# ---- add_pipe ----
## src/rtl/add_pipe.sv

```systemverilog
// Pipelined WIDTH-bit adder/subtractor: one CHUNK-bit slice per stage, carry registered between stages.
// Define ADD_PIPE_FLAGS_EN to build the ovf/zero flag logic; otherwise both flag ports are tied to 0.
module add_pipe #(
    parameter int WIDTH = 8,
    parameter int CHUNK = 4
) (
    input  logic             clk,
    input  logic             rst_n,
    input  logic             in_valid,
    output logic             in_ready,
    input  logic [WIDTH-1:0] a,
    input  logic [WIDTH-1:0] b,
    input  logic             cin,
    input  logic             sub,
    output logic             out_valid,
    input  logic             out_ready,
    output logic [WIDTH-1:0] sum,
    output logic             cout,
    output logic             ovf,
    output logic             zero
);
    localparam int STAGES = WIDTH / CHUNK;
    localparam int LAST   = STAGES - 1;

    logic             adv;

    // Register k holds the operands, the partial sum with slices 0..k filled and the carry out of slice k.
    logic             vld_q [STAGES];
    logic             vld_d [STAGES];
    logic [WIDTH-1:0] a_q   [STAGES];
    logic [WIDTH-1:0] a_d   [STAGES];
    logic [WIDTH-1:0] b_q   [STAGES];
    logic [WIDTH-1:0] b_d   [STAGES];
    logic [WIDTH-1:0] s_q   [STAGES];
    logic [WIDTH-1:0] s_d   [STAGES];
    logic             c_q   [STAGES];
    logic             c_d   [STAGES];

    // Inputs seen by each stage: the ports for stage 0, the previous register otherwise.
    logic             src_v [STAGES];
    logic [WIDTH-1:0] src_a [STAGES];
    logic [WIDTH-1:0] src_b [STAGES];
    logic [WIDTH-1:0] src_s [STAGES];
    logic             src_c [STAGES];
    logic [CHUNK:0]   part  [STAGES];

    assign adv      = !out_valid || out_ready;
    assign in_ready = adv;

    always_comb begin
        src_v[0] = in_valid;
        src_a[0] = a;
        src_b[0] = sub ? ~b : b;
        src_c[0] = sub ? !cin : cin;
        src_s[0] = '0;
        for (int k = 1; k < STAGES; k++) begin
            src_v[k] = vld_q[k-1];
            src_a[k] = a_q[k-1];
            src_b[k] = b_q[k-1];
            src_c[k] = c_q[k-1];
            src_s[k] = s_q[k-1];
        end
        for (int k = 0; k < STAGES; k++) begin
            part[k]  = {1'b0, src_a[k][k*CHUNK +: CHUNK]}
                     + {1'b0, src_b[k][k*CHUNK +: CHUNK]}
                     + (CHUNK+1)'(src_c[k]);
            vld_d[k] = src_v[k];
            a_d[k]   = src_a[k];
            b_d[k]   = src_b[k];
            c_d[k]   = part[k][CHUNK];
            s_d[k]   = src_s[k];
            s_d[k][k*CHUNK +: CHUNK] = part[k][CHUNK-1:0];
        end
    end

    always_ff @(posedge clk or negedge rst_n) begin
        if (!rst_n) begin
            for (int k = 0; k < STAGES; k++) begin
                vld_q[k] <= 1'b0;
                a_q[k]   <= '0;
                b_q[k]   <= '0;
                s_q[k]   <= '0;
                c_q[k]   <= 1'b0;
            end
        end else if (adv) begin
            for (int k = 0; k < STAGES; k++) begin
                vld_q[k] <= vld_d[k];
                a_q[k]   <= a_d[k];
                b_q[k]   <= b_d[k];
                s_q[k]   <= s_d[k];
                c_q[k]   <= c_d[k];
            end
        end
    end

    assign out_valid = vld_q[LAST];
    assign sum       = s_q[LAST];
    assign cout      = c_q[LAST];

`ifdef ADD_PIPE_FLAGS_EN
    logic ovf_d, ovf_q, zero_d, zero_q;

    // Flags are formed from the fully assembled sum as it enters the output register.
    always_comb begin
        ovf_d  = (src_a[LAST][WIDTH-1] == src_b[LAST][WIDTH-1]) &&
                 (s_d[LAST][WIDTH-1] != src_a[LAST][WIDTH-1]);
        zero_d = (s_d[LAST] == '0);
    end

    always_ff @(posedge clk or negedge rst_n) begin
        if (!rst_n) begin
            ovf_q  <= 1'b0;
            zero_q <= 1'b0;
        end else if (adv) begin
            ovf_q  <= ovf_d;
            zero_q <= zero_d;
        end
    end

    assign ovf  = ovf_q;
    assign zero = zero_q;
`else
    assign ovf  = 1'b0;
    assign zero = 1'b0;
`endif
endmodule
```

## config.mk

```make
export PLATFORM = sky130hd
export DESIGN_NAME = add_pipe
export DESIGN_NICKNAME = d
export VERILOG_FILES = /design/src/rtl/add_pipe.sv
export SDC_FILE = /design/constraint.sdc
export NUM_CORES = 1
export LEC_CHECK = 0
export CORE_ASPECT_RATIO = 1.1
export CORE_MARGIN = 8
export CORE_UTILIZATION = 29
export DETAILED_ROUTE_END_ITERATION = 10
export HOLD_SLACK_MARGIN = 0.06
export PLACE_DENSITY_LB_ADDON = 0.15
export SYNTH_ARGS = -nofsm -noshare
export SYNTH_HDL_FRONTEND = slang
export SYNTH_SLANG_ARGS = --single-unit
```

## constraint.sdc

```tcl
create_clock -name clk -period 1.85 [get_ports clk]
set_input_delay 0.185 -clock clk [delete_from_list [all_inputs] [get_ports clk]]
set_output_delay 0.185 -clock clk [all_outputs]
set_load 0.005 [all_outputs]
```

### Clock nets, add_pipe

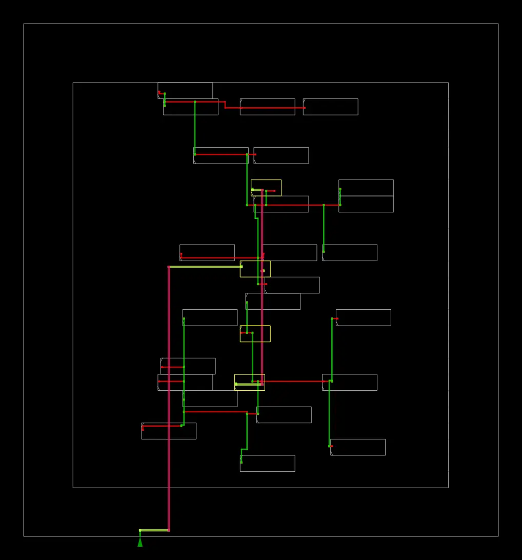
clock network latency to the later pin of the worst-skew pair: 0.26 ns
clock tree buffer count of the final layout: 4

==> notes.md <==
Implementation results.

The met3 layer wire length in the routed design is 130 um. The cell count after placement is 215. In this run, the synthesized area fraction spent on AND-OR/OR-AND gates is recorded as about a tenth.

The synthesis-to-layout area growth is 34.5%. The combinational power is approximately 600 uW. The flow ran to the end, and the final reports show no timing, DRC or antenna violations.

The report lists the cells along the critical path as clkdlybuf4s50_1, xor2_1, fa_2, fa_2, a21o_1, a21oi_2, a21oi_2. The part of the power in combinational logic is 35.8%. For met2 alone, demand over resource in global routing was 15.1%.

The routed via count divided by cell count is 4.22. The number of hold-repair buffers added at the cts stage is 0. After layout, the worst setup slack is 0.0830 ns. The final weighted congestion of routability-driven global placement is roughly 0.78.

The via count of the routed design is 925. For this run, design rule violations remaining after detail routing come to 0. Clock-pin slew was measured on the worst setup and hold paths at 0.08 ns. Per the synthesis report, the simple-gate share of the synthesized area is 15.8%.

The largest cell class by area is multi-input combinational cells. Per the layout report, the design carries 432 filler cells. Static timing analysis puts the maximum clock frequency at 566 MHz.
### Where the registers sit, add_pipe

Drawn at 3 px/um. Other sequential cells in the stronger grey, the rest of the logic in the fainter grey.
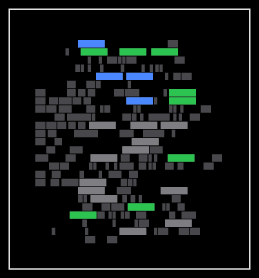
Green stands for sum, flops 8. Blue stands for s_d, flops 4, where top centre.


# ---- neck_power_ctrl ----
--- src/rtl/neck_power_ctrl.sv ---
// Power-switch sequencer for neck events: cut on neck start, restore on
// neck end with minimum/maximum off-time, post-restore blanking and stats.
module neck_power_ctrl #(
    parameter int CNT_W       = 16,
    parameter int MIN_OFF_CYC = 50,
    parameter int MAX_OFF_CYC = 2000,
    parameter int BLANK_CYC   = 500
) (
    input  logic             clk,
    input  logic             rst_n,
    input  logic             en_judge,
    input  logic             sample_valid,
    input  logic             neck_start,
    input  logic             neck_end,
    input  logic             clr_flag,
    output logic             power_switch,
    output logic [1:0]       state,
    output logic [CNT_W-1:0] cut_cnt,
    output logic [CNT_W-1:0] off_len,
    output logic             timeout_flag
);

    typedef enum logic [1:0] {
        IDLE  = 2'd0,
        ARMED = 2'd1,
        CUT   = 2'd2,
        BLANK = 2'd3
    } state_t;

    localparam logic [CNT_W-1:0] MIN_LAST   = CNT_W'(MIN_OFF_CYC - 1);
    localparam logic [CNT_W-1:0] MAX_LAST   = CNT_W'(MAX_OFF_CYC - 1);
    localparam logic [CNT_W-1:0] MAX_LEN    = CNT_W'(MAX_OFF_CYC);
    localparam logic [CNT_W-1:0] BLANK_LAST = CNT_W'(BLANK_CYC - 1);
    localparam logic [CNT_W-1:0] CNT_SAT    = '1;
    localparam logic [CNT_W-1:0] ONE        = CNT_W'(1);

    state_t           st_q, st_d;
    logic [CNT_W-1:0] tmr_q, tmr_d;
    logic [CNT_W-1:0] cnt_d, off_d;
    logic             pend_q, pend_d;
    logic             pwr_d, to_d;
    logic             start_q, end_q;

    // A simultaneous start/end is spurious: the start is dropped.
    assign start_q = sample_valid & neck_start & ~neck_end;
    assign end_q   = sample_valid & neck_end;

    always_comb begin
        st_d   = st_q;
        tmr_d  = tmr_q;
        pend_d = pend_q;
        pwr_d  = 1'b1;
        off_d  = off_len;
        to_d   = clr_flag ? 1'b0 : timeout_flag;
        cnt_d  = clr_flag ? '0 : cut_cnt;
        unique case (st_q)
            IDLE: begin
                tmr_d  = '0;
                pend_d = 1'b0;
                if (en_judge) st_d = ARMED;
            end
            ARMED: begin
                if (!en_judge) begin
                    st_d = IDLE;
                end else if (start_q) begin
                    st_d   = CUT;
                    tmr_d  = '0;
                    pend_d = 1'b0;
                    pwr_d  = 1'b0;
                    if (cnt_d != CNT_SAT) cnt_d = cnt_d + ONE;
                end
            end
            CUT: begin
                pwr_d = 1'b0;
                tmr_d = tmr_q + ONE;
                if (!en_judge) begin
                    st_d  = IDLE;
                    pwr_d = 1'b1;
                    off_d = tmr_q + ONE;
                    tmr_d = '0;
                end else if ((end_q || pend_q) && tmr_q >= MIN_LAST) begin
                    st_d  = BLANK;
                    pwr_d = 1'b1;
                    off_d = tmr_q + ONE;
                    tmr_d = '0;
                end else begin
                    if (end_q) pend_d = 1'b1;
                    if (tmr_q == MAX_LAST) begin
                        st_d  = BLANK;
                        pwr_d = 1'b1;
                        off_d = MAX_LEN;
                        to_d  = 1'b1;
                        tmr_d = '0;
                    end
                end
            end
            BLANK: begin
                tmr_d = tmr_q + ONE;
                if (!en_judge) begin
                    st_d  = IDLE;
                    tmr_d = '0;
                end else if (tmr_q == BLANK_LAST) begin
                    st_d  = ARMED;
                    tmr_d = '0;
                end
            end
            default: st_d = IDLE;
        endcase
    end

    always_ff @(posedge clk or negedge rst_n) begin
        if (!rst_n) begin
            st_q         <= IDLE;
            tmr_q        <= '0;
            pend_q       <= 1'b0;
            power_switch <= 1'b1;
            cut_cnt      <= '0;
            off_len      <= '0;
            timeout_flag <= 1'b0;
        end else begin
            st_q         <= st_d;
            tmr_q        <= tmr_d;
            pend_q       <= pend_d;
            power_switch <= pwr_d;
            cut_cnt      <= cnt_d;
            off_len      <= off_d;
            timeout_flag <= to_d;
        end
    end

    assign state = st_q;

endmodule

--- config.mk ---
export PLATFORM = sky130hd
export DESIGN_NAME = neck_power_ctrl
export DESIGN_NICKNAME = d
export VERILOG_FILES = /design/src/rtl/neck_power_ctrl.sv
export SDC_FILE = /design/constraint.sdc
export NUM_CORES = 1
export LEC_CHECK = 0
export CELL_PAD_IN_SITES_DETAIL_PLACEMENT = 0
export CELL_PAD_IN_SITES_GLOBAL_PLACEMENT = 2
export CORE_ASPECT_RATIO = 1.5
export CORE_UTILIZATION = 37
export DETAILED_ROUTE_END_ITERATION = 10
export PLACE_DENSITY_LB_ADDON = 0.1
export SETUP_SLACK_MARGIN = 0.1
export SLEW_MARGIN = 20
export SYNTH_ARGS = -nofsm -noshare
export SYNTH_HDL_FRONTEND = slang
export SYNTH_SLANG_ARGS = --single-unit
--- constraint.sdc ---
create_clock -name clk -period 3.6 [get_ports clk]
set_input_delay 0.72 -clock clk [delete_from_list [all_inputs] [get_ports clk]]
set_output_delay 0.72 -clock clk [all_outputs]
set_load 0.05 [all_outputs]
### Routed metal, one colour a layer, neck_power_ctrl

Drawn at 3 px/um.
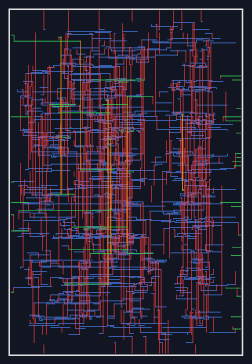
Blue stands for M1, wire length 3500 um. Orange stands for M4, wire length 271 um. Green stands for M3, wire length 304 um. Red stands for M2, wire length 4640 um.

### Where the registers sit, neck_power_ctrl

Drawn at 2 px/um. Other sequential cells in the stronger grey, the rest of the logic in the fainter grey.
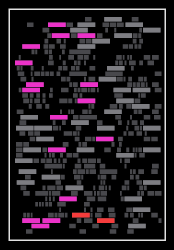
Red stands for state, flops 2. Magenta stands for tmr_q, flops 16.

### Selected gate families, neck_power_ctrl

Drawn at 3 px/um.
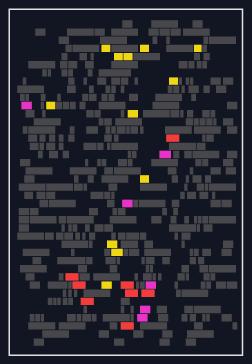
Yellow stands for non-inverting ao/oa cells, cells 12, most used o22a_1. Red stands for fa/ha/maj cells, cells 8, most used ha_1, where bottom centre. Magenta stands for mux cells, cells 6, most used mux2i_1.

==> notes.md <==
Implementation results.

The wire length of the first global-routing pass is roughly 15000 um. The clock transition at the register clock pins on the worst setup and hold paths after CTS is 0.08 ns. Among all stages on the critical path, the maximum delay recorded is 0.60 ns. The run finished with clean final reports.

The floorplan core density is 38.7%. The total chip power is between 1500 and 2000 uW. The number of rows in the core area is 40. After clock tree synthesis, the flow added hold-fix buffers numbering 0. The number of max-slew violations in the final report is 0. In the setup report, the worst path falls into the class primary input to register.

Switching power as a fraction of the total was reported as 35.6%. The mux contribution to synthesized area is 1.95%. For the worst-skew pair, the clock arrives at the later sink with an insertion delay of 0.30 ns. CTS added clock buffers totalling 5. Registers take roughly 1300 um^2.

Summed over all nets, wire length on met3 after detailed routing comes to 303 um. The global router reports that the layer with the highest usage is met2. The net count after synthesis is 348. In the per-layer breakdown of the detailed-route log, met1 shows between 3000 and 4000 um.

The routed length per instance is approximately 18 um. After layout the signal buffers, clock cells excluded, come to 12.4% of cell area. Setup slack closes at 0.833 ns. The number of logic gates is 247. In this run, the synthesized area fraction spent on adder and majority cells is recorded as around 3.2%.

# ---- fetch_req_ctrl_flat ----
### Where the registers sit, fetch_req_ctrl_flat

Drawn at 2 px/um. Other sequential cells in the stronger grey, the rest of the logic in the fainter grey.
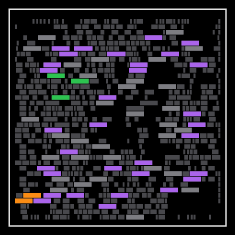
### Routed metal, one colour a layer, fetch_req_ctrl_flat

Drawn at 3 px/um.
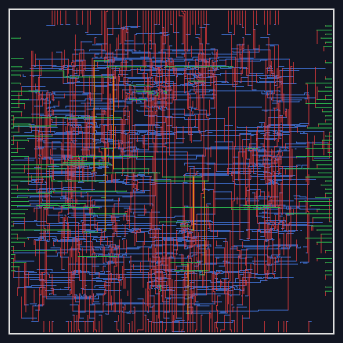
### Port wiring, fetch_req_ctrl_flat

Drawn at 4 px/um.
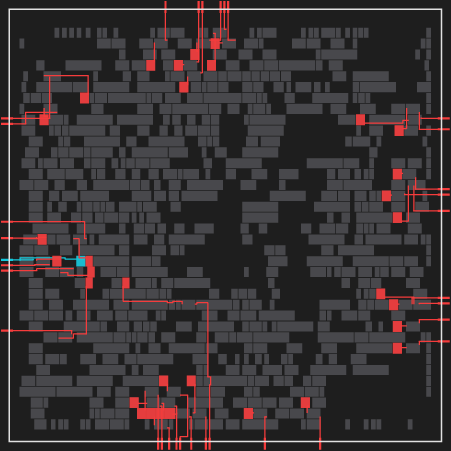
## config.mk

```make
export PLATFORM = sky130hd
export DESIGN_NAME = fetch_req_ctrl_flat
export DESIGN_NICKNAME = d
export VERILOG_FILES = /design/src/rtl/fetch_req_ctrl_if.sv /design/src/rtl/fetch_req_ctrl.sv /design/src/flat_wrapper.sv
export SDC_FILE = /design/constraint.sdc
export NUM_CORES = 1
export LEC_CHECK = 0
export ABC_CLOCK_PERIOD_IN_PS = 3700
export CORE_MARGIN = 2
export CORE_UTILIZATION = 43
export CTS_BUF_LIST = sky130_fd_sc_hd__clkbuf_8
export CTS_CLUSTER_DIAMETER = 120
export DETAILED_ROUTE_END_ITERATION = 10
export PLACE_DENSITY_LB_ADDON = 0.3
export SLEW_MARGIN = 20
export SYNTH_ARGS = -nofsm -noshare
export SYNTH_HDL_FRONTEND = slang
export SYNTH_SLANG_ARGS = --single-unit
```

## constraint.sdc

```tcl
create_clock -name clk -period 3.7 [get_ports clk]
set_input_delay 0.925 -clock clk [delete_from_list [all_inputs] [get_ports clk]]
set_output_delay 0.925 -clock clk [all_outputs]
set_load 0.01 [all_outputs]
```

## src/rtl/fetch_req_ctrl_if.sv

```systemverilog
// Fetch request/response handshake between the fetch sequencer (master) and the icache (slave).
interface fetch_req_ctrl_if #(
  parameter int EPOCH_W = 2
);
  logic               req_valid;
  logic               req_ready;
  logic [31:0]        req_pc;
  logic [EPOCH_W-1:0] req_epoch;
  logic               rsp_valid;
  logic               rsp_accept;
  logic               rsp_drop;
  logic [31:0]        fetch_pc;

  modport master (
    output req_valid, req_pc, req_epoch, rsp_accept, rsp_drop, fetch_pc,
    input  req_ready, rsp_valid
  );

  modport slave (
    input  req_valid, req_pc, req_epoch, rsp_accept, rsp_drop, fetch_pc,
    output req_ready, rsp_valid
  );
endinterface

```

## src/rtl/fetch_req_ctrl.sv

```systemverilog
// Fetch request sequencer: one icache request in flight, flush/predict/sequential next-PC, ADEF on misaligned PC.
// Optional FETCH_REQ_PERF_CNT_EN adds saturating request/drop counters; otherwise the perf ports are tied to 0.
module fetch_req_ctrl #(
  parameter logic [31:0] RESET_PC = 32'h1c000000,
  parameter int          EPOCH_W  = 2
) (
  input  logic                 clk,
  input  logic                 rst_n,
  input  logic                 flush,
  input  logic [31:0]          flush_pc,
  input  logic                 stall,
  input  logic                 iuncache,
  input  logic                 pred_taken,
  input  logic [31:0]          pred_pc,
  fetch_req_ctrl_if.master     fetch,
  output logic                 exc_valid,
  output logic [6:0]           exc_cause,
  output logic [31:0]          perf_req_cnt,
  output logic [31:0]          perf_drop_cnt
);

  localparam logic [6:0]         EXCEPTION_NOP  = 7'h00;
  localparam logic [6:0]         EXCEPTION_ADEF = 7'h08;
  localparam logic [EPOCH_W-1:0] EPOCH_ONE      = EPOCH_W'(1);

  typedef enum logic [2:0] {
    BOOT  = 3'd0,
    REQ   = 3'd1,
    WAIT  = 3'd2,
    DRAIN = 3'd3,
    EXC   = 3'd4
  } state_t;

  state_t             state;
  logic [31:0]        pc_q;
  logic [31:0]        inflight_pc;
  logic [EPOCH_W-1:0] epoch_q;

  logic        req_fire;
  logic        rsp_accept;
  logic        rsp_drop;
  logic [31:0] seq_pc;

  always_comb begin
    fetch.req_valid = (state == REQ) && !flush && !stall && (pc_q[1:0] == 2'b00);
    req_fire        = fetch.req_valid && fetch.req_ready;
    rsp_accept      = (state == WAIT) && fetch.rsp_valid && !flush;
    // A response racing a flush in WAIT is stale, as is anything that lands in DRAIN.
    rsp_drop        = fetch.rsp_valid && (((state == WAIT) && flush) || (state == DRAIN));
    seq_pc          = inflight_pc + (iuncache ? 32'd4 : 32'd8);
  end

  assign fetch.req_pc     = pc_q;
  assign fetch.req_epoch  = epoch_q;
  assign fetch.rsp_accept = rsp_accept;
  assign fetch.rsp_drop   = rsp_drop;
  assign fetch.fetch_pc   = rsp_accept ? inflight_pc : 32'd0;
  assign exc_valid        = (state == EXC);
  assign exc_cause        = (state == EXC) ? EXCEPTION_ADEF : EXCEPTION_NOP;

  always_ff @(posedge clk or negedge rst_n) begin
    if (!rst_n) begin
      state       <= BOOT;
      pc_q        <= RESET_PC;
      epoch_q     <= '0;
      inflight_pc <= '0;
    end else begin
      case (state)
        BOOT: state <= REQ;
        REQ: begin
          if (flush) begin
            pc_q    <= flush_pc;
            epoch_q <= epoch_q + EPOCH_ONE;
          end else if (pc_q[1:0] != 2'b00) begin
            state <= EXC;
          end else if (req_fire) begin
            inflight_pc <= pc_q;
            state       <= WAIT;
          end
        end
        WAIT: begin
          if (flush) begin
            pc_q    <= flush_pc;
            epoch_q <= epoch_q + EPOCH_ONE;
            state   <= fetch.rsp_valid ? REQ : DRAIN;
          end else if (fetch.rsp_valid) begin
            pc_q  <= pred_taken ? pred_pc : seq_pc;
            state <= REQ;
          end
        end
        DRAIN: begin
          if (flush) begin
            pc_q    <= flush_pc;
            epoch_q <= epoch_q + EPOCH_ONE;
          end
          if (fetch.rsp_valid) state <= REQ;
        end
        EXC: begin
          if (flush) begin
            pc_q    <= flush_pc;
            epoch_q <= epoch_q + EPOCH_ONE;
            state   <= REQ;
          end
        end
        default: state <= BOOT;
      endcase
    end
  end

`ifdef FETCH_REQ_PERF_CNT_EN
  logic [31:0] req_cnt_q;
  logic [31:0] drop_cnt_q;

  always_ff @(posedge clk or negedge rst_n) begin
    if (!rst_n) begin
      req_cnt_q  <= '0;
      drop_cnt_q <= '0;
    end else begin
      if (req_fire && (req_cnt_q != 32'hffffffff)) req_cnt_q <= req_cnt_q + 32'd1;
      if (rsp_drop && (drop_cnt_q != 32'hffffffff)) drop_cnt_q <= drop_cnt_q + 32'd1;
    end
  end

  assign perf_req_cnt  = req_cnt_q;
  assign perf_drop_cnt = drop_cnt_q;
`else
  assign perf_req_cnt  = 32'd0;
  assign perf_drop_cnt = 32'd0;
`endif

endmodule
```

## src/flat_wrapper.sv

```systemverilog
// flat-port wrapper written by rule: the top's interface ports become plain ports
module fetch_req_ctrl_flat 
#(
  parameter logic [31:0] RESET_PC = 32'h1c000000,
  parameter int          EPOCH_W  = 2
)
  (clk, rst_n, flush, flush_pc, stall, iuncache, pred_taken, pred_pc, exc_valid, exc_cause, perf_req_cnt, perf_drop_cnt, fetch_req_valid, fetch_req_pc, fetch_req_epoch, fetch_rsp_accept, fetch_rsp_drop, fetch_fetch_pc, fetch_req_ready, fetch_rsp_valid);
  fetch_req_ctrl_if #(.EPOCH_W(EPOCH_W)) fetch_i ();
  input  logic clk;
  input  logic rst_n;
  input  logic flush;
  input  logic [31:0] flush_pc;
  input  logic stall;
  input  logic iuncache;
  input  logic pred_taken;
  input  logic [31:0] pred_pc;
  output logic exc_valid;
  output logic [6:0] exc_cause;
  output logic [31:0] perf_req_cnt;
  output logic [31:0] perf_drop_cnt;
  output wire logic [$bits(fetch_i.req_valid)-1:0] fetch_req_valid;
  output wire logic [$bits(fetch_i.req_pc)-1:0] fetch_req_pc;
  output wire logic [$bits(fetch_i.req_epoch)-1:0] fetch_req_epoch;
  output wire logic [$bits(fetch_i.rsp_accept)-1:0] fetch_rsp_accept;
  output wire logic [$bits(fetch_i.rsp_drop)-1:0] fetch_rsp_drop;
  output wire logic [$bits(fetch_i.fetch_pc)-1:0] fetch_fetch_pc;
  input wire logic [$bits(fetch_i.req_ready)-1:0] fetch_req_ready;
  input wire logic [$bits(fetch_i.rsp_valid)-1:0] fetch_rsp_valid;
  assign fetch_req_valid = fetch_i.req_valid;
  assign fetch_req_pc = fetch_i.req_pc;
  assign fetch_req_epoch = fetch_i.req_epoch;
  assign fetch_rsp_accept = fetch_i.rsp_accept;
  assign fetch_rsp_drop = fetch_i.rsp_drop;
  assign fetch_fetch_pc = fetch_i.fetch_pc;
  assign fetch_i.req_ready = fetch_req_ready;
  assign fetch_i.rsp_valid = fetch_rsp_valid;
  fetch_req_ctrl #(.RESET_PC(RESET_PC), .EPOCH_W(EPOCH_W)) u_core (.clk(clk), .rst_n(rst_n), .flush(flush), .flush_pc(flush_pc), .stall(stall), .iuncache(iuncache), .pred_taken(pred_taken), .pred_pc(pred_pc), .fetch(fetch_i), .exc_valid(exc_valid), .exc_cause(exc_cause), .perf_req_cnt(perf_req_cnt), .perf_drop_cnt(perf_drop_cnt));
endmodule
```

==> notes.md <==
Implementation results.

The critical register-to-register path endpoint is u_core.fetch.req_pc[0]$_DFFE_PN0P_. Power comes to 3910 uW. The cell sitting at the root of the clock tree is a clkbuf_8.

The count of clock-net buffers in the final layout is 10. The final HPWL from detailed placement is 9100 um. The global routing report lists met1 layer usage as between 20% and 30%. The floorplan core density is 44.6%. The clock buffer and inverter area fraction after layout is under 10%. For flop-to-flop paths, the worst setup slack is 1.19 ns. The footprint of the multi-input gates is 2470 um^2. The height of the chip is 108 um. The layout has 166 buffers outside the clock class.

The inverter count of the layout excluding clock inverters is 7. The number of max-slew violations in the final report is 0. The share of cell area taken by multi-input logic gates is between 30% and 40%. The routed wirelength on the met1 layer is recorded as 5700 um. For this run, the top clock speed supported by timing is 275 MHz.

The signal on the critical path passes through clkdlybuf4s50_1, or2_2, nor2_4, buf_12, clkbuf_16, and2_1, clkdlybuf4s50_1. The wire length reported by the detailed router is approximately 14000 um. The final critical-path share of the clock period is between 90% and 100%.

The synthesis log from Yosys contains 0 warnings. Clock-pin slew was measured on the worst setup and hold paths at approximately 0.080 ns. The flow ran to the end, and the final reports show no timing, DRC or antenna violations. Per the TritonCTS log, the buffer count is 9.

The number of stages on the worst hold path is 1.
## Picture notes: 'Where the registers sit' of fetch_req_ctrl_flat
Orange stands for u_core.fetch.req_epoch, flops 2. Green stands for u_core.state, flops 3. Purple stands for u_core.fetch.req_pc, flops 32, where widely spread.
Sequential Area: 1730 um^2
sequential cell area share: 27.7%

## Picture notes: 'Routed metal, one colour a layer' of fetch_req_ctrl_flat
Red stands for M2, wire length 6770 um. Orange stands for M4, wire length 160 um. Green stands for M3, wire length 1020 um. Blue stands for M1, wire length 5700 um.

## Picture notes: 'Port wiring' of fetch_req_ctrl_flat
Red stands for fetch_fetch_pc, direction output, edge 10 bottom, 9 right, 7 left, 6 top, end cells 32, buffers 32, wire 513 um. Cyan stands for fetch_rsp_drop, direction output, edge left, end cells 1, buffers 1, wire 22.6 um.


# ---- wptr_handler_lvl ----
### Port wiring, wptr_handler_lvl

Drawn at 6 px/um.
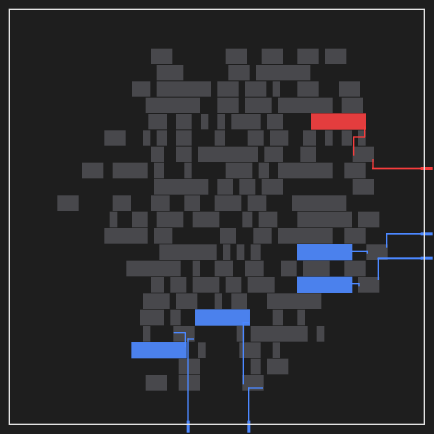
### Where the registers sit, wptr_handler_lvl

Drawn at 4 px/um. Other sequential cells in the stronger grey, the rest of the logic in the fainter grey.
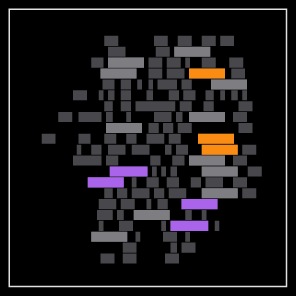
==> config.mk <==
export PLATFORM = sky130hd
export DESIGN_NAME = wptr_handler_lvl
export DESIGN_NICKNAME = d
export VERILOG_FILES = /design/src/rtl/fifo_ptr_pkg.sv /design/src/rtl/gray_to_bin.sv /design/src/rtl/wptr_handler_lvl.sv
export SDC_FILE = /design/constraint.sdc
export NUM_CORES = 1
export LEC_CHECK = 0
export CAP_MARGIN = 20
export CELL_PAD_IN_SITES_DETAIL_PLACEMENT = 1
export CELL_PAD_IN_SITES_GLOBAL_PLACEMENT = 2
export CORE_MARGIN = 5
export CORE_UTILIZATION = 28
export CTS_CLUSTER_DIAMETER = 80
export DETAILED_ROUTE_END_ITERATION = 10
export PLACE_DENSITY = 0.89
export SLEW_MARGIN = 0
export SYNTH_ARGS = -nofsm -noshare
export SYNTH_HDL_FRONTEND = slang
export SYNTH_SLANG_ARGS = --single-unit
==> constraint.sdc <==
create_clock -name wclk -period 3.5 [get_ports wclk]
set_input_delay 0.7 -clock wclk [delete_from_list [all_inputs] [get_ports wclk]]
set_output_delay 0.7 -clock wclk [all_outputs]
set_load 0.01 [all_outputs]
==> src/rtl/fifo_ptr_pkg.sv <==
// fifo_ptr_pkg: gray/binary pointer helpers shared by the write- and read-side FIFO pointer handlers.
// Callers zero-extend into PTR_MAXW bits and truncate the result to their own pointer width.
package fifo_ptr_pkg;
  localparam int PTR_MAXW = 13;
  function automatic logic [PTR_MAXW-1:0] bin2gray(input logic [PTR_MAXW-1:0] b);
    return b ^ (b >> 1);
  endfunction
  function automatic logic [PTR_MAXW-1:0] gray2bin(input logic [PTR_MAXW-1:0] g);
    logic [PTR_MAXW-1:0] b;
    b[PTR_MAXW-1] = g[PTR_MAXW-1];
    for (int i = PTR_MAXW-2; i >= 0; i--) b[i] = b[i+1] ^ g[i];
    return b;
  endfunction
endpackage

==> src/rtl/gray_to_bin.sv <==
// gray_to_bin: combinational gray-to-binary converter, each bit the XOR of all gray bits at or above it.
module gray_to_bin #(
  parameter int W = 4
) (
  input  logic [W-1:0] g_i,
  output logic [W-1:0] b_o
);
  for (genvar i = 0; i < W; i++) begin : g_bit
    assign b_o[i] = ^g_i[W-1:i];
  end
endmodule

==> src/rtl/wptr_handler_lvl.sv <==
// wptr_handler_lvl: async FIFO write-side pointer handler with level, almost-full threshold and sticky overflow.
// Level and full are computed against the synchronised read pointer, so they lag reads but never under-report.
module wptr_handler_lvl
  import fifo_ptr_pkg::*;
#(
  parameter int ADDR_WIDTH = 3,
  parameter int AF_RESET   = 2**ADDR_WIDTH-2
) (
  input  logic                  wclk,
  input  logic                  wrst_n,
  input  logic                  w_en,
  input  logic [ADDR_WIDTH:0]   g_rptr_sync,
  input  logic [ADDR_WIDTH:0]   af_thresh,
  input  logic                  af_load,
  input  logic                  ovf_clr,
  output logic [ADDR_WIDTH-1:0] w_addr,
  output logic                  w_accept,
  output logic [ADDR_WIDTH:0]   b_wptr,
  output logic [ADDR_WIDTH:0]   g_wptr,
  output logic                  full,
  output logic                  almost_full,
  output logic [ADDR_WIDTH:0]   wr_level,
  output logic                  overflow
);
  localparam int PW = ADDR_WIDTH+1;
  logic [PW-1:0] b_q, b_d, g_q, g_d, lvl_q, lvl_d, thr_q, thr_d, r_bin;
  logic full_q, full_d, af_q, af_d, ovf_q, ovf_d;
  gray_to_bin #(.W(PW)) u_r2b (.g_i(g_rptr_sync), .b_o(r_bin));
  assign w_accept = w_en & ~full_q;
  // Full when the writer is exactly one lap ahead: top two gray bits inverted, the rest equal.
  always_comb begin
    b_d    = b_q + PW'(w_accept);
    g_d    = PW'(bin2gray(PTR_MAXW'(b_d)));
    lvl_d  = b_d - r_bin;
    full_d = g_d == {~g_rptr_sync[ADDR_WIDTH:ADDR_WIDTH-1], g_rptr_sync[ADDR_WIDTH-2:0]};
    af_d   = lvl_d >= thr_q;
    ovf_d  = (w_en & full_q) | (ovf_q & ~ovf_clr);
    thr_d  = af_load ? af_thresh : thr_q;
  end
  always_ff @(posedge wclk or negedge wrst_n) begin
    if (!wrst_n) begin
      b_q    <= '0;
      g_q    <= '0;
      lvl_q  <= '0;
      full_q <= 1'b0;
      af_q   <= 1'b0;
      ovf_q  <= 1'b0;
      thr_q  <= PW'(AF_RESET);
    end else begin
      b_q    <= b_d;
      g_q    <= g_d;
      lvl_q  <= lvl_d;
      full_q <= full_d;
      af_q   <= af_d;
      ovf_q  <= ovf_d;
      thr_q  <= thr_d;
    end
  end
  assign w_addr      = b_q[ADDR_WIDTH-1:0];
  assign b_wptr      = b_q;
  assign g_wptr      = g_q;
  assign full        = full_q;
  assign almost_full = af_q;
  assign wr_level    = lvl_q;
  assign overflow    = ovf_q;
endmodule

==> notes.md <==
Implementation results.

Counting I/O delays and the setup requirement, the final critical path takes 3.19 ns. The cell area after synthesis is 972 um^2. The run finished with clean final reports. The clock network latency to the later pin of the worst-skew pair is 0.30 ns.

For the worst setup path, the data arrival time is about 3.4 ns. The most frequently used library cell after synthesis is dfrtp_1. Per the synthesis report, the XOR/XNOR share of the synthesized area is 15.3%. Leaving out the clock tree, the finished layout contains an inverter count of 11. Counting only logic cells after layout, the most numerous master is clkdlybuf4s50_1. The final weighted congestion of routability-driven global placement is about 0.75.

Looking at the group totals, the largest power group turns out to be combinational cells. The die is ~70 um wide. Looking at the clock tree report, the H-tree level count equals 1. The worst-case max-slew headroom was logged as 48.0%. The sequential cell area is 453 um^2. The type of the worst min-delay path is register to register.

Along the worst hold path, the cell count comes to 1. For this run the detailed placement stage logged an HPWL of 1840 um.
Notes on 'Port wiring' of wptr_handler_lvl above:
Blue stands for wr_level, direction output, edge 2 bottom, 2 right, end cells 4, buffers 4, wire 61.4 um. Red stands for overflow, direction output, edge right, end cells 1, buffers 1, wire 16.2 um.
number of buffers added on ports: 31
Top-Level Pins: 32

Notes on 'Where the registers sit' of wptr_handler_lvl above:
Orange stands for g_wptr, flops 3. Purple stands for thr_q, flops 4.


# ---- pwm_capture ----
### Port wiring, pwm_capture

Drawn at 2 px/um.
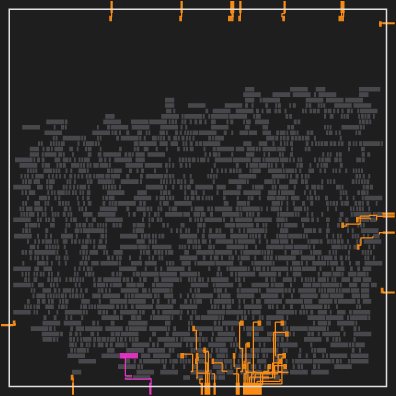
### Clock nets, pwm_capture

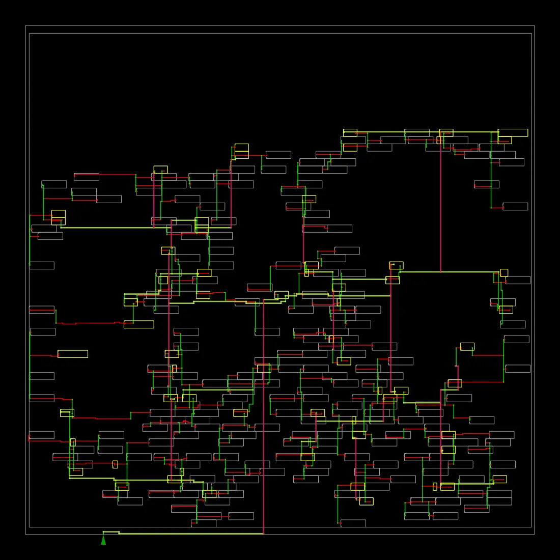
### Routed metal, one colour a layer, pwm_capture

Drawn at 2 px/um.
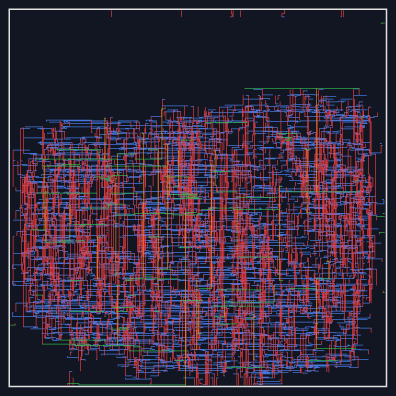
**src/rtl/pwm_capture_pkg.sv**
```systemverilog
// rtl/pwm_capture_pkg.sv - shared constants and FSM encoding for pwm_capture
package pwm_capture_pkg;

   localparam logic [1:0] ADDR_STATUS = 2'd0;
   localparam logic [1:0] ADDR_PERIOD = 2'd1;
   localparam logic [1:0] ADDR_HIGH   = 2'd2;
   localparam logic [1:0] ADDR_CTRL   = 2'd3;

   localparam int DUTY_W           = 7;
   localparam int STAT_VALID_BIT   = 8;
   localparam int STAT_OVERRUN_BIT = 9;
   localparam int STAT_BUSY_BIT    = 10;
   localparam int CTRL_ENABLE_BIT  = 0;

   localparam logic [DUTY_W-1:0] DUTY_FULL = 7'd100;

   typedef enum logic [1:0] {
      ST_IDLE = 2'd0,
      ST_ARM  = 2'd1,
      ST_HIGH = 2'd2,
      ST_LOW  = 2'd3
   } cap_state_t;

endpackage

```
**src/rtl/pwm_capture_div.sv**
```systemverilog
// rtl/pwm_capture_div.sv - serial restoring divider, one quotient bit per cycle
module pwm_capture_div
   import pwm_capture_pkg::*;
#(
   parameter int CNT_W = 20
) (
   input  logic              clk,
   input  logic              rst_n,
   input  logic              start,
   input  logic              abort,
   input  logic [CNT_W+6:0]  num,
   input  logic [CNT_W-1:0]  den,
   output logic [DUTY_W-1:0] quot,
   output logic              busy,
   output logic              done
);

   localparam int NUM_W  = CNT_W + 7;
   localparam int ITER_W = $clog2(NUM_W + 1);

   logic [CNT_W-1:0]  r_rem;
   logic [CNT_W-1:0]  r_den;
   logic [NUM_W-1:0]  r_num;
   logic [ITER_W-1:0] r_iter;
   logic              r_busy;

   logic [CNT_W-1:0]  w_src_rem;
   logic [CNT_W-1:0]  w_src_den;
   logic [NUM_W-1:0]  w_src_num;
   logic [CNT_W:0]    w_shift;
   logic              w_ge;
   logic [CNT_W-1:0]  w_rem_step;
   logic [NUM_W-1:0]  w_num_step;

   // One restoring step; on start it works on the fresh operands so the first bit costs no extra cycle
   always_comb begin
      w_src_rem  = start ? '0  : r_rem;
      w_src_num  = start ? num : r_num;
      w_src_den  = start ? den : r_den;
      w_shift    = {w_src_rem, w_src_num[NUM_W-1]};
      w_ge       = (w_shift >= {1'b0, w_src_den});
      // remainder stays below den, so the low CNT_W bits of the difference are exact
      w_rem_step = w_ge ? (w_shift[CNT_W-1:0] - w_src_den) : w_shift[CNT_W-1:0];
      w_num_step = {w_src_num[NUM_W-2:0], w_ge};
   end

   // Iteration state: NUM_W steps total, then a single done cycle with busy still high
   always_ff @(posedge clk or negedge rst_n) begin
      if (!rst_n) begin
         r_rem  <= '0;
         r_den  <= '0;
         r_num  <= '0;
         r_iter <= '0;
         r_busy <= 1'b0;
      end else if (abort) begin
         r_iter <= '0;
         r_busy <= 1'b0;
      end else if (start) begin
         r_rem  <= w_rem_step;
         r_num  <= w_num_step;
         r_den  <= den;
         r_iter <= ITER_W'(NUM_W - 1);
         r_busy <= 1'b1;
      end else if (r_busy) begin
         if (r_iter != '0) begin
            r_rem  <= w_rem_step;
            r_num  <= w_num_step;
            r_iter <= r_iter - ITER_W'(1);
         end else begin
            r_busy <= 1'b0;
         end
      end
   end

   assign busy = r_busy;
   assign done = r_busy && (r_iter == '0);
   assign quot = r_num[DUTY_W-1:0];

endmodule

```
**src/rtl/pwm_capture.sv**
```systemverilog
// rtl/pwm_capture.sv - PWM input capture (period, high time, duty %); PWM_CAPTURE_TIMEOUT_EN adds stuck-pin timeout
module pwm_capture
   import pwm_capture_pkg::*;
#(
   parameter int CNT_W = 20
) (
   input  logic        clk,
   input  logic        rst_n,
   input  logic        pwm_in,
   input  logic [1:0]  A,
   input  logic        WE,
   input  logic [31:0] WD,
   output logic [31:0] RD
);

   localparam int               NUM_W   = CNT_W + 7;
   localparam logic [CNT_W-1:0] CNT_MAX = '1;
   localparam logic [CNT_W-1:0] CNT_ONE = {{(CNT_W-1){1'b0}}, 1'b1};

   logic              r_sync1;
   logic              r_sync2;
   logic              r_dly;
   cap_state_t        r_state;
   logic [CNT_W-1:0]  r_cnt;
   logic [CNT_W-1:0]  r_high_lat;
   logic [CNT_W-1:0]  r_op_high;
   logic [CNT_W-1:0]  r_op_period;
   logic [CNT_W-1:0]  r_period;
   logic [CNT_W-1:0]  r_high;
   logic [DUTY_W-1:0] r_duty;
   logic              r_valid;
   logic              r_overrun;
   logic              r_enable;

   logic              w_rise;
   logic              w_fall;
   cap_state_t        w_state_next;
   logic [CNT_W-1:0]  w_cnt_next;
   logic [CNT_W-1:0]  w_cnt_inc;
   logic              w_start;
   logic              w_latch_high;
   logic              w_overrun_set;
   logic              w_timeout;
   logic              w_stat_wr;
   logic              w_ctrl_wr;
   logic              w_abort;
   logic [NUM_W-1:0]  w_num;
   logic [DUTY_W-1:0] w_quot;
   logic              w_div_busy;
   logic              w_div_done;
   logic              w_unused;

   assign w_rise    = r_sync2 & ~r_dly;
   assign w_fall    = ~r_sync2 & r_dly;
   assign w_cnt_inc = (r_cnt == CNT_MAX) ? r_cnt : r_cnt + CNT_ONE;
   assign w_stat_wr = WE && (A == ADDR_STATUS);
   assign w_ctrl_wr = WE && (A == ADDR_CTRL);
   // kill the divide in the same cycle enable is written low so busy drops right after
   assign w_abort   = w_ctrl_wr ? ~WD[CTRL_ENABLE_BIT] : ~r_enable;
   assign w_num     = NUM_W'(r_high_lat) * NUM_W'(DUTY_FULL);
   assign w_unused  = ^{WD[31:10], WD[7:1]};

   // Synchronize the asynchronous pin, plus one delay stage for edge detection
   always_ff @(posedge clk or negedge rst_n) begin
      if (!rst_n) begin
         r_sync1 <= 1'b0;
         r_sync2 <= 1'b0;
         r_dly   <= 1'b0;
      end else begin
         r_sync1 <= pwm_in;
         r_sync2 <= r_sync1;
         r_dly   <= r_sync2;
      end
   end

   // Capture FSM state and counter registers
   always_ff @(posedge clk or negedge rst_n) begin
      if (!rst_n) begin
         r_state <= ST_IDLE;
         r_cnt   <= '0;
      end else begin
         r_state <= w_state_next;
         r_cnt   <= w_cnt_next;
      end
   end

   // Capture FSM next state, counter update and measurement strobes
   always_comb begin
      w_state_next  = r_state;
      w_cnt_next    = r_cnt;
      w_start       = 1'b0;
      w_latch_high  = 1'b0;
      w_overrun_set = 1'b0;
      w_timeout     = 1'b0;
      if (!r_enable) begin
         w_state_next = ST_IDLE;
         w_cnt_next   = '0;
      end else begin
         case (r_state)
            ST_IDLE: begin
               w_state_next = ST_ARM;
            end
            ST_ARM: begin
               if (w_rise) begin
                  w_cnt_next   = CNT_ONE;
                  w_state_next = ST_HIGH;
               end
            end
            ST_HIGH: begin
               w_cnt_next = w_cnt_inc;
               if (w_fall) begin
                  w_latch_high = 1'b1;
                  w_state_next = ST_LOW;
               end
`ifdef PWM_CAPTURE_TIMEOUT_EN
               else if (r_cnt == CNT_MAX) begin
                  w_timeout    = 1'b1;
                  w_state_next = ST_ARM;
               end
`endif
            end
            ST_LOW: begin
               w_cnt_next = w_cnt_inc;
               if (w_rise) begin
                  w_cnt_next   = CNT_ONE;
                  w_state_next = ST_HIGH;
                  // a period finishing while the divider still works is dropped, not queued
                  if (w_div_busy) begin
                     w_overrun_set = 1'b1;
                  end else begin
                     w_start = 1'b1;
                  end
               end
`ifdef PWM_CAPTURE_TIMEOUT_EN
               else if (r_cnt == CNT_MAX) begin
                  w_timeout    = 1'b1;
                  w_state_next = ST_ARM;
               end
`endif
            end
            default: begin
               w_state_next = ST_IDLE;
            end
         endcase
      end
   end

   // High-time latch and the operand copy that travels with each divide
   always_ff @(posedge clk or negedge rst_n) begin
      if (!rst_n) begin
         r_high_lat  <= '0;
         r_op_high   <= '0;
         r_op_period <= '0;
      end else begin
         if (w_latch_high) begin
            r_high_lat <= r_cnt;
         end
         if (w_start) begin
            r_op_high   <= r_high_lat;
            r_op_period <= r_cnt;
         end
      end
   end

   pwm_capture_div #(
      .CNT_W (CNT_W)
   ) u_div (
      .clk   (clk),
      .rst_n (rst_n),
      .start (w_start),
      .abort (w_abort),
      .num   (w_num),
      .den   (r_cnt),
      .quot  (w_quot),
      .busy  (w_div_busy),
      .done  (w_div_done)
   );

   // Result registers and valid flag; a new result wins over a same-cycle W1C
   always_ff @(posedge clk or negedge rst_n) begin
      if (!rst_n) begin
         r_duty   <= '0;
         r_period <= '0;
         r_high   <= '0;
         r_valid  <= 1'b0;
      end else if (w_div_done) begin
         r_duty   <= w_quot;
         r_period <= r_op_period;
         r_high   <= r_op_high;
         r_valid  <= 1'b1;
      end else if (w_timeout) begin
         r_duty   <= r_sync2 ? DUTY_FULL : '0;
         r_period <= '0;
         r_high   <= '0;
         r_valid  <= 1'b1;
      end else if (w_stat_wr && WD[STAT_VALID_BIT]) begin
         r_valid  <= 1'b0;
      end
   end

   // Sticky overrun flag and the enable control bit
   always_ff @(posedge clk or negedge rst_n) begin
      if (!rst_n) begin
         r_overrun <= 1'b0;
         r_enable  <= 1'b0;
      end else begin
         if (w_overrun_set) begin
            r_overrun <= 1'b1;
         end else if (w_stat_wr && WD[STAT_OVERRUN_BIT]) begin
            r_overrun <= 1'b0;
         end
         if (w_ctrl_wr) begin
            r_enable <= WD[CTRL_ENABLE_BIT];
         end
      end
   end

   // Register read mux
   always_comb begin
      RD = '0;
      case (A)
         ADDR_STATUS: begin
            RD[DUTY_W-1:0]      = r_duty;
            RD[STAT_VALID_BIT]   = r_valid;
            RD[STAT_OVERRUN_BIT] = r_overrun;
            RD[STAT_BUSY_BIT]    = w_div_busy;
         end
         ADDR_PERIOD: RD[CNT_W-1:0] = r_period;
         ADDR_HIGH:   RD[CNT_W-1:0] = r_high;
         ADDR_CTRL:   RD[CTRL_ENABLE_BIT] = r_enable;
         default:     RD = '0;
      endcase
   end

endmodule

```
**config.mk**
```make
export PLATFORM = sky130hd
export DESIGN_NAME = pwm_capture
export DESIGN_NICKNAME = d
export VERILOG_FILES = /design/src/rtl/pwm_capture_pkg.sv /design/src/rtl/pwm_capture_div.sv /design/src/rtl/pwm_capture.sv
export SDC_FILE = /design/constraint.sdc
export NUM_CORES = 1
export LEC_CHECK = 0
export ABC_AREA = 1
export CAP_MARGIN = 20
export CORE_UTILIZATION = 39
export CTS_BUF_LIST = sky130_fd_sc_hd__clkbuf_8
export CTS_CLUSTER_SIZE = 28
export DETAILED_ROUTE_END_ITERATION = 16
export GPL_TIMING_DRIVEN = 1
export PLACE_DENSITY = 0.67
export SYNTH_ARGS = -nofsm -noshare
export SYNTH_HDL_FRONTEND = slang
export SYNTH_SLANG_ARGS = --single-unit
```
**constraint.sdc**
```tcl
create_clock -name clk -period 7.69 [get_ports clk]
set_clock_uncertainty 0.2 [all_clocks]
set_input_delay 1.538 -clock clk [delete_from_list [all_inputs] [get_ports clk]]
set_output_delay 1.538 -clock clk [all_outputs]
set_load 0.01 [all_outputs]
```
==> notes.md <==
Implementation results.

The run finished with clean final reports. The CTS tree is done. The floorplan step set the die width to 188 um. The final report lists a non-filler cell total of approximately 2300. Compared with the post-synthesis result, the final layout area differs by 10.1%. Global routing consumed, on the met3 layer, 2.45% of the routing resources. Looking at the post-CTS report, the setup buffer insertion count equals 0. The total congestion overflow after global routing is 0.

Per the detail_route log, the uppermost layer with routed signals is met4. The layer flagged by global routing as most heavily used is met2. In this run the standard cell core region covers 33800 um^2. The cell family contributing the most delay on the critical path is simple AND/OR/NAND/NOR gates. The number of hold-repair buffers added at the cts stage is 0. The remaining max-slew budget at the tightest pin is 33.2%. The commonest cells after synthesis are 501 x nand2_1, 273 x inv_1, 208 x dfrtp_1. The register with the most flip-flops is u_div.r_num.

The met3 layer wire length in the routed design is 1140 um. The start point of the worst min-delay path is r_sync1$_DFF_PN0_. The design received a total of about 450 well taps at floorplan. After detailed routing, the met2 layer carries 16400 um of wire. The post-cts sizing count is 0.

The finished cells cover 14800 um^2. The pre-antenna-repair detailed-routing pass consisted of 5 iterations. The via count of the routed design is 11359. The count of library flops with an enable pin is 0. Summed over all sequential cells, the power is 1270 uW.
Notes on 'Port wiring' of pwm_capture above:
Magenta stands for pwm_in, direction input, edge bottom, end cells 1, buffers 1, wire 31.7 um. Orange stands for RD, direction output, edge 18 bottom, 8 top, 5 right, 1 left, end cells 32, buffers 20, wire 540 um.

Notes on 'Clock nets' of pwm_capture above:
number of CTS-inserted buffers: 37
total number of sequential cells: 208
clock tree buffer count of the final layout: 46
Power Clock: 1110 uW
clock network latency to the later pin of the worst-skew pair: 0.55 ns

Notes on 'Routed metal, one colour a layer' of pwm_capture above:
Blue stands for M1, wire length 15700 um. Green stands for M3, wire length 1140 um. Red stands for M2, wire length 16400 um. Orange stands for M4, wire length 914 um.


# ---- vga_seg_renderer ----
### Port wiring, vga_seg_renderer

Drawn at 6 px/um.
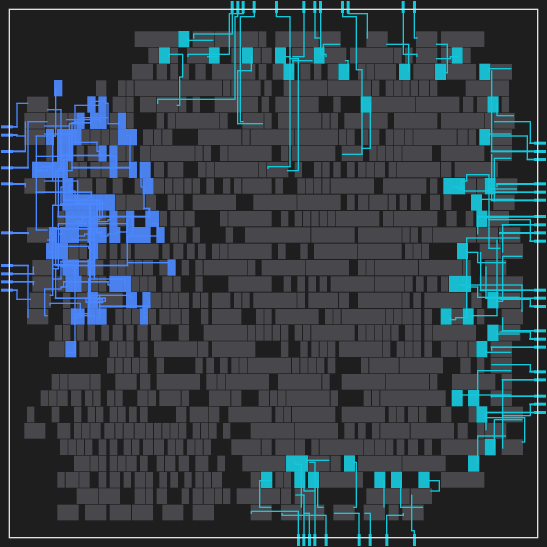
**config.mk**
```make
export PLATFORM = sky130hd
export DESIGN_NAME = vga_seg_renderer
export DESIGN_NICKNAME = d
export VERILOG_FILES = /design/src/rtl/vga_seg_renderer.sv
export SDC_FILE = /design/constraint.sdc
export NUM_CORES = 1
export LEC_CHECK = 0
export ABC_AREA = 1
export ABC_CLOCK_PERIOD_IN_PS = 2900
export CORE_MARGIN = 2
export CORE_UTILIZATION = 60
export CTS_BUF_LIST = sky130_fd_sc_hd__clkbuf_8
export CTS_CLUSTER_SIZE = 10
export DETAILED_ROUTE_END_ITERATION = 10
export GPL_ROUTABILITY_DRIVEN = 0
export PLACE_DENSITY = 0.88
export SLEW_MARGIN = 20
export SYNTH_ARGS = -nofsm -noshare
export SYNTH_HDL_FRONTEND = slang
export SYNTH_SLANG_ARGS = --single-unit
```
**constraint.sdc**
```tcl
create_clock -name clk -period 2.9 [get_ports clk]
set_input_delay 0.435 -clock clk [delete_from_list [all_inputs] [get_ports clk]]
set_output_delay 0.435 -clock clk [all_outputs]
set_load 0.01 [all_outputs]
```
**src/rtl/vga_seg_renderer.sv**
```systemverilog
// ---------------------------------------------------------------------------
// vga_seg_renderer
//
// Seven-segment clock renderer for the 640x480 VGA path. It turns the VGA
// horizontal/vertical counters into a single pixel drive enable for
// NUM_DIGITS digits. The digits are grouped in pairs, with a two-dot colon
// between each pair. Digit patterns are captured into shadow registers on
// frame_start, so a time update never tears mid-frame. The pixel path has a
// fixed latency of two clocks.
//
// Optional feature macro: COLON_BLINK_EN
//   defined   : a frame counter toggles colon_phase every BLINK_FRAMES frames,
//               and colons are drawn only while colon_phase = 1.
//   undefined : colon_phase is tied to 1 and colons are always drawn.
//
// Ports
//   clk           in   pixel clock
//   rst           in   synchronous, active-high reset
//   horiz_cnt     in   [9:0] VGA horizontal counter
//   vert_cnt      in   [9:0] VGA vertical counter
//   frame_start   in   one-cycle pulse per frame, loads the shadow digits
//   digits        in   [7*NUM_DIGITS-1:0] digit k at [7k+6:7k], bit0=a..bit6=g,
//                      active-low (0 = segment lit)
//   display_en    in   0 forces the pixel dark
//   drive_enable  out  pixel lit, registered (two clocks after the pixel)
//   colon_phase   out  current colon visibility
// ---------------------------------------------------------------------------
module vga_seg_renderer #(
  parameter int NUM_DIGITS   = 6,
  parameter int H_BIAS       = 144,
  parameter int H_ORIGIN     = 50,
  parameter int V_ORIGIN     = 150,
  parameter int SEG_W        = 65,
  parameter int SEG_T        = 15,
  parameter int VSEG_H       = 70,
  parameter int VSEG_T       = 10,
  parameter int GAP          = 20,
  parameter int COLON_W      = 14,
  parameter int COLON_H      = 17,
  parameter int COLON_V0     = 200,
  parameter int COLON_GAP    = 60,
  parameter int BLINK_FRAMES = 30
) (
  input  logic                    clk,
  input  logic                    rst,
  input  logic [9:0]              horiz_cnt,
  input  logic [9:0]              vert_cnt,
  input  logic                    frame_start,
  input  logic [7*NUM_DIGITS-1:0] digits,
  input  logic                    display_en,
  output logic                    drive_enable,
  output logic                    colon_phase
);

  // -------------------------------------------------------------------------
  // Elaboration-time geometry
  // -------------------------------------------------------------------------
  localparam int NUM_COLONS = NUM_DIGITS / 2 - 1;
  // Keeps the colon vectors at least one bit wide for a two-digit build.
  localparam int COLON_REGS = (NUM_COLONS > 0) ? NUM_COLONS : 1;

  localparam int H0 = H_BIAS + H_ORIGIN;
  localparam int Y1 = V_ORIGIN + SEG_T;
  localparam int Y2 = Y1 + VSEG_H;
  localparam int Y3 = Y2 + SEG_T;
  localparam int Y4 = Y3 + VSEG_H;

  localparam int COLON_UP_TOP = COLON_V0;
  localparam int COLON_UP_BOT = COLON_V0 + COLON_H;
  localparam int COLON_LO_TOP = COLON_UP_BOT + COLON_GAP;
  localparam int COLON_LO_BOT = COLON_LO_TOP + COLON_H;

  if ((NUM_DIGITS < 2) || (NUM_DIGITS > 8) || ((NUM_DIGITS % 2) != 0) ||
      (BLINK_FRAMES < 1)) begin : gBadParams
    $error("vga_seg_renderer: NUM_DIGITS must be even in 2..8 and BLINK_FRAMES >= 1");
  end

  // Inclusive, unsigned 10-bit range test against constant bounds.
  function automatic logic inRange(input logic [9:0] x, input int lo, input int hi);
    return (x >= 10'(lo)) && (x <= 10'(hi));
  endfunction

  // -------------------------------------------------------------------------
  // Row bands, shared by every digit / colon
  // -------------------------------------------------------------------------
  logic rowA, rowBF, rowG, rowCE, rowD;
  logic rowColonUp, rowColonLo;

  assign rowA       = inRange(vert_cnt, V_ORIGIN, Y1);
  assign rowBF      = inRange(vert_cnt, Y1, Y2);
  assign rowG       = inRange(vert_cnt, Y2, Y3);
  assign rowCE      = inRange(vert_cnt, Y3, Y4);
  assign rowD       = inRange(vert_cnt, Y4, Y4 + SEG_T);
  assign rowColonUp = inRange(vert_cnt, COLON_UP_TOP, COLON_UP_BOT);
  assign rowColonLo = inRange(vert_cnt, COLON_LO_TOP, COLON_LO_BOT);

  // -------------------------------------------------------------------------
  // Per-segment region hits (bit order matches the digits bus: a..g)
  // -------------------------------------------------------------------------
  logic [7*NUM_DIGITS-1:0] segHitComb;

  for (genvar k = 0; k < NUM_DIGITS; k++) begin : gDigit
    localparam int L = H0 + k * (SEG_W + GAP) + (k / 2) * (COLON_W + GAP);

    logic colFull;
    logic colLeft;
    logic colRight;

    assign colFull  = inRange(horiz_cnt, L, L + SEG_W);
    assign colLeft  = inRange(horiz_cnt, L, L + VSEG_T);
    assign colRight = inRange(horiz_cnt, L + SEG_W - VSEG_T, L + SEG_W);

    assign segHitComb[7*k + 0] = colFull  & rowA;   // a
    assign segHitComb[7*k + 1] = colRight & rowBF;  // b
    assign segHitComb[7*k + 2] = colRight & rowCE;  // c
    assign segHitComb[7*k + 3] = colFull  & rowD;   // d
    assign segHitComb[7*k + 4] = colLeft  & rowCE;  // e
    assign segHitComb[7*k + 5] = colLeft  & rowBF;  // f
    assign segHitComb[7*k + 6] = colFull  & rowG;   // g
  end

  // -------------------------------------------------------------------------
  // Per-colon region hits (both dots of a colon fold into one flag)
  // -------------------------------------------------------------------------
  logic [COLON_REGS-1:0] colonHitComb;

  for (genvar j = 0; j < COLON_REGS; j++) begin : gColon
    if (j < NUM_COLONS) begin : gLive
      localparam int CL = H0 + (2 * j + 2) * (SEG_W + GAP);
      logic colColon;
      assign colColon        = inRange(horiz_cnt, CL, CL + COLON_W);
      assign colonHitComb[j] = colColon & (rowColonUp | rowColonLo);
    end else begin : gNone
      assign colonHitComb[j] = 1'b0;
    end
  end

  // -------------------------------------------------------------------------
  // Stage 1: register region hits and display enable
  // -------------------------------------------------------------------------
  logic [7*NUM_DIGITS-1:0] segHitQ;
  logic [COLON_REGS-1:0]   colonHitQ;
  logic                    displayEnQ;

  always_ff @(posedge clk) begin
    if (rst) begin
      segHitQ    <= '0;
      colonHitQ  <= '0;
      displayEnQ <= 1'b0;
    end else begin
      segHitQ    <= segHitComb;
      colonHitQ  <= colonHitComb;
      displayEnQ <= display_en;
    end
  end

  // -------------------------------------------------------------------------
  // Shadow digit patterns. Loaded on the same edge as stage 1, so the pixel
  // presented alongside frame_start is rendered with the new pattern.
  // -------------------------------------------------------------------------
  logic [7*NUM_DIGITS-1:0] shadowDigits;

  always_ff @(posedge clk) begin
    if (rst) begin
      shadowDigits <= '1;
    end else if (frame_start) begin
      shadowDigits <= digits;
    end
  end

  // -------------------------------------------------------------------------
  // Colon phase
  // -------------------------------------------------------------------------
`ifdef COLON_BLINK_EN
  localparam int FC_W = (BLINK_FRAMES > 1) ? $clog2(BLINK_FRAMES) : 1;
  localparam logic [FC_W-1:0] FC_LAST = FC_W'(BLINK_FRAMES - 1);

  logic [FC_W-1:0] frameCnt;

  // The wrap and the phase toggle share one edge, so each phase lasts
  // exactly BLINK_FRAMES frames.
  always_ff @(posedge clk) begin
    if (rst) begin
      frameCnt    <= '0;
      colon_phase <= 1'b1;
    end else if (frame_start) begin
      if (frameCnt == FC_LAST) begin
        frameCnt    <= '0;
        colon_phase <= ~colon_phase;
      end else begin
        frameCnt <= frameCnt + 1'b1;
      end
    end
  end
`else
  assign colon_phase = 1'b1;
`endif

  // -------------------------------------------------------------------------
  // Stage 2: combine hits with the lit pattern and register the pixel
  // -------------------------------------------------------------------------
  logic segLit;
  logic colonLit;
  logic pixelLit;

  // Overlapping edges light when any covering segment is lit.
  assign segLit   = |(segHitQ & ~shadowDigits);
  assign colonLit = (|colonHitQ) & colon_phase;
  assign pixelLit = displayEnQ & (segLit | colonLit);

  always_ff @(posedge clk) begin
    if (rst) begin
      drive_enable <= 1'b0;
    end else begin
      drive_enable <= pixelLit;
    end
  end

endmodule

```
==> notes.md <==
Implementation results.

The run finished with clean final reports. In this run the remaining antenna-violating nets after routing total 0. The part of the power in combinational logic is ~15%. Counting every instance in the synthesized netlist gives 653. The die covers 7710 um^2. The first routing iteration left about 370 violations. Logged for this run, the post-placement worst setup slack is 0.550 ns. In the hold report, the worst path ends at shadowDigits[33]$_SDFFE_PP1P_. met3 track demand over resource after global routing is 5.09%. Sorting the synthesized cells by area gives the leading types as dfxtp_1 42%, nand2_1 15%, nor2_1 9.0%. The final critical-path share of the clock period is between 70 and 80%.

The detailed-routing wirelength on met1 is about 4700 um. The cell with the most instances after synthesis is nand2_1. The well tap count is 96. The vertical die dimension reported for this design is just under 90 um. Per the layout area report, the sequential fraction of cell area is 34.3%. The floorplan has 30 rows. In the final layout, flip-flops and latches occupy 1760 um^2.

The iteration count recorded for the first detailed-route pass is 5. Of the total power, registers draw about half. The synthesis-to-layout area growth is 21.8%. The type of the worst min-delay path is register to register. The tool warning count for the run is 26. Using the TritonRoute via totals, the vias-per-cell ratio works out to approximately 5.4. The worst path meets setup with 0.810 ns of slack.
About 'Port wiring' of vga_seg_renderer:
Cyan stands for digits, direction input, edge 21 right, 12 top, 9 bottom, end cells 42, buffers 42, wire 839 um. Blue stands for horiz_cnt, direction input, edge left, end cells 60, buffers 10, wire 589 um.
number of buffers added on ports: 66
Top-Level Pins: 68


# ---- ddc_mixer_cic ----
## config.mk

```make
export PLATFORM = sky130hd
export DESIGN_NAME = ddc_mixer_cic
export DESIGN_NICKNAME = d
export VERILOG_FILES = /design/src/rtl/ddc_pkg.sv /design/src/rtl/cic_decimator.sv /design/src/rtl/ddc_mixer_cic.sv
export SDC_FILE = /design/constraint.sdc
export NUM_CORES = 2
export LEC_CHECK = 0
export CAP_MARGIN = 20
export CORE_MARGIN = 2
export CORE_UTILIZATION = 25
export DETAILED_ROUTE_END_ITERATION = 16
export PLACE_DENSITY_LB_ADDON = 0.05
export SLEW_MARGIN = 25
export SYNTH_ARGS = -nofsm -noshare
export SYNTH_HDL_FRONTEND = slang
export SYNTH_SLANG_ARGS = --single-unit
```

## constraint.sdc

```tcl
create_clock -name clk -period 10.05 [get_ports clk]
set_input_delay 2.01 -clock clk [delete_from_list [all_inputs] [get_ports clk]]
set_output_delay 2.01 -clock clk [all_outputs]
set_load 0.005 [all_outputs]
```

## src/rtl/ddc_pkg.sv

```systemverilog
// ddc_pkg: shared definitions for the down-converter mixer/CIC block.
//   - default widths and the derived mixer/accumulator widths
//   - width helpers so instances with other parameters size themselves
//   - R_MIN and clamp_rate(), the lower bound applied to the rate input
package ddc_pkg;

    localparam int ADC_WIDTH_D   = 12;
    localparam int NCO_WIDTH_D   = 12;
    localparam int CIC_STAGES_D  = 3;
    localparam int DECIM_WIDTH_D = 8;
    localparam int OUT_WIDTH_D   = 16;

    function automatic int calc_mix_w(input int adc_w, input int nco_w);
        return adc_w + nco_w;
    endfunction

    function automatic int calc_acc_w(input int adc_w, input int nco_w,
                                      input int stages, input int decim_w);
        return calc_mix_w(adc_w, nco_w) + stages * decim_w;
    endfunction

    localparam int MIX_W = calc_mix_w(ADC_WIDTH_D, NCO_WIDTH_D);
    localparam int ACC_W = calc_acc_w(ADC_WIDTH_D, NCO_WIDTH_D, CIC_STAGES_D, DECIM_WIDTH_D);

    localparam int unsigned R_MIN = 2;

    // Rates 0 and 1 are meaningless for the shared counter; force them to R_MIN.
    function automatic int unsigned clamp_rate(input int unsigned rate);
        return (rate < R_MIN) ? R_MIN : rate;
    endfunction

endpackage

```

## src/rtl/cic_decimator.sv

```systemverilog
// cic_decimator: one channel of the N-stage CIC decimator.
//   i_clk     system clock
//   i_rst_n   asynchronous active-low reset
//   i_int_en  advance the integrator cascade with i_mix
//   i_mix     sign-extended mixer product
//   i_snap    capture the last integrator (end of a decimation period)
//   i_dump    run the comb chain on the captured value and update o_data
//   o_data    truncated comb output (top OUT_W bits of the accumulator)
// All arithmetic wraps modulo 2^ACC_W; the comb differences cancel the wrap.
module cic_decimator
    import ddc_pkg::*;
#(
    parameter int STAGES = CIC_STAGES_D,
    parameter int ACC_W  = ddc_pkg::ACC_W,
    parameter int OUT_W  = OUT_WIDTH_D
) (
    input  logic                    i_clk,
    input  logic                    i_rst_n,
    input  logic                    i_int_en,
    input  logic signed [ACC_W-1:0] i_mix,
    input  logic                    i_snap,
    input  logic                    i_dump,
    output logic signed [OUT_W-1:0] o_data
);

    logic signed [ACC_W-1:0] r_int  [STAGES];
    logic signed [ACC_W-1:0] r_dly  [STAGES];
    logic signed [ACC_W-1:0] r_snap;
    logic signed [ACC_W-1:0] w_comb [STAGES+1];

    always_comb begin
        w_comb[0] = r_snap;
        for (int k = 0; k < STAGES; k++) begin
            w_comb[k+1] = w_comb[k] - r_dly[k];
        end
    end

    always_ff @(posedge i_clk or negedge i_rst_n) begin
        if (!i_rst_n) begin
            for (int k = 0; k < STAGES; k++) begin
                r_int[k] <= '0;
                r_dly[k] <= '0;
            end
            r_snap <= '0;
            o_data <= '0;
        end else begin
            // Each stage adds the previous stage's registered value (Hogenauer cascade).
            if (i_int_en) begin
                r_int[0] <= r_int[0] + i_mix;
                for (int k = 1; k < STAGES; k++) begin
                    r_int[k] <= r_int[k] + r_int[k-1];
                end
            end
            // Snapshot isolates the comb from integrator updates that
            // continue while the output is being formed.
            if (i_snap) begin
                r_snap <= r_int[STAGES-1];
            end
            if (i_dump) begin
                for (int k = 0; k < STAGES; k++) begin
                    r_dly[k] <= w_comb[k];
                end
                o_data <= w_comb[STAGES][ACC_W-1 -: OUT_W];
            end
        end
    end

endmodule

```

## src/rtl/ddc_mixer_cic.sv

```systemverilog
// ddc_mixer_cic: complex mixer (multiply by e^-jwt) followed by two CIC
// decimators sharing one decimation counter.
//   clk        system clock
//   reset_n    asynchronous active-low reset
//   clken      sample strobe for adc_i / nco_sin_i / nco_cos_i
//   adc_i      ADC sample
//   nco_sin_i  signed NCO sine
//   nco_cos_i  signed NCO cosine
//   decim_i    decimation rate R (0 and 1 behave as 2)
//   i_o, q_o   decimated I/Q
//   out_valid  one-cycle strobe when i_o/q_o update
// Build option: DDC_ADC_OFFSET_BINARY_EN treats adc_i as offset binary
// (MSB inverted before the multiply); otherwise adc_i is two's complement.
// Timing: sample edge -> mixer reg; +1 integrators; +2 counter tick and
// snapshot; +3 comb result on i_o/q_o with out_valid.
module ddc_mixer_cic
    import ddc_pkg::*;
#(
    parameter int ADC_WIDTH   = ADC_WIDTH_D,
    parameter int NCO_WIDTH   = NCO_WIDTH_D,
    parameter int CIC_STAGES  = CIC_STAGES_D,
    parameter int DECIM_WIDTH = DECIM_WIDTH_D,
    parameter int OUT_WIDTH   = OUT_WIDTH_D
) (
    input  logic                        clk,
    input  logic                        reset_n,
    input  logic                        clken,
    input  logic        [ADC_WIDTH-1:0] adc_i,
    input  logic signed [NCO_WIDTH-1:0] nco_sin_i,
    input  logic signed [NCO_WIDTH-1:0] nco_cos_i,
    input  logic      [DECIM_WIDTH-1:0] decim_i,
    output logic signed [OUT_WIDTH-1:0] i_o,
    output logic signed [OUT_WIDTH-1:0] q_o,
    output logic                        out_valid
);

    localparam int LP_MIX_W = calc_mix_w(ADC_WIDTH, NCO_WIDTH);
    localparam int LP_ACC_W = calc_acc_w(ADC_WIDTH, NCO_WIDTH, CIC_STAGES, DECIM_WIDTH);

    logic signed [ADC_WIDTH-1:0]   w_adc;
    logic signed [LP_MIX_W-1:0]    w_prod_i;
    logic signed [LP_MIX_W-1:0]    w_prod_q;
    logic signed [LP_ACC_W-1:0]    w_ext_i;
    logic signed [LP_ACC_W-1:0]    w_ext_q;
    logic signed [LP_ACC_W-1:0]    r_mix_i;
    logic signed [LP_ACC_W-1:0]    r_mix_q;
    logic                          r_v1;
    logic                          r_v2;
    logic        [DECIM_WIDTH-1:0] r_cnt;
    logic        [DECIM_WIDTH-1:0] r_rate;
    logic        [DECIM_WIDTH-1:0] w_rate_clamped;
    logic                          w_tick;
    logic                          r_tick;
    logic                          r_out_valid;

`ifdef DDC_ADC_OFFSET_BINARY_EN
    assign w_adc = {~adc_i[ADC_WIDTH-1], adc_i[ADC_WIDTH-2:0]};
`else
    assign w_adc = adc_i;
`endif

    assign w_prod_i = w_adc * nco_cos_i;
    assign w_prod_q = w_adc * nco_sin_i;
    assign w_ext_i  = LP_ACC_W'(w_prod_i);
    assign w_ext_q  = LP_ACC_W'(w_prod_q);

    always_ff @(posedge clk or negedge reset_n) begin
        if (!reset_n) begin
            r_mix_i <= '0;
            r_mix_q <= '0;
            r_v1    <= 1'b0;
            r_v2    <= 1'b0;
        end else begin
            r_v1 <= clken;
            r_v2 <= r_v1;
            if (clken) begin
                r_mix_i <= w_ext_i;
                r_mix_q <= -w_ext_q;
            end
        end
    end

    assign w_rate_clamped = DECIM_WIDTH'(clamp_rate(32'(decim_i)));
    assign w_tick         = r_v2 && (r_cnt == r_rate - DECIM_WIDTH'(1));

    // r_rate == 0 only right after reset (clamped rates are >= 2), so it
    // doubles as the "load on reset release" condition.
    always_ff @(posedge clk or negedge reset_n) begin
        if (!reset_n) begin
            r_cnt       <= '0;
            r_rate      <= '0;
            r_tick      <= 1'b0;
            r_out_valid <= 1'b0;
        end else begin
            r_tick      <= w_tick;
            r_out_valid <= r_tick;
            if (r_rate == '0) begin
                r_rate <= w_rate_clamped;
            end
            if (r_v2) begin
                if (w_tick) begin
                    r_cnt  <= '0;
                    r_rate <= w_rate_clamped;
                end else begin
                    r_cnt <= r_cnt + DECIM_WIDTH'(1);
                end
            end
        end
    end

    assign out_valid = r_out_valid;

    cic_decimator #(
        .STAGES (CIC_STAGES),
        .ACC_W  (LP_ACC_W),
        .OUT_W  (OUT_WIDTH)
    ) u_cic_i (
        .i_clk    (clk),
        .i_rst_n  (reset_n),
        .i_int_en (r_v1),
        .i_mix    (r_mix_i),
        .i_snap   (w_tick),
        .i_dump   (r_tick),
        .o_data   (i_o)
    );

    cic_decimator #(
        .STAGES (CIC_STAGES),
        .ACC_W  (LP_ACC_W),
        .OUT_W  (OUT_WIDTH)
    ) u_cic_q (
        .i_clk    (clk),
        .i_rst_n  (reset_n),
        .i_int_en (r_v1),
        .i_mix    (r_mix_q),
        .i_snap   (w_tick),
        .i_dump   (r_tick),
        .o_data   (q_o)
    );

endmodule

```

### Routed metal, one colour a layer, ddc_mixer_cic

Drawn at 1 px/um.
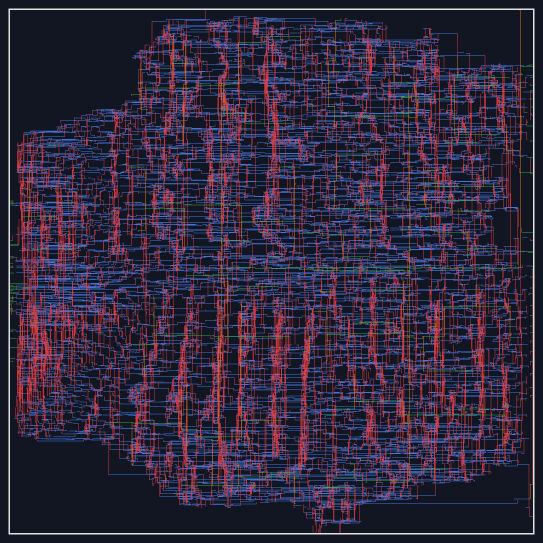
Red stands for M2, wire length 73.5 mm. Blue stands for M1, wire length 95.5 mm. Green stands for M3, wire length 3720 um. Orange stands for M4, wire length 2890 um.
final wirelength: 176000 um
all-layer global routing usage: 12.9%

==> notes.md <==
Implementation results.

Setup slack on the worst reg-to-reg path comes out at 1.30 ns. The synthesis report names the predominant flop master as dfrtp_1. The synthesized netlist occupies a cell area of 67400 um^2. The number of ordinary and repair buffers in the finished layout is between 100 and 150.

The floorplan core density is approximately a quarter. The highest layer touched by signal routing is met4. The overall die width is 523 um. Per the post-place timing report, worst setup slack is 0.808 ns. Ranking logic cells in the layout by count gives the top entries 925 x nand2_1, 794 x dfrtp_1, 722 x inv_1. In the CTS report, the clock slew at the register clock pins of the worst setup and hold paths is listed as 0.06 ns.

The flow ran to the end, and the final reports show no timing, DRC or antenna violations. The via count of the routed design is 49437. The first element of the critical path is u_cic_i.r_snap[0]$_DFFE_PN0P_.

The post-synthesis instance total is 7422. In this run, the synthesized area fraction spent on and/or/nand/nor cells is recorded as between 10% and 20%. Among all stages on the critical path, the largest delay is contributed by fa_1.

The critical path ends at u_cic_i.o_data[15]$_DFFE_PN0P_. The portion of synthesized area spent on multiplexers is 5.42%. The start point of the worst min-delay path is u_cic_q.r_int[47]$_DFFE_PN0P_.

# ---- serial_word_deserializer ----
### Selected gate families, serial_word_deserializer

Drawn at 3 px/um.
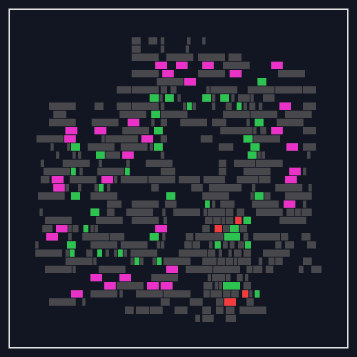
### Routed metal, one colour a layer, serial_word_deserializer

Drawn at 3 px/um.
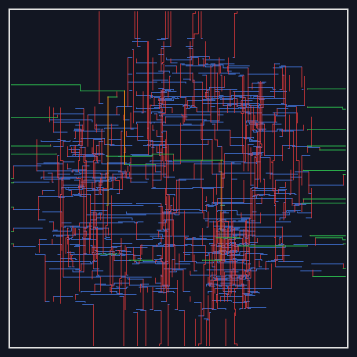
File: config.mk
export PLATFORM = sky130hd
export DESIGN_NAME = serial_word_deserializer
export DESIGN_NICKNAME = d
export VERILOG_FILES = /design/src/rtl/serial_word_deserializer.sv
export SDC_FILE = /design/constraint.sdc
export NUM_CORES = 1
export LEC_CHECK = 0
export CORE_MARGIN = 8
export CORE_UTILIZATION = 31
export CTS_CLUSTER_SIZE = 14
export DETAILED_ROUTE_END_ITERATION = 12
export RECOVER_POWER = 100
export SKIP_LAST_GASP = 1
export SLEW_MARGIN = 10
export SYNTH_ARGS = -nofsm -noshare
export SYNTH_HDL_FRONTEND = slang
export SYNTH_SLANG_ARGS = --single-unit
File: constraint.sdc
create_clock -name clk -period 1.75 [get_ports clk]
set_input_delay 0.35 -clock clk [delete_from_list [all_inputs] [get_ports clk]]
set_output_delay 0.35 -clock clk [all_outputs]
set_load 0.03 [all_outputs]
File: src/rtl/serial_word_deserializer.sv
// Serial-to-parallel word assembler: shifts 1-bit input into a DATA_WIDTH accumulator
// and hands each completed word to a single-entry valid/ready output register.
module serial_word_deserializer #(
  parameter int DATA_WIDTH = 32,
  parameter bit LSB_FIRST  = 1'b0
) (
  input  logic                            clk,
  input  logic                            resetn,
  input  logic                            clr,
  input  logic                            sin_valid,
  input  logic                            sin_bit,
  output logic                            sin_ready,
  output logic [DATA_WIDTH-1:0]           dout,
  output logic                            dout_valid,
  input  logic                            dout_ready,
  output logic [$clog2(DATA_WIDTH+1)-1:0] bit_cnt
);

  localparam int CW = $clog2(DATA_WIDTH + 1);

  // Handshake rule for both sides: a beat moves only on a rising edge where
  // valid && ready; a producer holding valid keeps its data stable until then.
  logic [DATA_WIDTH-1:0] acc;
  logic                  acc_full;
  logic                  accept;
  logic                  xfer;

  assign acc_full  = (bit_cnt == CW'(DATA_WIDTH));
  assign sin_ready = !acc_full && !clr;
  assign accept    = sin_valid && sin_ready;
  // clr wins over a pending full accumulator, so the word is discarded not sent.
  assign xfer      = acc_full && !clr && (!dout_valid || dout_ready);

  always_ff @(posedge clk or negedge resetn) begin
    if (!resetn) begin
      acc     <= '0;
      bit_cnt <= '0;
    end else if (clr) begin
      acc     <= '0;
      bit_cnt <= '0;
    end else if (xfer) begin
      bit_cnt <= '0;
    end else if (accept) begin
      if (LSB_FIRST)
        acc <= {sin_bit, acc[DATA_WIDTH-1:1]};
      else
        acc <= {acc[DATA_WIDTH-2:0], sin_bit};
      bit_cnt <= bit_cnt + CW'(1);
    end
  end

  always_ff @(posedge clk or negedge resetn) begin
    if (!resetn) begin
      dout       <= '0;
      dout_valid <= 1'b0;
    end else if (xfer) begin
      dout       <= acc;
      dout_valid <= 1'b1;
    end else if (dout_valid && dout_ready) begin
      dout_valid <= 1'b0;
    end
  end

endmodule
==> notes.md <==
Implementation results.

The overall die width is 112 um. Internal power comes to between 2000 and 3000 uW. The final reports fail on negative setup slack. The run finished, with violations left.

The clock tree has to reach around 71 sinks. The design has 71 sequential cells. The largest part of the power goes to sequential cells. The well tap count is 111. Setup violations remaining at the end of the flow were counted as 66. The report lists the number of standard-cell rows as 35. The fraction of final cell area spent on non-clock buffers in this run is 17.7%. The setup slack of the critical path after layout is -0.223 ns. After routing the design area is between 4000 and 5000 um^2. For the clock group, total power comes out at 1600 uW. The most used routing layer in global routing is met2.

The largest cell class by area is flip-flops and latches. Counting tap cells, the placed design contains a total of 421 instances. The number of buffer and inverter stages on the critical path is 2.
About 'Selected gate families' of serial_word_deserializer:
Magenta stands for mux cells, cells 32, most used mux2_2, where widely spread. Red stands for and/or cells, cells 4. Green stands for aoi and oai cells, cells 39, most used a21oi_2.
non-filler instance count after layout: 449
multi-input gate share of total cell area: 28.7%
most common library cell in the layout ignoring fill and taps: dfrtp_1

About 'Routed metal, one colour a layer' of serial_word_deserializer:
Red stands for M2, wire length 3400 um. Blue stands for M1, wire length 3070 um. Green stands for M3, wire length 329 um. Orange stands for M4, wire length 93.8 um.


# ---- instr_fetch_t ----
==> src/rtl/ifetch_pkg.sv <==
// Shared types, constants and the 6502 opcode length decode used by the
// byte-serial instruction fetch stage.
package ifetch_pkg;

   typedef enum logic [1:0] {
      REQ   = 2'd0,
      WAIT  = 2'd1,
      HOLD  = 2'd2,
      DRAIN = 2'd3
   } fetch_state_t;

   localparam int INSTR_MAX_BYTES = 3;

   // Instruction length in bytes (1..3) from the opcode's aaa/bbb/cc fields.
   // cc=11 opcodes are illegal on the 6502 and are treated as one-byte NOPs.
   function automatic logic [1:0] instr_len(input logic [7:0] opcode);
      logic [1:0] cc;
      logic [2:0] bbb;
      logic [2:0] aaa;
      logic [1:0] len;
      cc  = opcode[1:0];
      bbb = opcode[4:2];
      aaa = opcode[7:5];
      len = 2'd2;
      if (cc == 2'b11) begin
         len = 2'd1;
      end else if (cc == 2'b01) begin
         if (bbb == 3'b011 || bbb == 3'b110 || bbb == 3'b111) len = 2'd3;
      end else begin
         case (bbb)
            3'b010, 3'b110: len = 2'd1;
            3'b011, 3'b111: len = 2'd3;
            3'b000: begin
               if (cc == 2'b00) begin
                  if (aaa == 3'b001) len = 2'd3;
                  else if (aaa == 3'b000 || aaa == 3'b010 || aaa == 3'b011) len = 2'd1;
               end
            end
            default: len = 2'd2;
         endcase
      end
      return len;
   endfunction

endpackage

==> src/rtl/instr_fetch_t.sv <==
// Byte-serial instruction fetch: reads opcode and operand bytes one at a
// time, assembles {op_hi, op_lo, opcode} and hands it to decode over a
// valid/ready handshake. A redirect reloads the PC and flushes the fetch;
// a granted read that is still in flight is drained and its byte dropped.
module instr_fetch_t
   import ifetch_pkg::*;
#(
   parameter int                       MEM_ADDR_SIZE = 16,
   parameter logic [MEM_ADDR_SIZE-1:0] RESET_PC      = '0
) (
   input  logic                     clk_i,
   input  logic                     rst_i,
   input  logic                     redirect_i,
   input  logic [MEM_ADDR_SIZE-1:0] redirect_pc_i,
   output logic                     mem_req_o,
   output logic [MEM_ADDR_SIZE-1:0] mem_addr_o,
   input  logic                     mem_gnt_i,
   input  logic                     mem_rvalid_i,
   input  logic [7:0]               mem_rdata_i,
   output logic                     instr_valid_o,
   input  logic                     instr_ready_i,
   output logic [23:0]              instr_o,
   output logic [1:0]               instr_len_o,
   output logic [MEM_ADDR_SIZE-1:0] instr_pc_o
);

   localparam int                       BUF_BITS = INSTR_MAX_BYTES * 8;
   localparam logic [MEM_ADDR_SIZE-1:0] PC_STEP  = {{(MEM_ADDR_SIZE-1){1'b0}}, 1'b1};

   fetch_state_t             state;
   fetch_state_t             state_next;
   logic [MEM_ADDR_SIZE-1:0] fetch_pc;
   logic [MEM_ADDR_SIZE-1:0] pc_q;
   logic [1:0]               byte_cnt;
   logic [1:0]               len_q;
   logic [1:0]               cur_len;
   logic [BUF_BITS-1:0]      buffer;
   logic                     byte_rx;
   logic                     accept;
   logic                     outstanding;
   logic                     last_byte;

   // Handshake terms; the opcode byte supplies its own length on arrival
   always_comb begin
      byte_rx     = (state == WAIT) && mem_rvalid_i;
      accept      = (state == HOLD) && instr_ready_i;
      outstanding = (state == WAIT) || (state == DRAIN) || ((state == REQ) && mem_gnt_i);
      cur_len     = (byte_cnt == 2'd0) ? instr_len(mem_rdata_i) : len_q;
      last_byte   = ((byte_cnt + 2'd1) == cur_len);
   end

   // State register
   always_ff @(posedge clk_i or posedge rst_i) begin
      if (rst_i) state <= REQ;
      else       state <= state_next;
   end

   // Next state; redirect overrides everything and drains a granted read
   always_comb begin
      state_next = state;
      if (redirect_i) begin
         if ((state == WAIT || state == DRAIN) && mem_rvalid_i) state_next = REQ;
         else if (outstanding)                                  state_next = DRAIN;
         else                                                   state_next = REQ;
      end else begin
         case (state)
            REQ:     if (mem_gnt_i)     state_next = WAIT;
            WAIT:    if (mem_rvalid_i)  state_next = last_byte ? HOLD : REQ;
            HOLD:    if (instr_ready_i) state_next = REQ;
            DRAIN:   if (mem_rvalid_i)  state_next = REQ;
            default:                    state_next = REQ;
         endcase
      end
   end

   // Fetch PC, byte counter and assembly buffer
   always_ff @(posedge clk_i or posedge rst_i) begin
      if (rst_i) begin
         fetch_pc <= RESET_PC;
         byte_cnt <= 2'd0;
         buffer   <= '0;
         len_q    <= 2'd0;
         pc_q     <= '0;
      end else if (redirect_i) begin
         fetch_pc <= redirect_pc_i;
         byte_cnt <= 2'd0;
         buffer   <= '0;
      end else if (byte_rx) begin
         case (byte_cnt)
            2'd0:    buffer[7:0]   <= mem_rdata_i;
            2'd1:    buffer[15:8]  <= mem_rdata_i;
            default: buffer[23:16] <= mem_rdata_i;
         endcase
         fetch_pc <= fetch_pc + PC_STEP;
         if (byte_cnt == 2'd0) begin
            pc_q  <= fetch_pc;
            len_q <= cur_len;
         end
         if (!last_byte) byte_cnt <= byte_cnt + 2'd1;
      end else if (accept) begin
         buffer   <= '0;
         byte_cnt <= 2'd0;
      end
   end

   // Outputs; the request is held low for as long as reset is asserted
   always_comb begin
      mem_req_o     = (state == REQ) && !rst_i;
      mem_addr_o    = fetch_pc;
      instr_valid_o = (state == HOLD);
      instr_o       = buffer;
      instr_len_o   = len_q;
      instr_pc_o    = pc_q;
   end

endmodule

==> config.mk <==
export PLATFORM = sky130hd
export DESIGN_NAME = instr_fetch_t
export DESIGN_NICKNAME = d
export VERILOG_FILES = /design/src/rtl/ifetch_pkg.sv /design/src/rtl/instr_fetch_t.sv
export SDC_FILE = /design/constraint.sdc
export NUM_CORES = 1
export LEC_CHECK = 0
export CAP_MARGIN = 0
export CORE_MARGIN = 3
export CORE_UTILIZATION = 50
export CTS_CLUSTER_DIAMETER = 30
export DETAILED_ROUTE_END_ITERATION = 7
export GPL_TIMING_DRIVEN = 0
export PLACE_DENSITY = 0.88
export SYNTH_ARGS = -nofsm -noshare
export SYNTH_HDL_FRONTEND = slang
export SYNTH_SLANG_ARGS = --single-unit
export TNS_END_PERCENT = 30
==> constraint.sdc <==
create_clock -name clk_i -period 2.94 [get_ports clk_i]
set_input_delay 0.441 -clock clk_i [delete_from_list [all_inputs] [get_ports clk_i]]
set_output_delay 0.441 -clock clk_i [all_outputs]
set_load 0.02 [all_outputs]
### Selected gate families, instr_fetch_t

Drawn at 4 px/um.
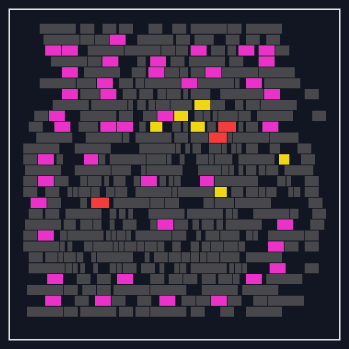
Yellow stands for non-inverting ao/oa cells, cells 6, most used a22o_1. Magenta stands for mux cells, cells 42, most used mux2_2, where widely spread. Red stands for fa/ha/maj cells, cells 3, most used ha_1.
multi-input gate share of total cell area: 31.4%
non-filler instance count after layout: 424
most common library cell in the layout ignoring fill and taps: clkdlybuf4s50_1

==> notes.md <==
Implementation results.

According to the floorplan report, the placeable core area is 5570 um^2. The met3 layer wire length in the routed design is approximately 230 um. The fraction of registers with async set or reset after synthesis is 100%. The clock transition at the register clock pins on the worst setup and hold paths after CTS is approximately 0.070 ns.

The compound-cell area share of the yosys netlist is 9.04%. TritonCTS built the clock tree. The total chip power is 3280 uW.

The cell area after synthesis is 2910 um^2. By instance count after routing, the leading logic cell types are 88 x clkdlybuf4s50_1, 62 x dfrtp_1, 40 x mux2_2. The violation tally recorded at the end of detailed-routing iteration 0 is 89.

The critical register-to-register path endpoint is byte_cnt[1]$_DFFE_PP0P_. The cell total in the yosys stat output is 247. Per the OpenROAD power report, leakage power amounts to 0.00180 uW. STA lists the maximum fanout along the critical path as 8.

The flow ran to the end, and the final reports show no timing, DRC or antenna violations. Summed over all sequential cells, the power is 1180 uW. The report gives the cell count of the worst hold path as 1. Once placement completed, the tool counted placed cells totaling 408. After synthesis, the most frequently instantiated cells are 62 x dfrtp_1, 40 x mux2_2, 27 x nand2_1. For the worst min-delay path, the startpoint reported by OpenROAD is instr_pc_o[3]$_DFFE_PP0P_. The final net count is around 380. The clock network fraction of design power is 26.4%.

The count of warning messages emitted by the tools is 27. The wire length of the first global-routing pass is roughly 11000 um. The final HPWL from detailed placement is 5130 um.

# ---- egress_slot_arbiter ----
### Where the registers sit, egress_slot_arbiter

Drawn at 4 px/um. Other sequential cells in the stronger grey, the rest of the logic in the fainter grey.
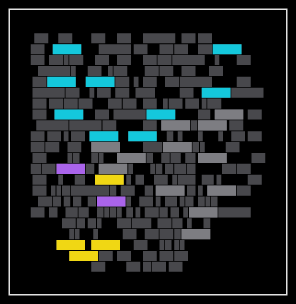
### Selected gate families, egress_slot_arbiter

Drawn at 6 px/um.
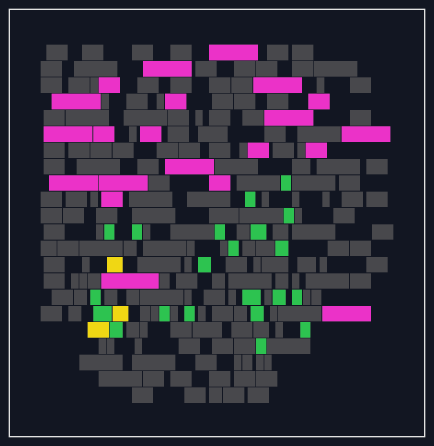
`config.mk`:
```
export PLATFORM = sky130hd
export DESIGN_NAME = egress_slot_arbiter
export DESIGN_NICKNAME = d
export VERILOG_FILES = /design/src/rtl/egress_slot_arbiter.sv
export SDC_FILE = /design/constraint.sdc
export NUM_CORES = 1
export LEC_CHECK = 0
export CAP_MARGIN = 20
export CORE_AREA = 5 5 64 66
export CTS_BUF_LIST = sky130_fd_sc_hd__clkbuf_8
export CTS_CLUSTER_DIAMETER = 80
export CTS_CLUSTER_SIZE = 40
export DETAILED_ROUTE_END_ITERATION = 10
export DIE_AREA = 0 0 69 71
export PLACE_DENSITY = 0.88
export REMOVE_ABC_BUFFERS = 1
export SLEW_MARGIN = 15
export SYNTH_ARGS = -nofsm -noshare
export SYNTH_HDL_FRONTEND = slang
export SYNTH_SLANG_ARGS = --single-unit
```
`constraint.sdc`:
```
create_clock -name clock -period 3.99 [get_ports clock]
set_input_delay 0.5985 -clock clock [delete_from_list [all_inputs] [get_ports clock]]
set_output_delay 0.5985 -clock clock [all_outputs]
set_load 0.1 [all_outputs]
```
`src/rtl/egress_slot_arbiter.sv`:
```
// Round-robin arbiter that admits one que-slot handler at a time and forwards its frame words to the egress FIFO.
// Optional EGRESS_ARB_FRAME_COUNT_EN adds per-frame word count, frame_done and frame_overlength outputs.
module egress_slot_arbiter #(
  parameter int NUM_SLOTS       = 4,
  parameter int MAX_FRAME_WORDS = 1518,
  parameter int START_TIMEOUT   = 8
) (
  input  logic                         clock,
  input  logic                         reset_n,
  input  logic [NUM_SLOTS-1:0]         slot_ready,
  input  logic [9*NUM_SLOTS-1:0]       slot_push_data,
  input  logic [NUM_SLOTS-1:0]         slot_push_data_valid,
  input  logic [NUM_SLOTS-1:0]         slot_push_data_ready,
  input  logic [11:0]                  egress_free,
  output logic [NUM_SLOTS-1:0]         slot_enable,
  output logic [8:0]                   egress_data,
  output logic                         egress_valid,
  output logic                         busy,
  output logic [$clog2(NUM_SLOTS)-1:0] grant_index,
  output logic                         start_timeout,
  output logic                         sof_error
`ifdef EGRESS_ARB_FRAME_COUNT_EN
  ,
  output logic [11:0]                  frame_words,
  output logic                         frame_done,
  output logic                         frame_overlength
`endif
);

  localparam int IW = $clog2(NUM_SLOTS);
  localparam int TW = $clog2(START_TIMEOUT + 1);
  localparam logic [11:0]          MAX_WORDS = 12'(MAX_FRAME_WORDS);
  localparam logic [TW-1:0]        TMO       = TW'(START_TIMEOUT);
  localparam logic [NUM_SLOTS-1:0] ONE_HOT0  = NUM_SLOTS'(1);

  typedef enum logic [1:0] {S_IDLE, S_WAIT_START, S_STREAM, S_RELEASE} state_t;

  state_t               state_q;
  logic [IW-1:0]        last_q, grant_q;
  logic [TW-1:0]        cnt_q, cnt_d;
  logic                 first_q;
  logic [NUM_SLOTS-1:0] enable_q;
  logic [8:0]           egress_data_q;
  logic                 egress_valid_q, start_timeout_q, sof_error_q;

  logic [8:0]    slot_word [NUM_SLOTS];
  logic [IW-1:0] pick_d;
  logic          pick_valid_d;
  logic          sel_valid, sel_push_ready, sel_slot_ready;
  logic [8:0]    sel_data;

  always_comb begin
    for (int i = 0; i < NUM_SLOTS; i++) slot_word[i] = slot_push_data[9*i +: 9];
  end

  // Walk offsets from farthest to nearest so the slot closest after last_q wins.
  always_comb begin
    int            sum;
    logic [IW-1:0] cand;
    // NOTE: every always_comb output gets a default first so no latch is inferred.
    sum          = 0;
    cand         = '0;
    pick_d       = '0;
    pick_valid_d = 1'b0;
    for (int off = NUM_SLOTS; off >= 1; off--) begin
      sum = int'(last_q) + off;
      if (sum >= NUM_SLOTS) sum = sum - NUM_SLOTS;
      cand = IW'(sum);
      if (slot_ready[cand]) begin
        pick_d       = cand;
        pick_valid_d = 1'b1;
      end
    end
  end

  assign sel_valid      = slot_push_data_valid[grant_q];
  assign sel_push_ready = slot_push_data_ready[grant_q];
  assign sel_slot_ready = slot_ready[grant_q];
  assign sel_data       = slot_word[grant_q];
  assign cnt_d          = cnt_q + TW'(1);

`ifdef EGRESS_ARB_FRAME_COUNT_EN
  logic [11:0] words_q, words_inc, words_final, frame_words_q;
  logic        frame_done_q, frame_overlength_q;

  assign words_inc   = (words_q == 12'hFFF) ? words_q : words_q + 12'd1;
  assign words_final = sel_valid ? words_inc : words_q;
`endif

  always_ff @(posedge clock) begin
    // NOTE: reset is synchronous; sequential state uses non-blocking assignments only.
    if (!reset_n) begin
      state_q         <= S_IDLE;
      last_q          <= IW'(NUM_SLOTS - 1);
      grant_q         <= '0;
      cnt_q           <= '0;
      first_q         <= 1'b0;
      enable_q        <= '0;
      egress_data_q   <= '0;
      egress_valid_q  <= 1'b0;
      start_timeout_q <= 1'b0;
      sof_error_q     <= 1'b0;
`ifdef EGRESS_ARB_FRAME_COUNT_EN
      words_q            <= '0;
      frame_words_q      <= '0;
      frame_done_q       <= 1'b0;
      frame_overlength_q <= 1'b0;
`endif
    end else begin
      enable_q        <= '0;
      egress_valid_q  <= 1'b0;
      start_timeout_q <= 1'b0;
      sof_error_q     <= 1'b0;
`ifdef EGRESS_ARB_FRAME_COUNT_EN
      frame_done_q       <= 1'b0;
      frame_overlength_q <= 1'b0;
`endif
      unique case (state_q)
        S_IDLE: begin
          // Admission only when a whole frame is guaranteed to fit; egress is never stalled.
          if (pick_valid_d && (egress_free >= MAX_WORDS)) begin
            enable_q <= ONE_HOT0 << pick_d;
            grant_q  <= pick_d;
            last_q   <= pick_d;
            cnt_q    <= '0;
            first_q  <= 1'b1;
`ifdef EGRESS_ARB_FRAME_COUNT_EN
            words_q  <= '0;
`endif
            state_q  <= S_WAIT_START;
          end
        end
        S_WAIT_START: begin
          if (sel_push_ready) begin
            state_q <= S_STREAM;
          end else begin
            cnt_q <= cnt_d;
            if (cnt_d == TMO) begin
              start_timeout_q <= 1'b1;
              state_q         <= S_IDLE;
            end
          end
        end
        S_STREAM: begin
          if (sel_valid) begin
            egress_valid_q <= 1'b1;
            egress_data_q  <= sel_data;
            first_q        <= 1'b0;
            if (first_q && !sel_data[8]) sof_error_q <= 1'b1;
`ifdef EGRESS_ARB_FRAME_COUNT_EN
            words_q <= words_inc;
`endif
          end
          if (!sel_push_ready) begin
            state_q <= S_RELEASE;
`ifdef EGRESS_ARB_FRAME_COUNT_EN
            frame_done_q       <= 1'b1;
            frame_words_q      <= words_final;
            frame_overlength_q <= (words_final > MAX_WORDS);
`endif
          end
        end
        S_RELEASE: begin
          if (!sel_slot_ready) state_q <= S_IDLE;
        end
        default: state_q <= S_IDLE;
      endcase
    end
  end

  assign slot_enable   = enable_q;
  assign egress_data   = egress_data_q;
  assign egress_valid  = egress_valid_q;
  assign busy          = (state_q != S_IDLE);
  assign grant_index   = grant_q;
  assign start_timeout = start_timeout_q;
  assign sof_error     = sof_error_q;
`ifdef EGRESS_ARB_FRAME_COUNT_EN
  assign frame_words      = frame_words_q;
  assign frame_done       = frame_done_q;
  assign frame_overlength = frame_overlength_q;
`endif

endmodule

```
==> notes.md <==
Implementation results.

The fraction of the mapped netlist area in simple logic gates is 21.2%. Per the synthesis report, the adder-cell share of the synthesized area is 0.896%. TritonCTS built the clock tree.

The number of buffers inserted by port buffering is 79. The overall die width is 69 um. The synthesized netlist was found by Yosys to have 141 cells. For this block, the via count after detailed routing is between 1000 and 1500.

The total inserted antenna cells is 0. The highest-count logic cell in the final layout is clkdlybuf4s50_1. The worst hold path belongs to the class register to register. Counting flops with an async set or reset pin after synthesis yields a share of 0%. The biggest slice of the area belongs to multi-input combinational cells.

Summing internal, switching and leakage power gives 768 uW. There are 27 flip-flops and latches. Listed in order, past its start point the critical path passes clkdlybuf4s50_1. The tool flagged a number of max-cap violations equal to 0.

The script extracted a total leakage power of roughly 0.00088 uW. The power report shows net switching accounting for between 30 and 40% of the total. The depth of the most critical reg-to-reg path is 4.

The power report lists the clock group at 155 uW. The run finished with clean final reports.
About 'Where the registers sit' of egress_slot_arbiter:
Purple stands for last_q, flops 2. Cyan stands for egress_data, flops 9. Yellow stands for slot_enable, flops 4.
sequential cell area share: 23.9%
final core utilization: 64.3%

About 'Selected gate families' of egress_slot_arbiter:
Yellow stands for non-inverting ao/oa cells, cells 3, most used a21o_1. Magenta stands for mux cells, cells 21, most used mux4_2. Green stands for aoi and oai cells, cells 21, most used a21oi_1.


# ---- mlp_host_sequencer ----
### Where the registers sit, mlp_host_sequencer

Drawn at 3 px/um. Other sequential cells in the stronger grey, the rest of the logic in the fainter grey.
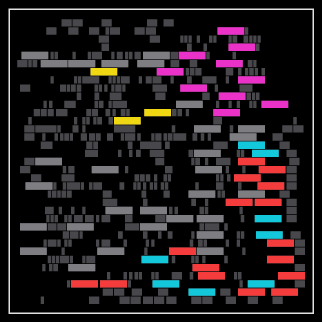
### Clock nets, mlp_host_sequencer

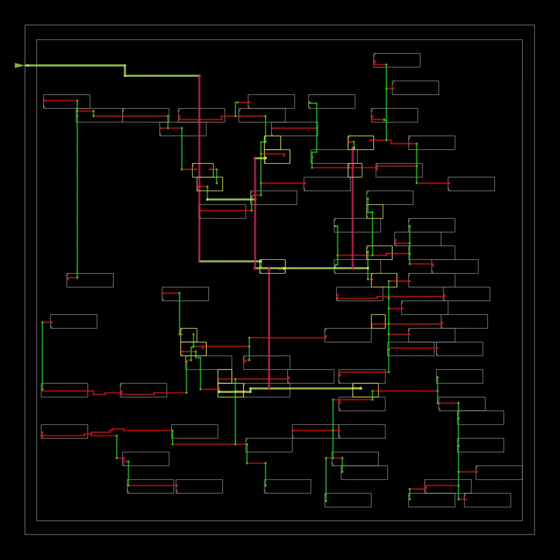
### Routed metal, one colour a layer, mlp_host_sequencer

Drawn at 4 px/um.
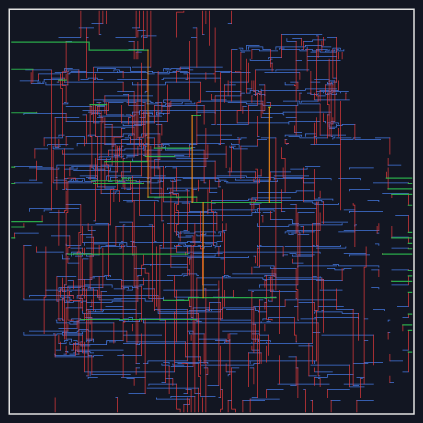
## src/rtl/mlp_host_sequencer.sv

```systemverilog
// rtl/mlp_host_sequencer.sv - byte-stream command sequencer for the MLP load/control port
// Decodes host opcodes into registered single-cycle datapath pulses and one-byte status responses.
module mlp_host_sequencer #(
  parameter int          MAX_ACT_WORDS    = 16,
  parameter int          TIMEOUT_CYCLES   = 1024,
  parameter logic [3:0]  LOAD_WEIGHT_CODE = 4'd1,
  parameter logic [7:0]  DONE_RESP        = 8'hA5,
  parameter logic [7:0]  ERR_RESP         = 8'hEE
) (
  input  logic        clk,
  input  logic        reset,
  input  logic        in_valid,
  input  logic [7:0]  in_data,
  output logic        in_ready,
  output logic        wf_push_col0,
  output logic        wf_push_col1,
  output logic [7:0]  wf_data_in,
  output logic        wf_reset,
  output logic        init_act_valid,
  output logic [15:0] init_act_data,
  output logic        start_mlp,
  output logic        weights_ready,
  input  logic [3:0]  mlp_state,
  input  logic        layer_complete,
  output logic        resp_valid,
  output logic [7:0]  resp_data,
  input  logic        resp_ready,
  output logic        busy,
  output logic        err
);

  localparam int         TCW   = (TIMEOUT_CYCLES > 2) ? $clog2(TIMEOUT_CYCLES) : 1;
  localparam logic [7:0] MAX_N = 8'(MAX_ACT_WORDS);

  typedef enum logic [2:0] {
    S_IDLE, S_W_DATA, S_A_CNT, S_A_LO, S_A_HI, S_WR_HOLD, S_WAIT_DONE, S_RESP
  } state_t;

  state_t           r_state, w_next;
  logic [1:0]       r_wcnt;
  logic [7:0]       r_acnt;
  logic [7:0]       r_lo;
  logic [TCW-1:0]   r_tcnt;
  logic             r_push0, r_push1, r_wf_reset, r_init_valid, r_start, r_wr, r_err;
  logic [7:0]       r_wf_data;
  logic [15:0]      r_init_data;
  logic             r_resp_valid;
  logic [7:0]       r_resp_data;

  logic             w_in_ready, w_acc, w_tmo, w_wr_ack;
  logic             w_push0, w_push1, w_wf_reset, w_init_valid, w_start;
  logic [7:0]       w_wf_data;
  logic [15:0]      w_init_data;
  logic             w_err_evt, w_done_evt;

  assign w_in_ready = ((r_state == S_IDLE) && !r_resp_valid) || (r_state == S_W_DATA) ||
                      (r_state == S_A_CNT) || (r_state == S_A_LO) || (r_state == S_A_HI);
  assign w_acc    = in_valid & w_in_ready;
  assign w_tmo    = (r_tcnt == TCW'(TIMEOUT_CYCLES - 1));
  assign w_wr_ack = (mlp_state == LOAD_WEIGHT_CODE);

  always_ff @(posedge clk or posedge reset) begin
    if (reset) r_state <= S_IDLE;
    else       r_state <= w_next;
  end

  always_comb begin
    w_next = r_state;
    case (r_state)
      S_IDLE: if (w_acc) begin
        case (in_data)
          8'h01:        w_next = S_W_DATA;
          8'h02:        w_next = S_A_CNT;
          8'h03, 8'h06: w_next = S_IDLE;
          8'h04:        w_next = S_WR_HOLD;
          8'h05:        w_next = S_WAIT_DONE;
          default:      w_next = S_RESP;
        endcase
      end
      S_W_DATA: if (w_acc && r_wcnt == 2'd3) w_next = S_IDLE;
      S_A_CNT: if (w_acc) begin
        if (in_data == 8'd0)       w_next = S_IDLE;
        else if (in_data > MAX_N)  w_next = S_RESP;
        else                       w_next = S_A_LO;
      end
      S_A_LO: if (w_acc) w_next = S_A_HI;
      S_A_HI: if (w_acc) w_next = (r_acnt == 8'd1) ? S_IDLE : S_A_LO;
      S_WR_HOLD: begin
        if (w_wr_ack)   w_next = S_IDLE;
        else if (w_tmo) w_next = S_RESP;
      end
      S_WAIT_DONE: if (layer_complete || w_tmo) w_next = S_RESP;
      S_RESP: if (r_resp_valid && resp_ready) w_next = S_IDLE;
      default: w_next = S_IDLE;
    endcase
  end

  // Next-cycle values of the registered datapath strobes, one per accepting handshake.
  always_comb begin
    w_push0      = 1'b0;
    w_push1      = 1'b0;
    w_wf_data    = 8'h00;
    w_wf_reset   = 1'b0;
    w_init_valid = 1'b0;
    w_init_data  = 16'h0000;
    w_start      = 1'b0;
    w_err_evt    = 1'b0;
    w_done_evt   = 1'b0;
    case (r_state)
      S_IDLE: if (w_acc) begin
        case (in_data)
          8'h03:                      w_start    = 1'b1;
          8'h06:                      w_wf_reset = 1'b1;
          8'h01, 8'h02, 8'h04, 8'h05: w_err_evt  = 1'b0;
          default:                    w_err_evt  = 1'b1;
        endcase
      end
      S_W_DATA: if (w_acc) begin
        w_push0   = ~r_wcnt[1];
        w_push1   = r_wcnt[1];
        w_wf_data = in_data;
      end
      S_A_CNT: if (w_acc && in_data > MAX_N) w_err_evt = 1'b1;
      S_A_HI: if (w_acc) begin
        w_init_valid = 1'b1;
        w_init_data  = {in_data, r_lo};
      end
      S_WR_HOLD: if (!w_wr_ack && w_tmo) w_err_evt = 1'b1;
      S_WAIT_DONE: begin
        if (layer_complete) w_done_evt = 1'b1;
        else if (w_tmo)     w_err_evt  = 1'b1;
      end
      default: w_err_evt = 1'b0;
    endcase
  end

  always_ff @(posedge clk or posedge reset) begin
    if (reset) begin
      r_push0      <= 1'b0;
      r_push1      <= 1'b0;
      r_wf_data    <= 8'h00;
      r_wf_reset   <= 1'b0;
      r_init_valid <= 1'b0;
      r_init_data  <= 16'h0000;
      r_start      <= 1'b0;
      r_wr         <= 1'b0;
      r_err        <= 1'b0;
      r_resp_valid <= 1'b0;
      r_resp_data  <= 8'h00;
      r_wcnt       <= 2'd0;
      r_acnt       <= 8'd0;
      r_lo         <= 8'h00;
      r_tcnt       <= '0;
    end else begin
      r_push0      <= w_push0;
      r_push1      <= w_push1;
      r_wf_data    <= w_wf_data;
      r_wf_reset   <= w_wf_reset;
      r_init_valid <= w_init_valid;
      r_init_data  <= w_init_data;
      r_start      <= w_start;
      r_wr         <= (w_next == S_WR_HOLD);
      r_err        <= r_err | w_err_evt;
      if (w_err_evt || w_done_evt) begin
        r_resp_valid <= 1'b1;
        r_resp_data  <= w_done_evt ? DONE_RESP : ERR_RESP;
      end else if (r_resp_valid && resp_ready) begin
        r_resp_valid <= 1'b0;
      end
      if (r_state == S_IDLE)            r_wcnt <= 2'd0;
      else if (r_state == S_W_DATA && w_acc) r_wcnt <= r_wcnt + 2'd1;
      if (r_state == S_A_CNT && w_acc)       r_acnt <= in_data;
      else if (r_state == S_A_HI && w_acc)   r_acnt <= r_acnt - 8'd1;
      if (r_state == S_A_LO && w_acc)        r_lo <= in_data;
      // Entry to the wait states is always from IDLE, so clearing outside them clears on entry.
      if (r_state == S_WR_HOLD || r_state == S_WAIT_DONE) r_tcnt <= r_tcnt + 1'b1;
      else                                                r_tcnt <= '0;
    end
  end

  assign in_ready       = w_in_ready;
  assign wf_push_col0   = r_push0;
  assign wf_push_col1   = r_push1;
  assign wf_data_in     = r_wf_data;
  assign wf_reset       = r_wf_reset;
  assign init_act_valid = r_init_valid;
  assign init_act_data  = r_init_data;
  assign start_mlp      = r_start;
  assign weights_ready  = r_wr;
  assign resp_valid     = r_resp_valid;
  assign resp_data      = r_resp_data;
  assign busy           = (r_state != S_IDLE) || r_resp_valid;
  assign err            = r_err;

endmodule

```

## config.mk

```make
export PLATFORM = sky130hd
export DESIGN_NAME = mlp_host_sequencer
export DESIGN_NICKNAME = d
export VERILOG_FILES = /design/src/rtl/mlp_host_sequencer.sv
export SDC_FILE = /design/constraint.sdc
export NUM_CORES = 1
export LEC_CHECK = 0
export ABC_AREA = 1
export CELL_PAD_IN_SITES_DETAIL_PLACEMENT = 0
export CELL_PAD_IN_SITES_GLOBAL_PLACEMENT = 2
export CORE_MARGIN = 2
export CORE_UTILIZATION = 33
export DETAILED_ROUTE_END_ITERATION = 12
export PLACE_DENSITY_LB_ADDON = 0.1
export SKIP_LAST_GASP = 1
export SLEW_MARGIN = 20
export SYNTH_ARGS = -nofsm -noshare
export SYNTH_HDL_FRONTEND = slang
export SYNTH_SLANG_ARGS = --single-unit
```

## constraint.sdc

```tcl
create_clock -name clk -period 5.3 [get_ports clk]
set_clock_uncertainty 0.1 [all_clocks]
set_input_delay 1.06 -clock clk [delete_from_list [all_inputs] [get_ports clk]]
set_output_delay 1.06 -clock clk [all_outputs]
set_load 0.005 [all_outputs]
```

==> notes.md <==
Implementation results.

The run finished with clean final reports. Data on the critical path is required at its endpoint by 4.14 ns. The transition time recorded at the tightest slew-check pin is slightly below 0.7 ns. Entering global routing, the biggest net connects 36 pins. The overall die width is 101 um. The most common logic cells in the final layout are 67 x nor2_1, 66 x dfrtp_1, 57 x clkdlybuf4s50_1. 0 antenna diodes ended up in the layout. STA lists the startpoint of the worst register-to-register path as r_state[1]$_DFF_PP0_.

The start point of the worst min-delay path is r_wcnt[1]$_DFFE_PP0P_. The synthesis-to-layout area growth is 26.8%. Counting pins that exceed their max-slew limit in the final report gives 0. The compound-cell area share of the yosys netlist is 6.91%. The global-route met1 utilization is between 20% and 30%.

For the worst-skew pair, the clock arrives at the later sink with an insertion delay of roughly 0.35 ns. The post-placement worst setup slack is 2.29 ns. Warnings raised by the tools during the run amount to 27. ~220 cells are multi-input combinational gates. The via count of the routed design is 2374. The post-CTS hold buffer count recorded in the log is 0. Per the GRT congestion report, total overflow comes to 0. Dividing the detail-routed wire length by the instance count gives 13.3 um. The library cell used most frequently in the layout, excluding fill and tap cells, is nor2_1.
About 'Where the registers sit' of mlp_host_sequencer:
Cyan stands for wf_data_in, flops 8. Yellow stands for r_state, flops 3. Magenta stands for r_tcnt, flops 10, where upper right. Red stands for init_act_data, flops 16.
Another 29 sequential cells are not coloured.
sequential cell area share: 42.1%
reported sequential group power: 712 uW
final core utilization: 42.9%

About 'Clock nets' of mlp_host_sequencer:
number of CTS-inserted buffers: 9
total number of sequential cells: 66
number of clock sinks: 66

About 'Routed metal, one colour a layer' of mlp_host_sequencer:
Red stands for M2, wire length 3000 um. Blue stands for M1, wire length 3620 um. Orange stands for M4, wire length 106 um. Green stands for M3, wire length 289 um.


# ---- shift_normalizer ----
--- src/rtl/shift_normalizer_pkg.sv ---
// shift_normalizer_pkg: shared state encoding and default widths for the normalizer / barrel shifter path
package shift_normalizer_pkg;
    localparam int NORM_WIDTH = 8;
    localparam int NORM_MAG_W = 3;
    typedef enum logic [1:0] {
        IDLE,
        SHIFT,
        DONE
    } state_e;
endpackage

--- src/rtl/shift_normalizer.sv ---
// shift_normalizer: iterative left-justifier returning the leading-zero count as shift_mag
module shift_normalizer
    import shift_normalizer_pkg::*;
#(
    parameter int WIDTH = NORM_WIDTH,
    parameter int MAG_W = NORM_MAG_W
) (
    input  logic             clk,
    input  logic             rst,
    input  logic             in_valid,
    output logic             in_ready,
    input  logic [WIDTH-1:0] Ip,
    output logic             out_valid,
    input  logic             out_ready,
    output logic [WIDTH-1:0] Op,
    output logic [MAG_W-1:0] shift_mag,
    output logic             zero
);
    state_e           state_q, state_d;
    logic [WIDTH-1:0] work_q, work_d;
    logic [MAG_W-1:0] cnt_q, cnt_d;
    logic             zero_q, zero_d;
    always_ff @(posedge clk) begin
        if (rst) begin
            state_q <= IDLE;
            work_q  <= '0;
            cnt_q   <= '0;
            zero_q  <= 1'b0;
        end else begin
            state_q <= state_d;
            work_q  <= work_d;
            cnt_q   <= cnt_d;
            zero_q  <= zero_d;
        end
    end
    always_comb begin
        state_d = state_q;
        work_d  = work_q;
        cnt_d   = cnt_q;
        zero_d  = zero_q;
        case (state_q)
            IDLE: begin
                if (in_valid) begin
                    work_d  = Ip;
                    cnt_d   = '0;
                    zero_d  = (Ip == '0);
                    state_d = (Ip[WIDTH-1] || Ip == '0) ? DONE : SHIFT;
                end
            end
            SHIFT: begin
                // bit WIDTH-2 becomes the MSB after this shift, so stop here
                work_d  = work_q << 1;
                cnt_d   = cnt_q + MAG_W'(1);
                state_d = work_q[WIDTH-2] ? DONE : SHIFT;
            end
            DONE:    state_d = out_ready ? IDLE : DONE;
            default: state_d = IDLE;
        endcase
    end
    assign in_ready  = (state_q == IDLE);
    assign out_valid = (state_q == DONE);
    assign Op        = work_q;
    assign shift_mag = cnt_q;
    assign zero      = zero_q;
endmodule

--- config.mk ---
export PLATFORM = sky130hd
export DESIGN_NAME = shift_normalizer
export DESIGN_NICKNAME = d
export VERILOG_FILES = /design/src/rtl/shift_normalizer_pkg.sv /design/src/rtl/shift_normalizer.sv
export SDC_FILE = /design/constraint.sdc
export NUM_CORES = 1
export LEC_CHECK = 0
export CORE_MARGIN = 2
export CORE_UTILIZATION = 42
export CTS_CLUSTER_DIAMETER = 100
export DETAILED_ROUTE_END_ITERATION = 8
export GPL_ROUTABILITY_DRIVEN = 0
export PLACE_DENSITY = 0.76
export SYNTH_ARGS = -nofsm -noshare
export SYNTH_HDL_FRONTEND = slang
export SYNTH_SLANG_ARGS = --single-unit
--- constraint.sdc ---
create_clock -name clk -period 1.2 [get_ports clk]
set_input_delay 0.24 -clock clk [delete_from_list [all_inputs] [get_ports clk]]
set_output_delay 0.24 -clock clk [all_outputs]
set_load 0.005 [all_outputs]
==> notes.md <==
Implementation results.

The combinational power is 467 uW. The area taken by sequential standard cells is reported as 299 um^2. The biggest slice of the area belongs to non-clock buffers. The synthesis stats list as the most numerous cell nand2_1. In the final report, the number of endpoints failing setup comes to 12. Walking the critical path from launch to capture passes 6 cell instances. The H-tree depth is 1. Of the synthesized area, sequential elements account for 38.8%. In the per-layer summary, the met1 wirelength comes to 1000 um.

The critical path maximum fanout is 5. met2 is the most crowded layer. The final reports fail on negative setup slack. The fraction of power consumed by sequential logic is 39.9%.

After floorplanning, the core was sized to cover 1560 um^2. The cell total in the yosys stat output is 80. The final cell utilization of the core is 83.5%. The hold violation count in the final report is 0. The synthesized area per cell is 9.02 um^2. The number of rows in the core area is 14.

Setup slack on the critical path of the routed design comes to -0.0937 ns. The largest clock skew in the final design is 0.00441 ns. The run finished, with violations left. The met3 global-route usage is 8.33%.
### Selected gate families, shift_normalizer

Drawn at 8 px/um.
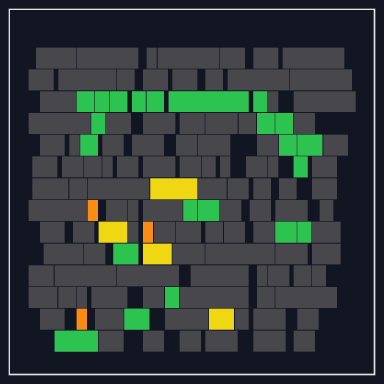
Yellow stands for non-inverting ao/oa cells, cells 4. Green stands for aoi and oai cells, cells 22, most used a31oi_1. Orange stands for inv cells, cells 3, most used inv_1.


# ---- rgb_pwm_driver ----
### Where the registers sit, rgb_pwm_driver

Drawn at 2 px/um. Other sequential cells in the stronger grey, the rest of the logic in the fainter grey.
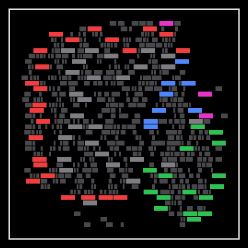
### Clock nets, rgb_pwm_driver

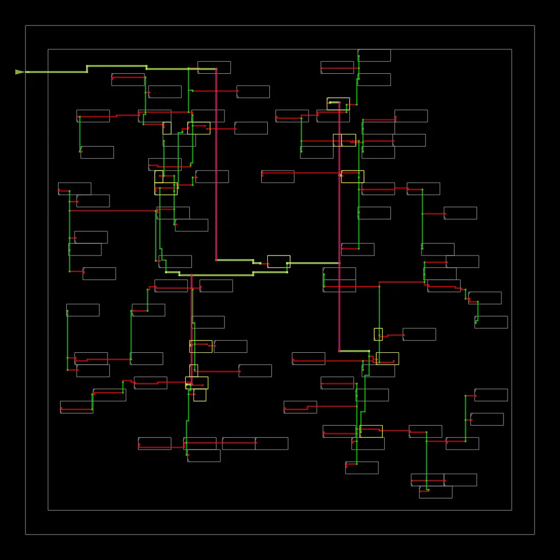
### Selected gate families, rgb_pwm_driver

Drawn at 3 px/um.
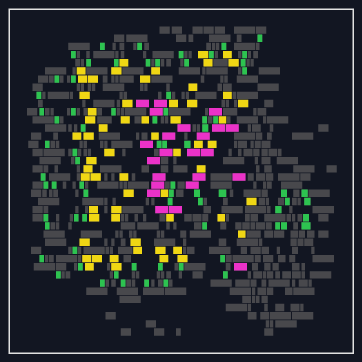
`src/rtl/rgb_pwm_driver.sv`:
```
// Three-channel PWM LED driver. Colours are double-buffered and applied at frame wrap.
// Optional gamma mapping of loaded duties: define RGB_PWM_GAMMA_EN.
module rgb_pwm_driver #(
  parameter int unsigned PRESCALE = 4
) (
  input  logic        clk,
  input  logic        rst_n,
  input  logic        enable,
  input  logic [23:0] rgb,
  input  logic        rgb_valid,
  output logic        led_r,
  output logic        led_g,
  output logic        led_b,
  output logic        frame_done,
  output logic        active
);

  localparam int unsigned NUM_CH = 3;
  localparam logic [15:0] PS_LAST = 16'(PRESCALE - 1);

  typedef enum logic {IDLE = 1'b0, RUN = 1'b1} state_e;

  state_e                        state_q, state_d;
  logic [15:0]                   presc_q, presc_d;
  logic [7:0]                    cnt_q, cnt_d;
  logic [NUM_CH-1:0][7:0]        duty_q, duty_d;
  logic [23:0]                   pend_q, pend_d;
  logic                          pflag_q, pflag_d;
  logic                          fd_q, fd_d;
  logic [NUM_CH-1:0]             led_q, led_d;
  logic                          tick, boundary;

  // Channel order in duty_q follows rgb: [2]=R, [1]=G, [0]=B.
  function automatic logic [NUM_CH-1:0][7:0] map_rgb(input logic [23:0] c);
    logic [NUM_CH-1:0][7:0] m;
`ifdef RGB_PWM_GAMMA_EN
    logic [15:0] p;
    for (int i = 0; i < NUM_CH; i++) begin
      p    = 16'(c[8*i +: 8]) * 16'(c[8*i +: 8]);
      m[i] = p[15:8];
    end
`else
    m = c;
`endif
    return m;
  endfunction

  assign tick     = (state_q == RUN) && enable && (presc_q == PS_LAST);
  assign boundary = tick && (cnt_q == 8'hFF);

  always_comb begin
    state_d = state_q;
    presc_d = presc_q;
    cnt_d   = cnt_q;
    duty_d  = duty_q;
    pend_d  = pend_q;
    pflag_d = pflag_q;
    fd_d    = 1'b0;
    case (state_q)
      IDLE: begin
        presc_d = '0;
        cnt_d   = '0;
        if (rgb_valid) begin
          duty_d  = map_rgb(rgb);
          state_d = RUN;
        end
      end
      RUN: begin
        if (enable) begin
          if (tick) begin
            presc_d = '0;
            cnt_d   = cnt_q + 8'd1;
          end else begin
            presc_d = presc_q + 16'd1;
          end
        end
        if (boundary) begin
          fd_d = 1'b1;
          // A colour arriving exactly on the wrap skips the pending stage.
          if (rgb_valid) begin
            duty_d  = map_rgb(rgb);
            pflag_d = 1'b0;
          end else if (pflag_q) begin
            duty_d  = map_rgb(pend_q);
            pflag_d = 1'b0;
          end
        end else if (rgb_valid) begin
          pend_d  = rgb;
          pflag_d = 1'b1;
        end
      end
      default: state_d = IDLE;
    endcase
  end

  for (genvar g = 0; g < NUM_CH; g++) begin : g_cmp
    assign led_d[g] = (state_q == RUN) && enable && (cnt_q < duty_q[g]);
  end

  always_ff @(posedge clk) begin
    if (!rst_n) begin
      state_q <= IDLE;
      presc_q <= '0;
      cnt_q   <= '0;
      duty_q  <= '0;
      pend_q  <= '0;
      pflag_q <= 1'b0;
      fd_q    <= 1'b0;
      led_q   <= '0;
    end else begin
      state_q <= state_d;
      presc_q <= presc_d;
      cnt_q   <= cnt_d;
      duty_q  <= duty_d;
      pend_q  <= pend_d;
      pflag_q <= pflag_d;
      fd_q    <= fd_d;
      led_q   <= led_d;
    end
  end

  assign led_r      = led_q[2];
  assign led_g      = led_q[1];
  assign led_b      = led_q[0];
  assign frame_done = fd_q;
  assign active     = (state_q == RUN);

endmodule

```
`config.mk`:
```
export PLATFORM = sky130hd
export DESIGN_NAME = rgb_pwm_driver
export DESIGN_NICKNAME = d
export VERILOG_FILES = /design/src/rtl/rgb_pwm_driver.sv
export SDC_FILE = /design/constraint.sdc
export NUM_CORES = 1
export LEC_CHECK = 0
export CORE_MARGIN = 5
export CORE_UTILIZATION = 40
export CTS_CLUSTER_SIZE = 16
export DETAILED_ROUTE_END_ITERATION = 10
export SLEW_MARGIN = 20
export SYNTH_ARGS = -nofsm -noshare
export SYNTH_HDL_FRONTEND = slang
export SYNTH_SLANG_ARGS = --single-unit
```
`constraint.sdc`:
```
create_clock -name clk -period 2.7 [get_ports clk]
set_clock_uncertainty 0.1 [all_clocks]
set_input_delay 0.54 -clock clk [delete_from_list [all_inputs] [get_ports clk]]
set_output_delay 0.54 -clock clk [all_outputs]
set_load 0.02 [all_outputs]
```
==> notes.md <==
Implementation results.

Once the clock tree was built, the resizer swapped 0 gates to a different size. Per the post-place timing report, worst setup slack is ~0.058 ns. Per STA, the library cell used most along the worst path is or4_1. Across the VDD grid, the largest voltage drop is 0.000192 V. Per the placement log, port buffering inserted 32 buffers. The footprint of the multi-input gates is between 2000 and 2500 um^2. The critical path in the final layout is reported with a setup slack of between 0.15 and 0.2 ns. The floorplan core density is 40.4%. The total inserted antenna cells is 0. The number of optimization iterations in the first detailed-route pass is 5. The routed length per instance is roughly 15 um. The largest registers in the layout are duty_q (24), pend_q (24), presc_q (16). The cell type of the slowest stage on the worst timing path is or4_1. At the end of the flow the core is filled with cells to 46.1%. The top routing layer in use is met4. The endpoint of the worst setup timing path is duty_q[6]$_SDFFE_PN0P_. The number of stages on the worst hold path is 2.

The post-route cell area is 4950 um^2. After layout, the design draws a total of 2330 uW. The worst hold path terminates at pend_q[16]$_SDFFE_PN0P_. Of the cells placed in the final design, the portion with a size suffix greater than 1 is under 10%. The worst setup path is launched from a register. The flow ran to the end, and the final reports show no timing, DRC or antenna violations. The clock tree synthesis step divided the H-tree into 3 levels. The initial antenna violation count is 0.

The number of library cell types mapped by synthesis is 45. The number of nets in the synthesized netlist is 609. The synthesized chip area reported by yosys is 4340 um^2. The finished layout holds 722 standard cells, fillers aside.
About 'Where the registers sit' of rgb_pwm_driver:
Blue stands for cnt_q, flops 8. Red stands for pend_q, flops 24. Magenta stands for led_q, flops 3. Green stands for presc_q, flops 16, where lower right.

About 'Clock nets' of rgb_pwm_driver:
clock tree buffer count of the final layout: 9
number of clock sinks: 78

About 'Selected gate families' of rgb_pwm_driver:
Magenta stands for fa/ha/maj cells, cells 23, most used ha_1, where centre. Green stands for aoi and oai cells, cells 74, most used a21oi_1, where widely spread. Yellow stands for non-inverting ao/oa cells, cells 60.



## Gallery

Where the registers sit.
Plate I
Drawn at 1.5 px/um. Other sequential cells in the stronger grey, the rest of the logic in the fainter grey.
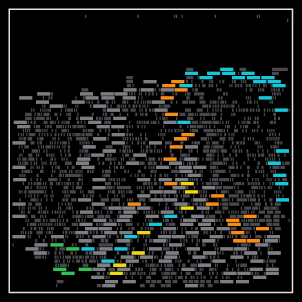
Plate II
Drawn at 3 px/um. Other sequential cells in the stronger grey, the rest of the logic in the fainter grey.
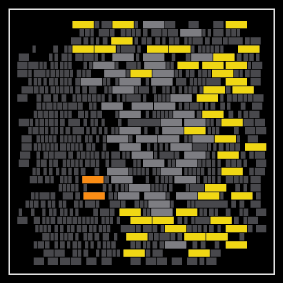
Plate III
Drawn at 3 px/um. Other sequential cells in the stronger grey, the rest of the logic in the fainter grey.
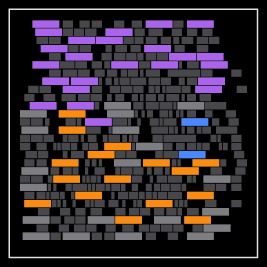
Plate IV
Drawn at 6 px/um. Other sequential cells in the stronger grey, the rest of the logic in the fainter grey.
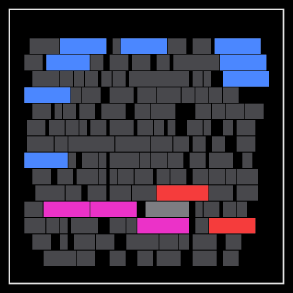
Plate V
Drawn at 1 px/um. Other sequential cells in the stronger grey, the rest of the logic in the fainter grey.
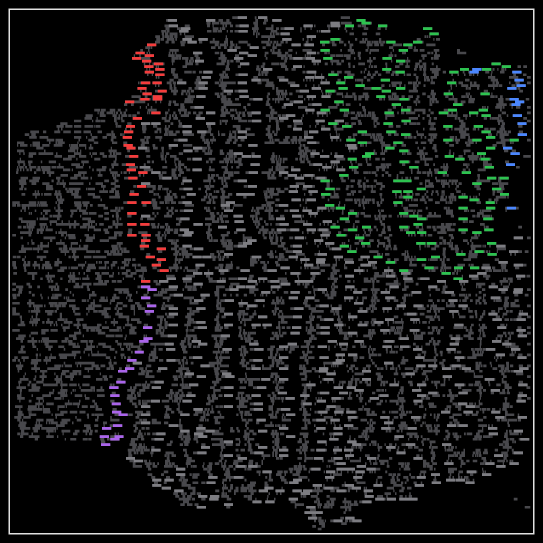
Plate VI
Drawn at 2 px/um. Other sequential cells in the stronger grey, the rest of the logic in the fainter grey.
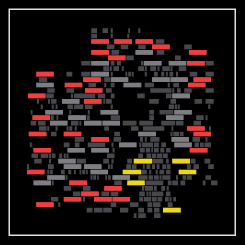
ddc_mixer_cic: Plate V
shift_normalizer: Plate IV
serial_word_deserializer: Plate VI
pwm_capture: Plate I
instr_fetch_t: Plate III
vga_seg_renderer: Plate II
The one with the most cells is Plate V.
The one with the largest die is Plate V.


==> notes/layouts.md <==
Pictures saved along the way, in no particular order.

Routed metal, one colour a layer.
image #1
Drawn at 8 px/um.
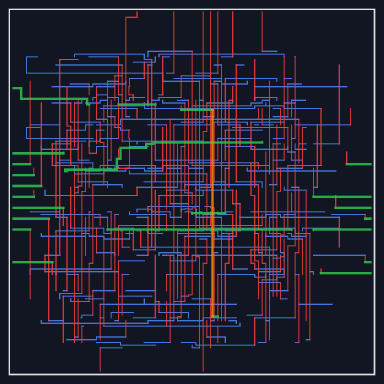
image #2
Drawn at 4 px/um.
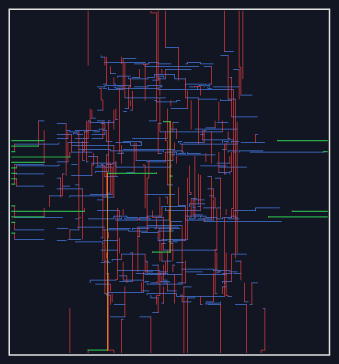
image #3
Drawn at 3 px/um.
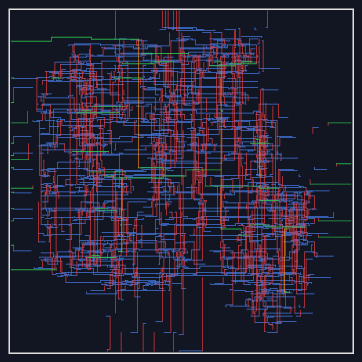
image #4
Drawn at 6 px/um.
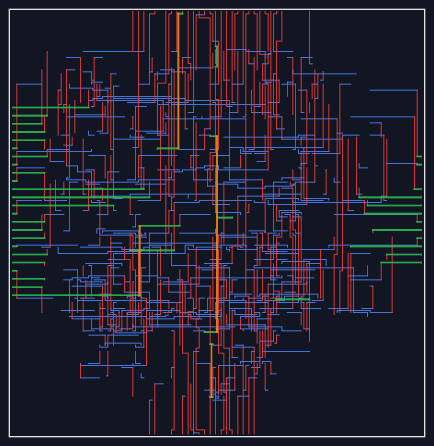
image #5
Drawn at 4 px/um.
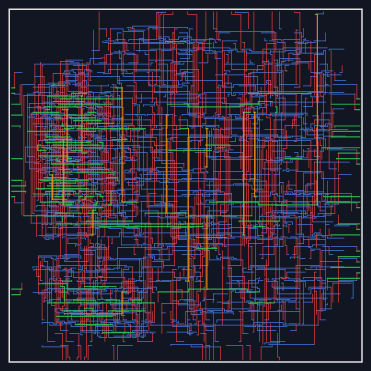
image #6
Drawn at 4 px/um.
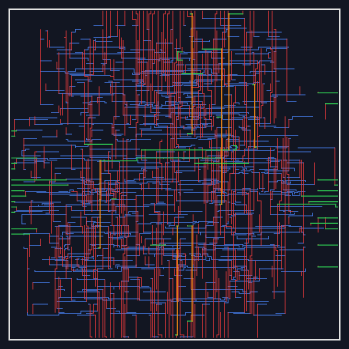
instr_fetch_t: image #6
egress_slot_arbiter: image #4
vga_seg_renderer: image #5
add_pipe: image #2
shift_normalizer: image #1
rgb_pwm_driver: image #3

Key to image #5:
Red stands for M2, wire length 5480 um. Blue stands for M1, wire length 4690 um. Orange stands for M4, wire length 279 um. Green stands for M3, wire length 923 um.

Power is estimated from default activity; no workload was simulated.
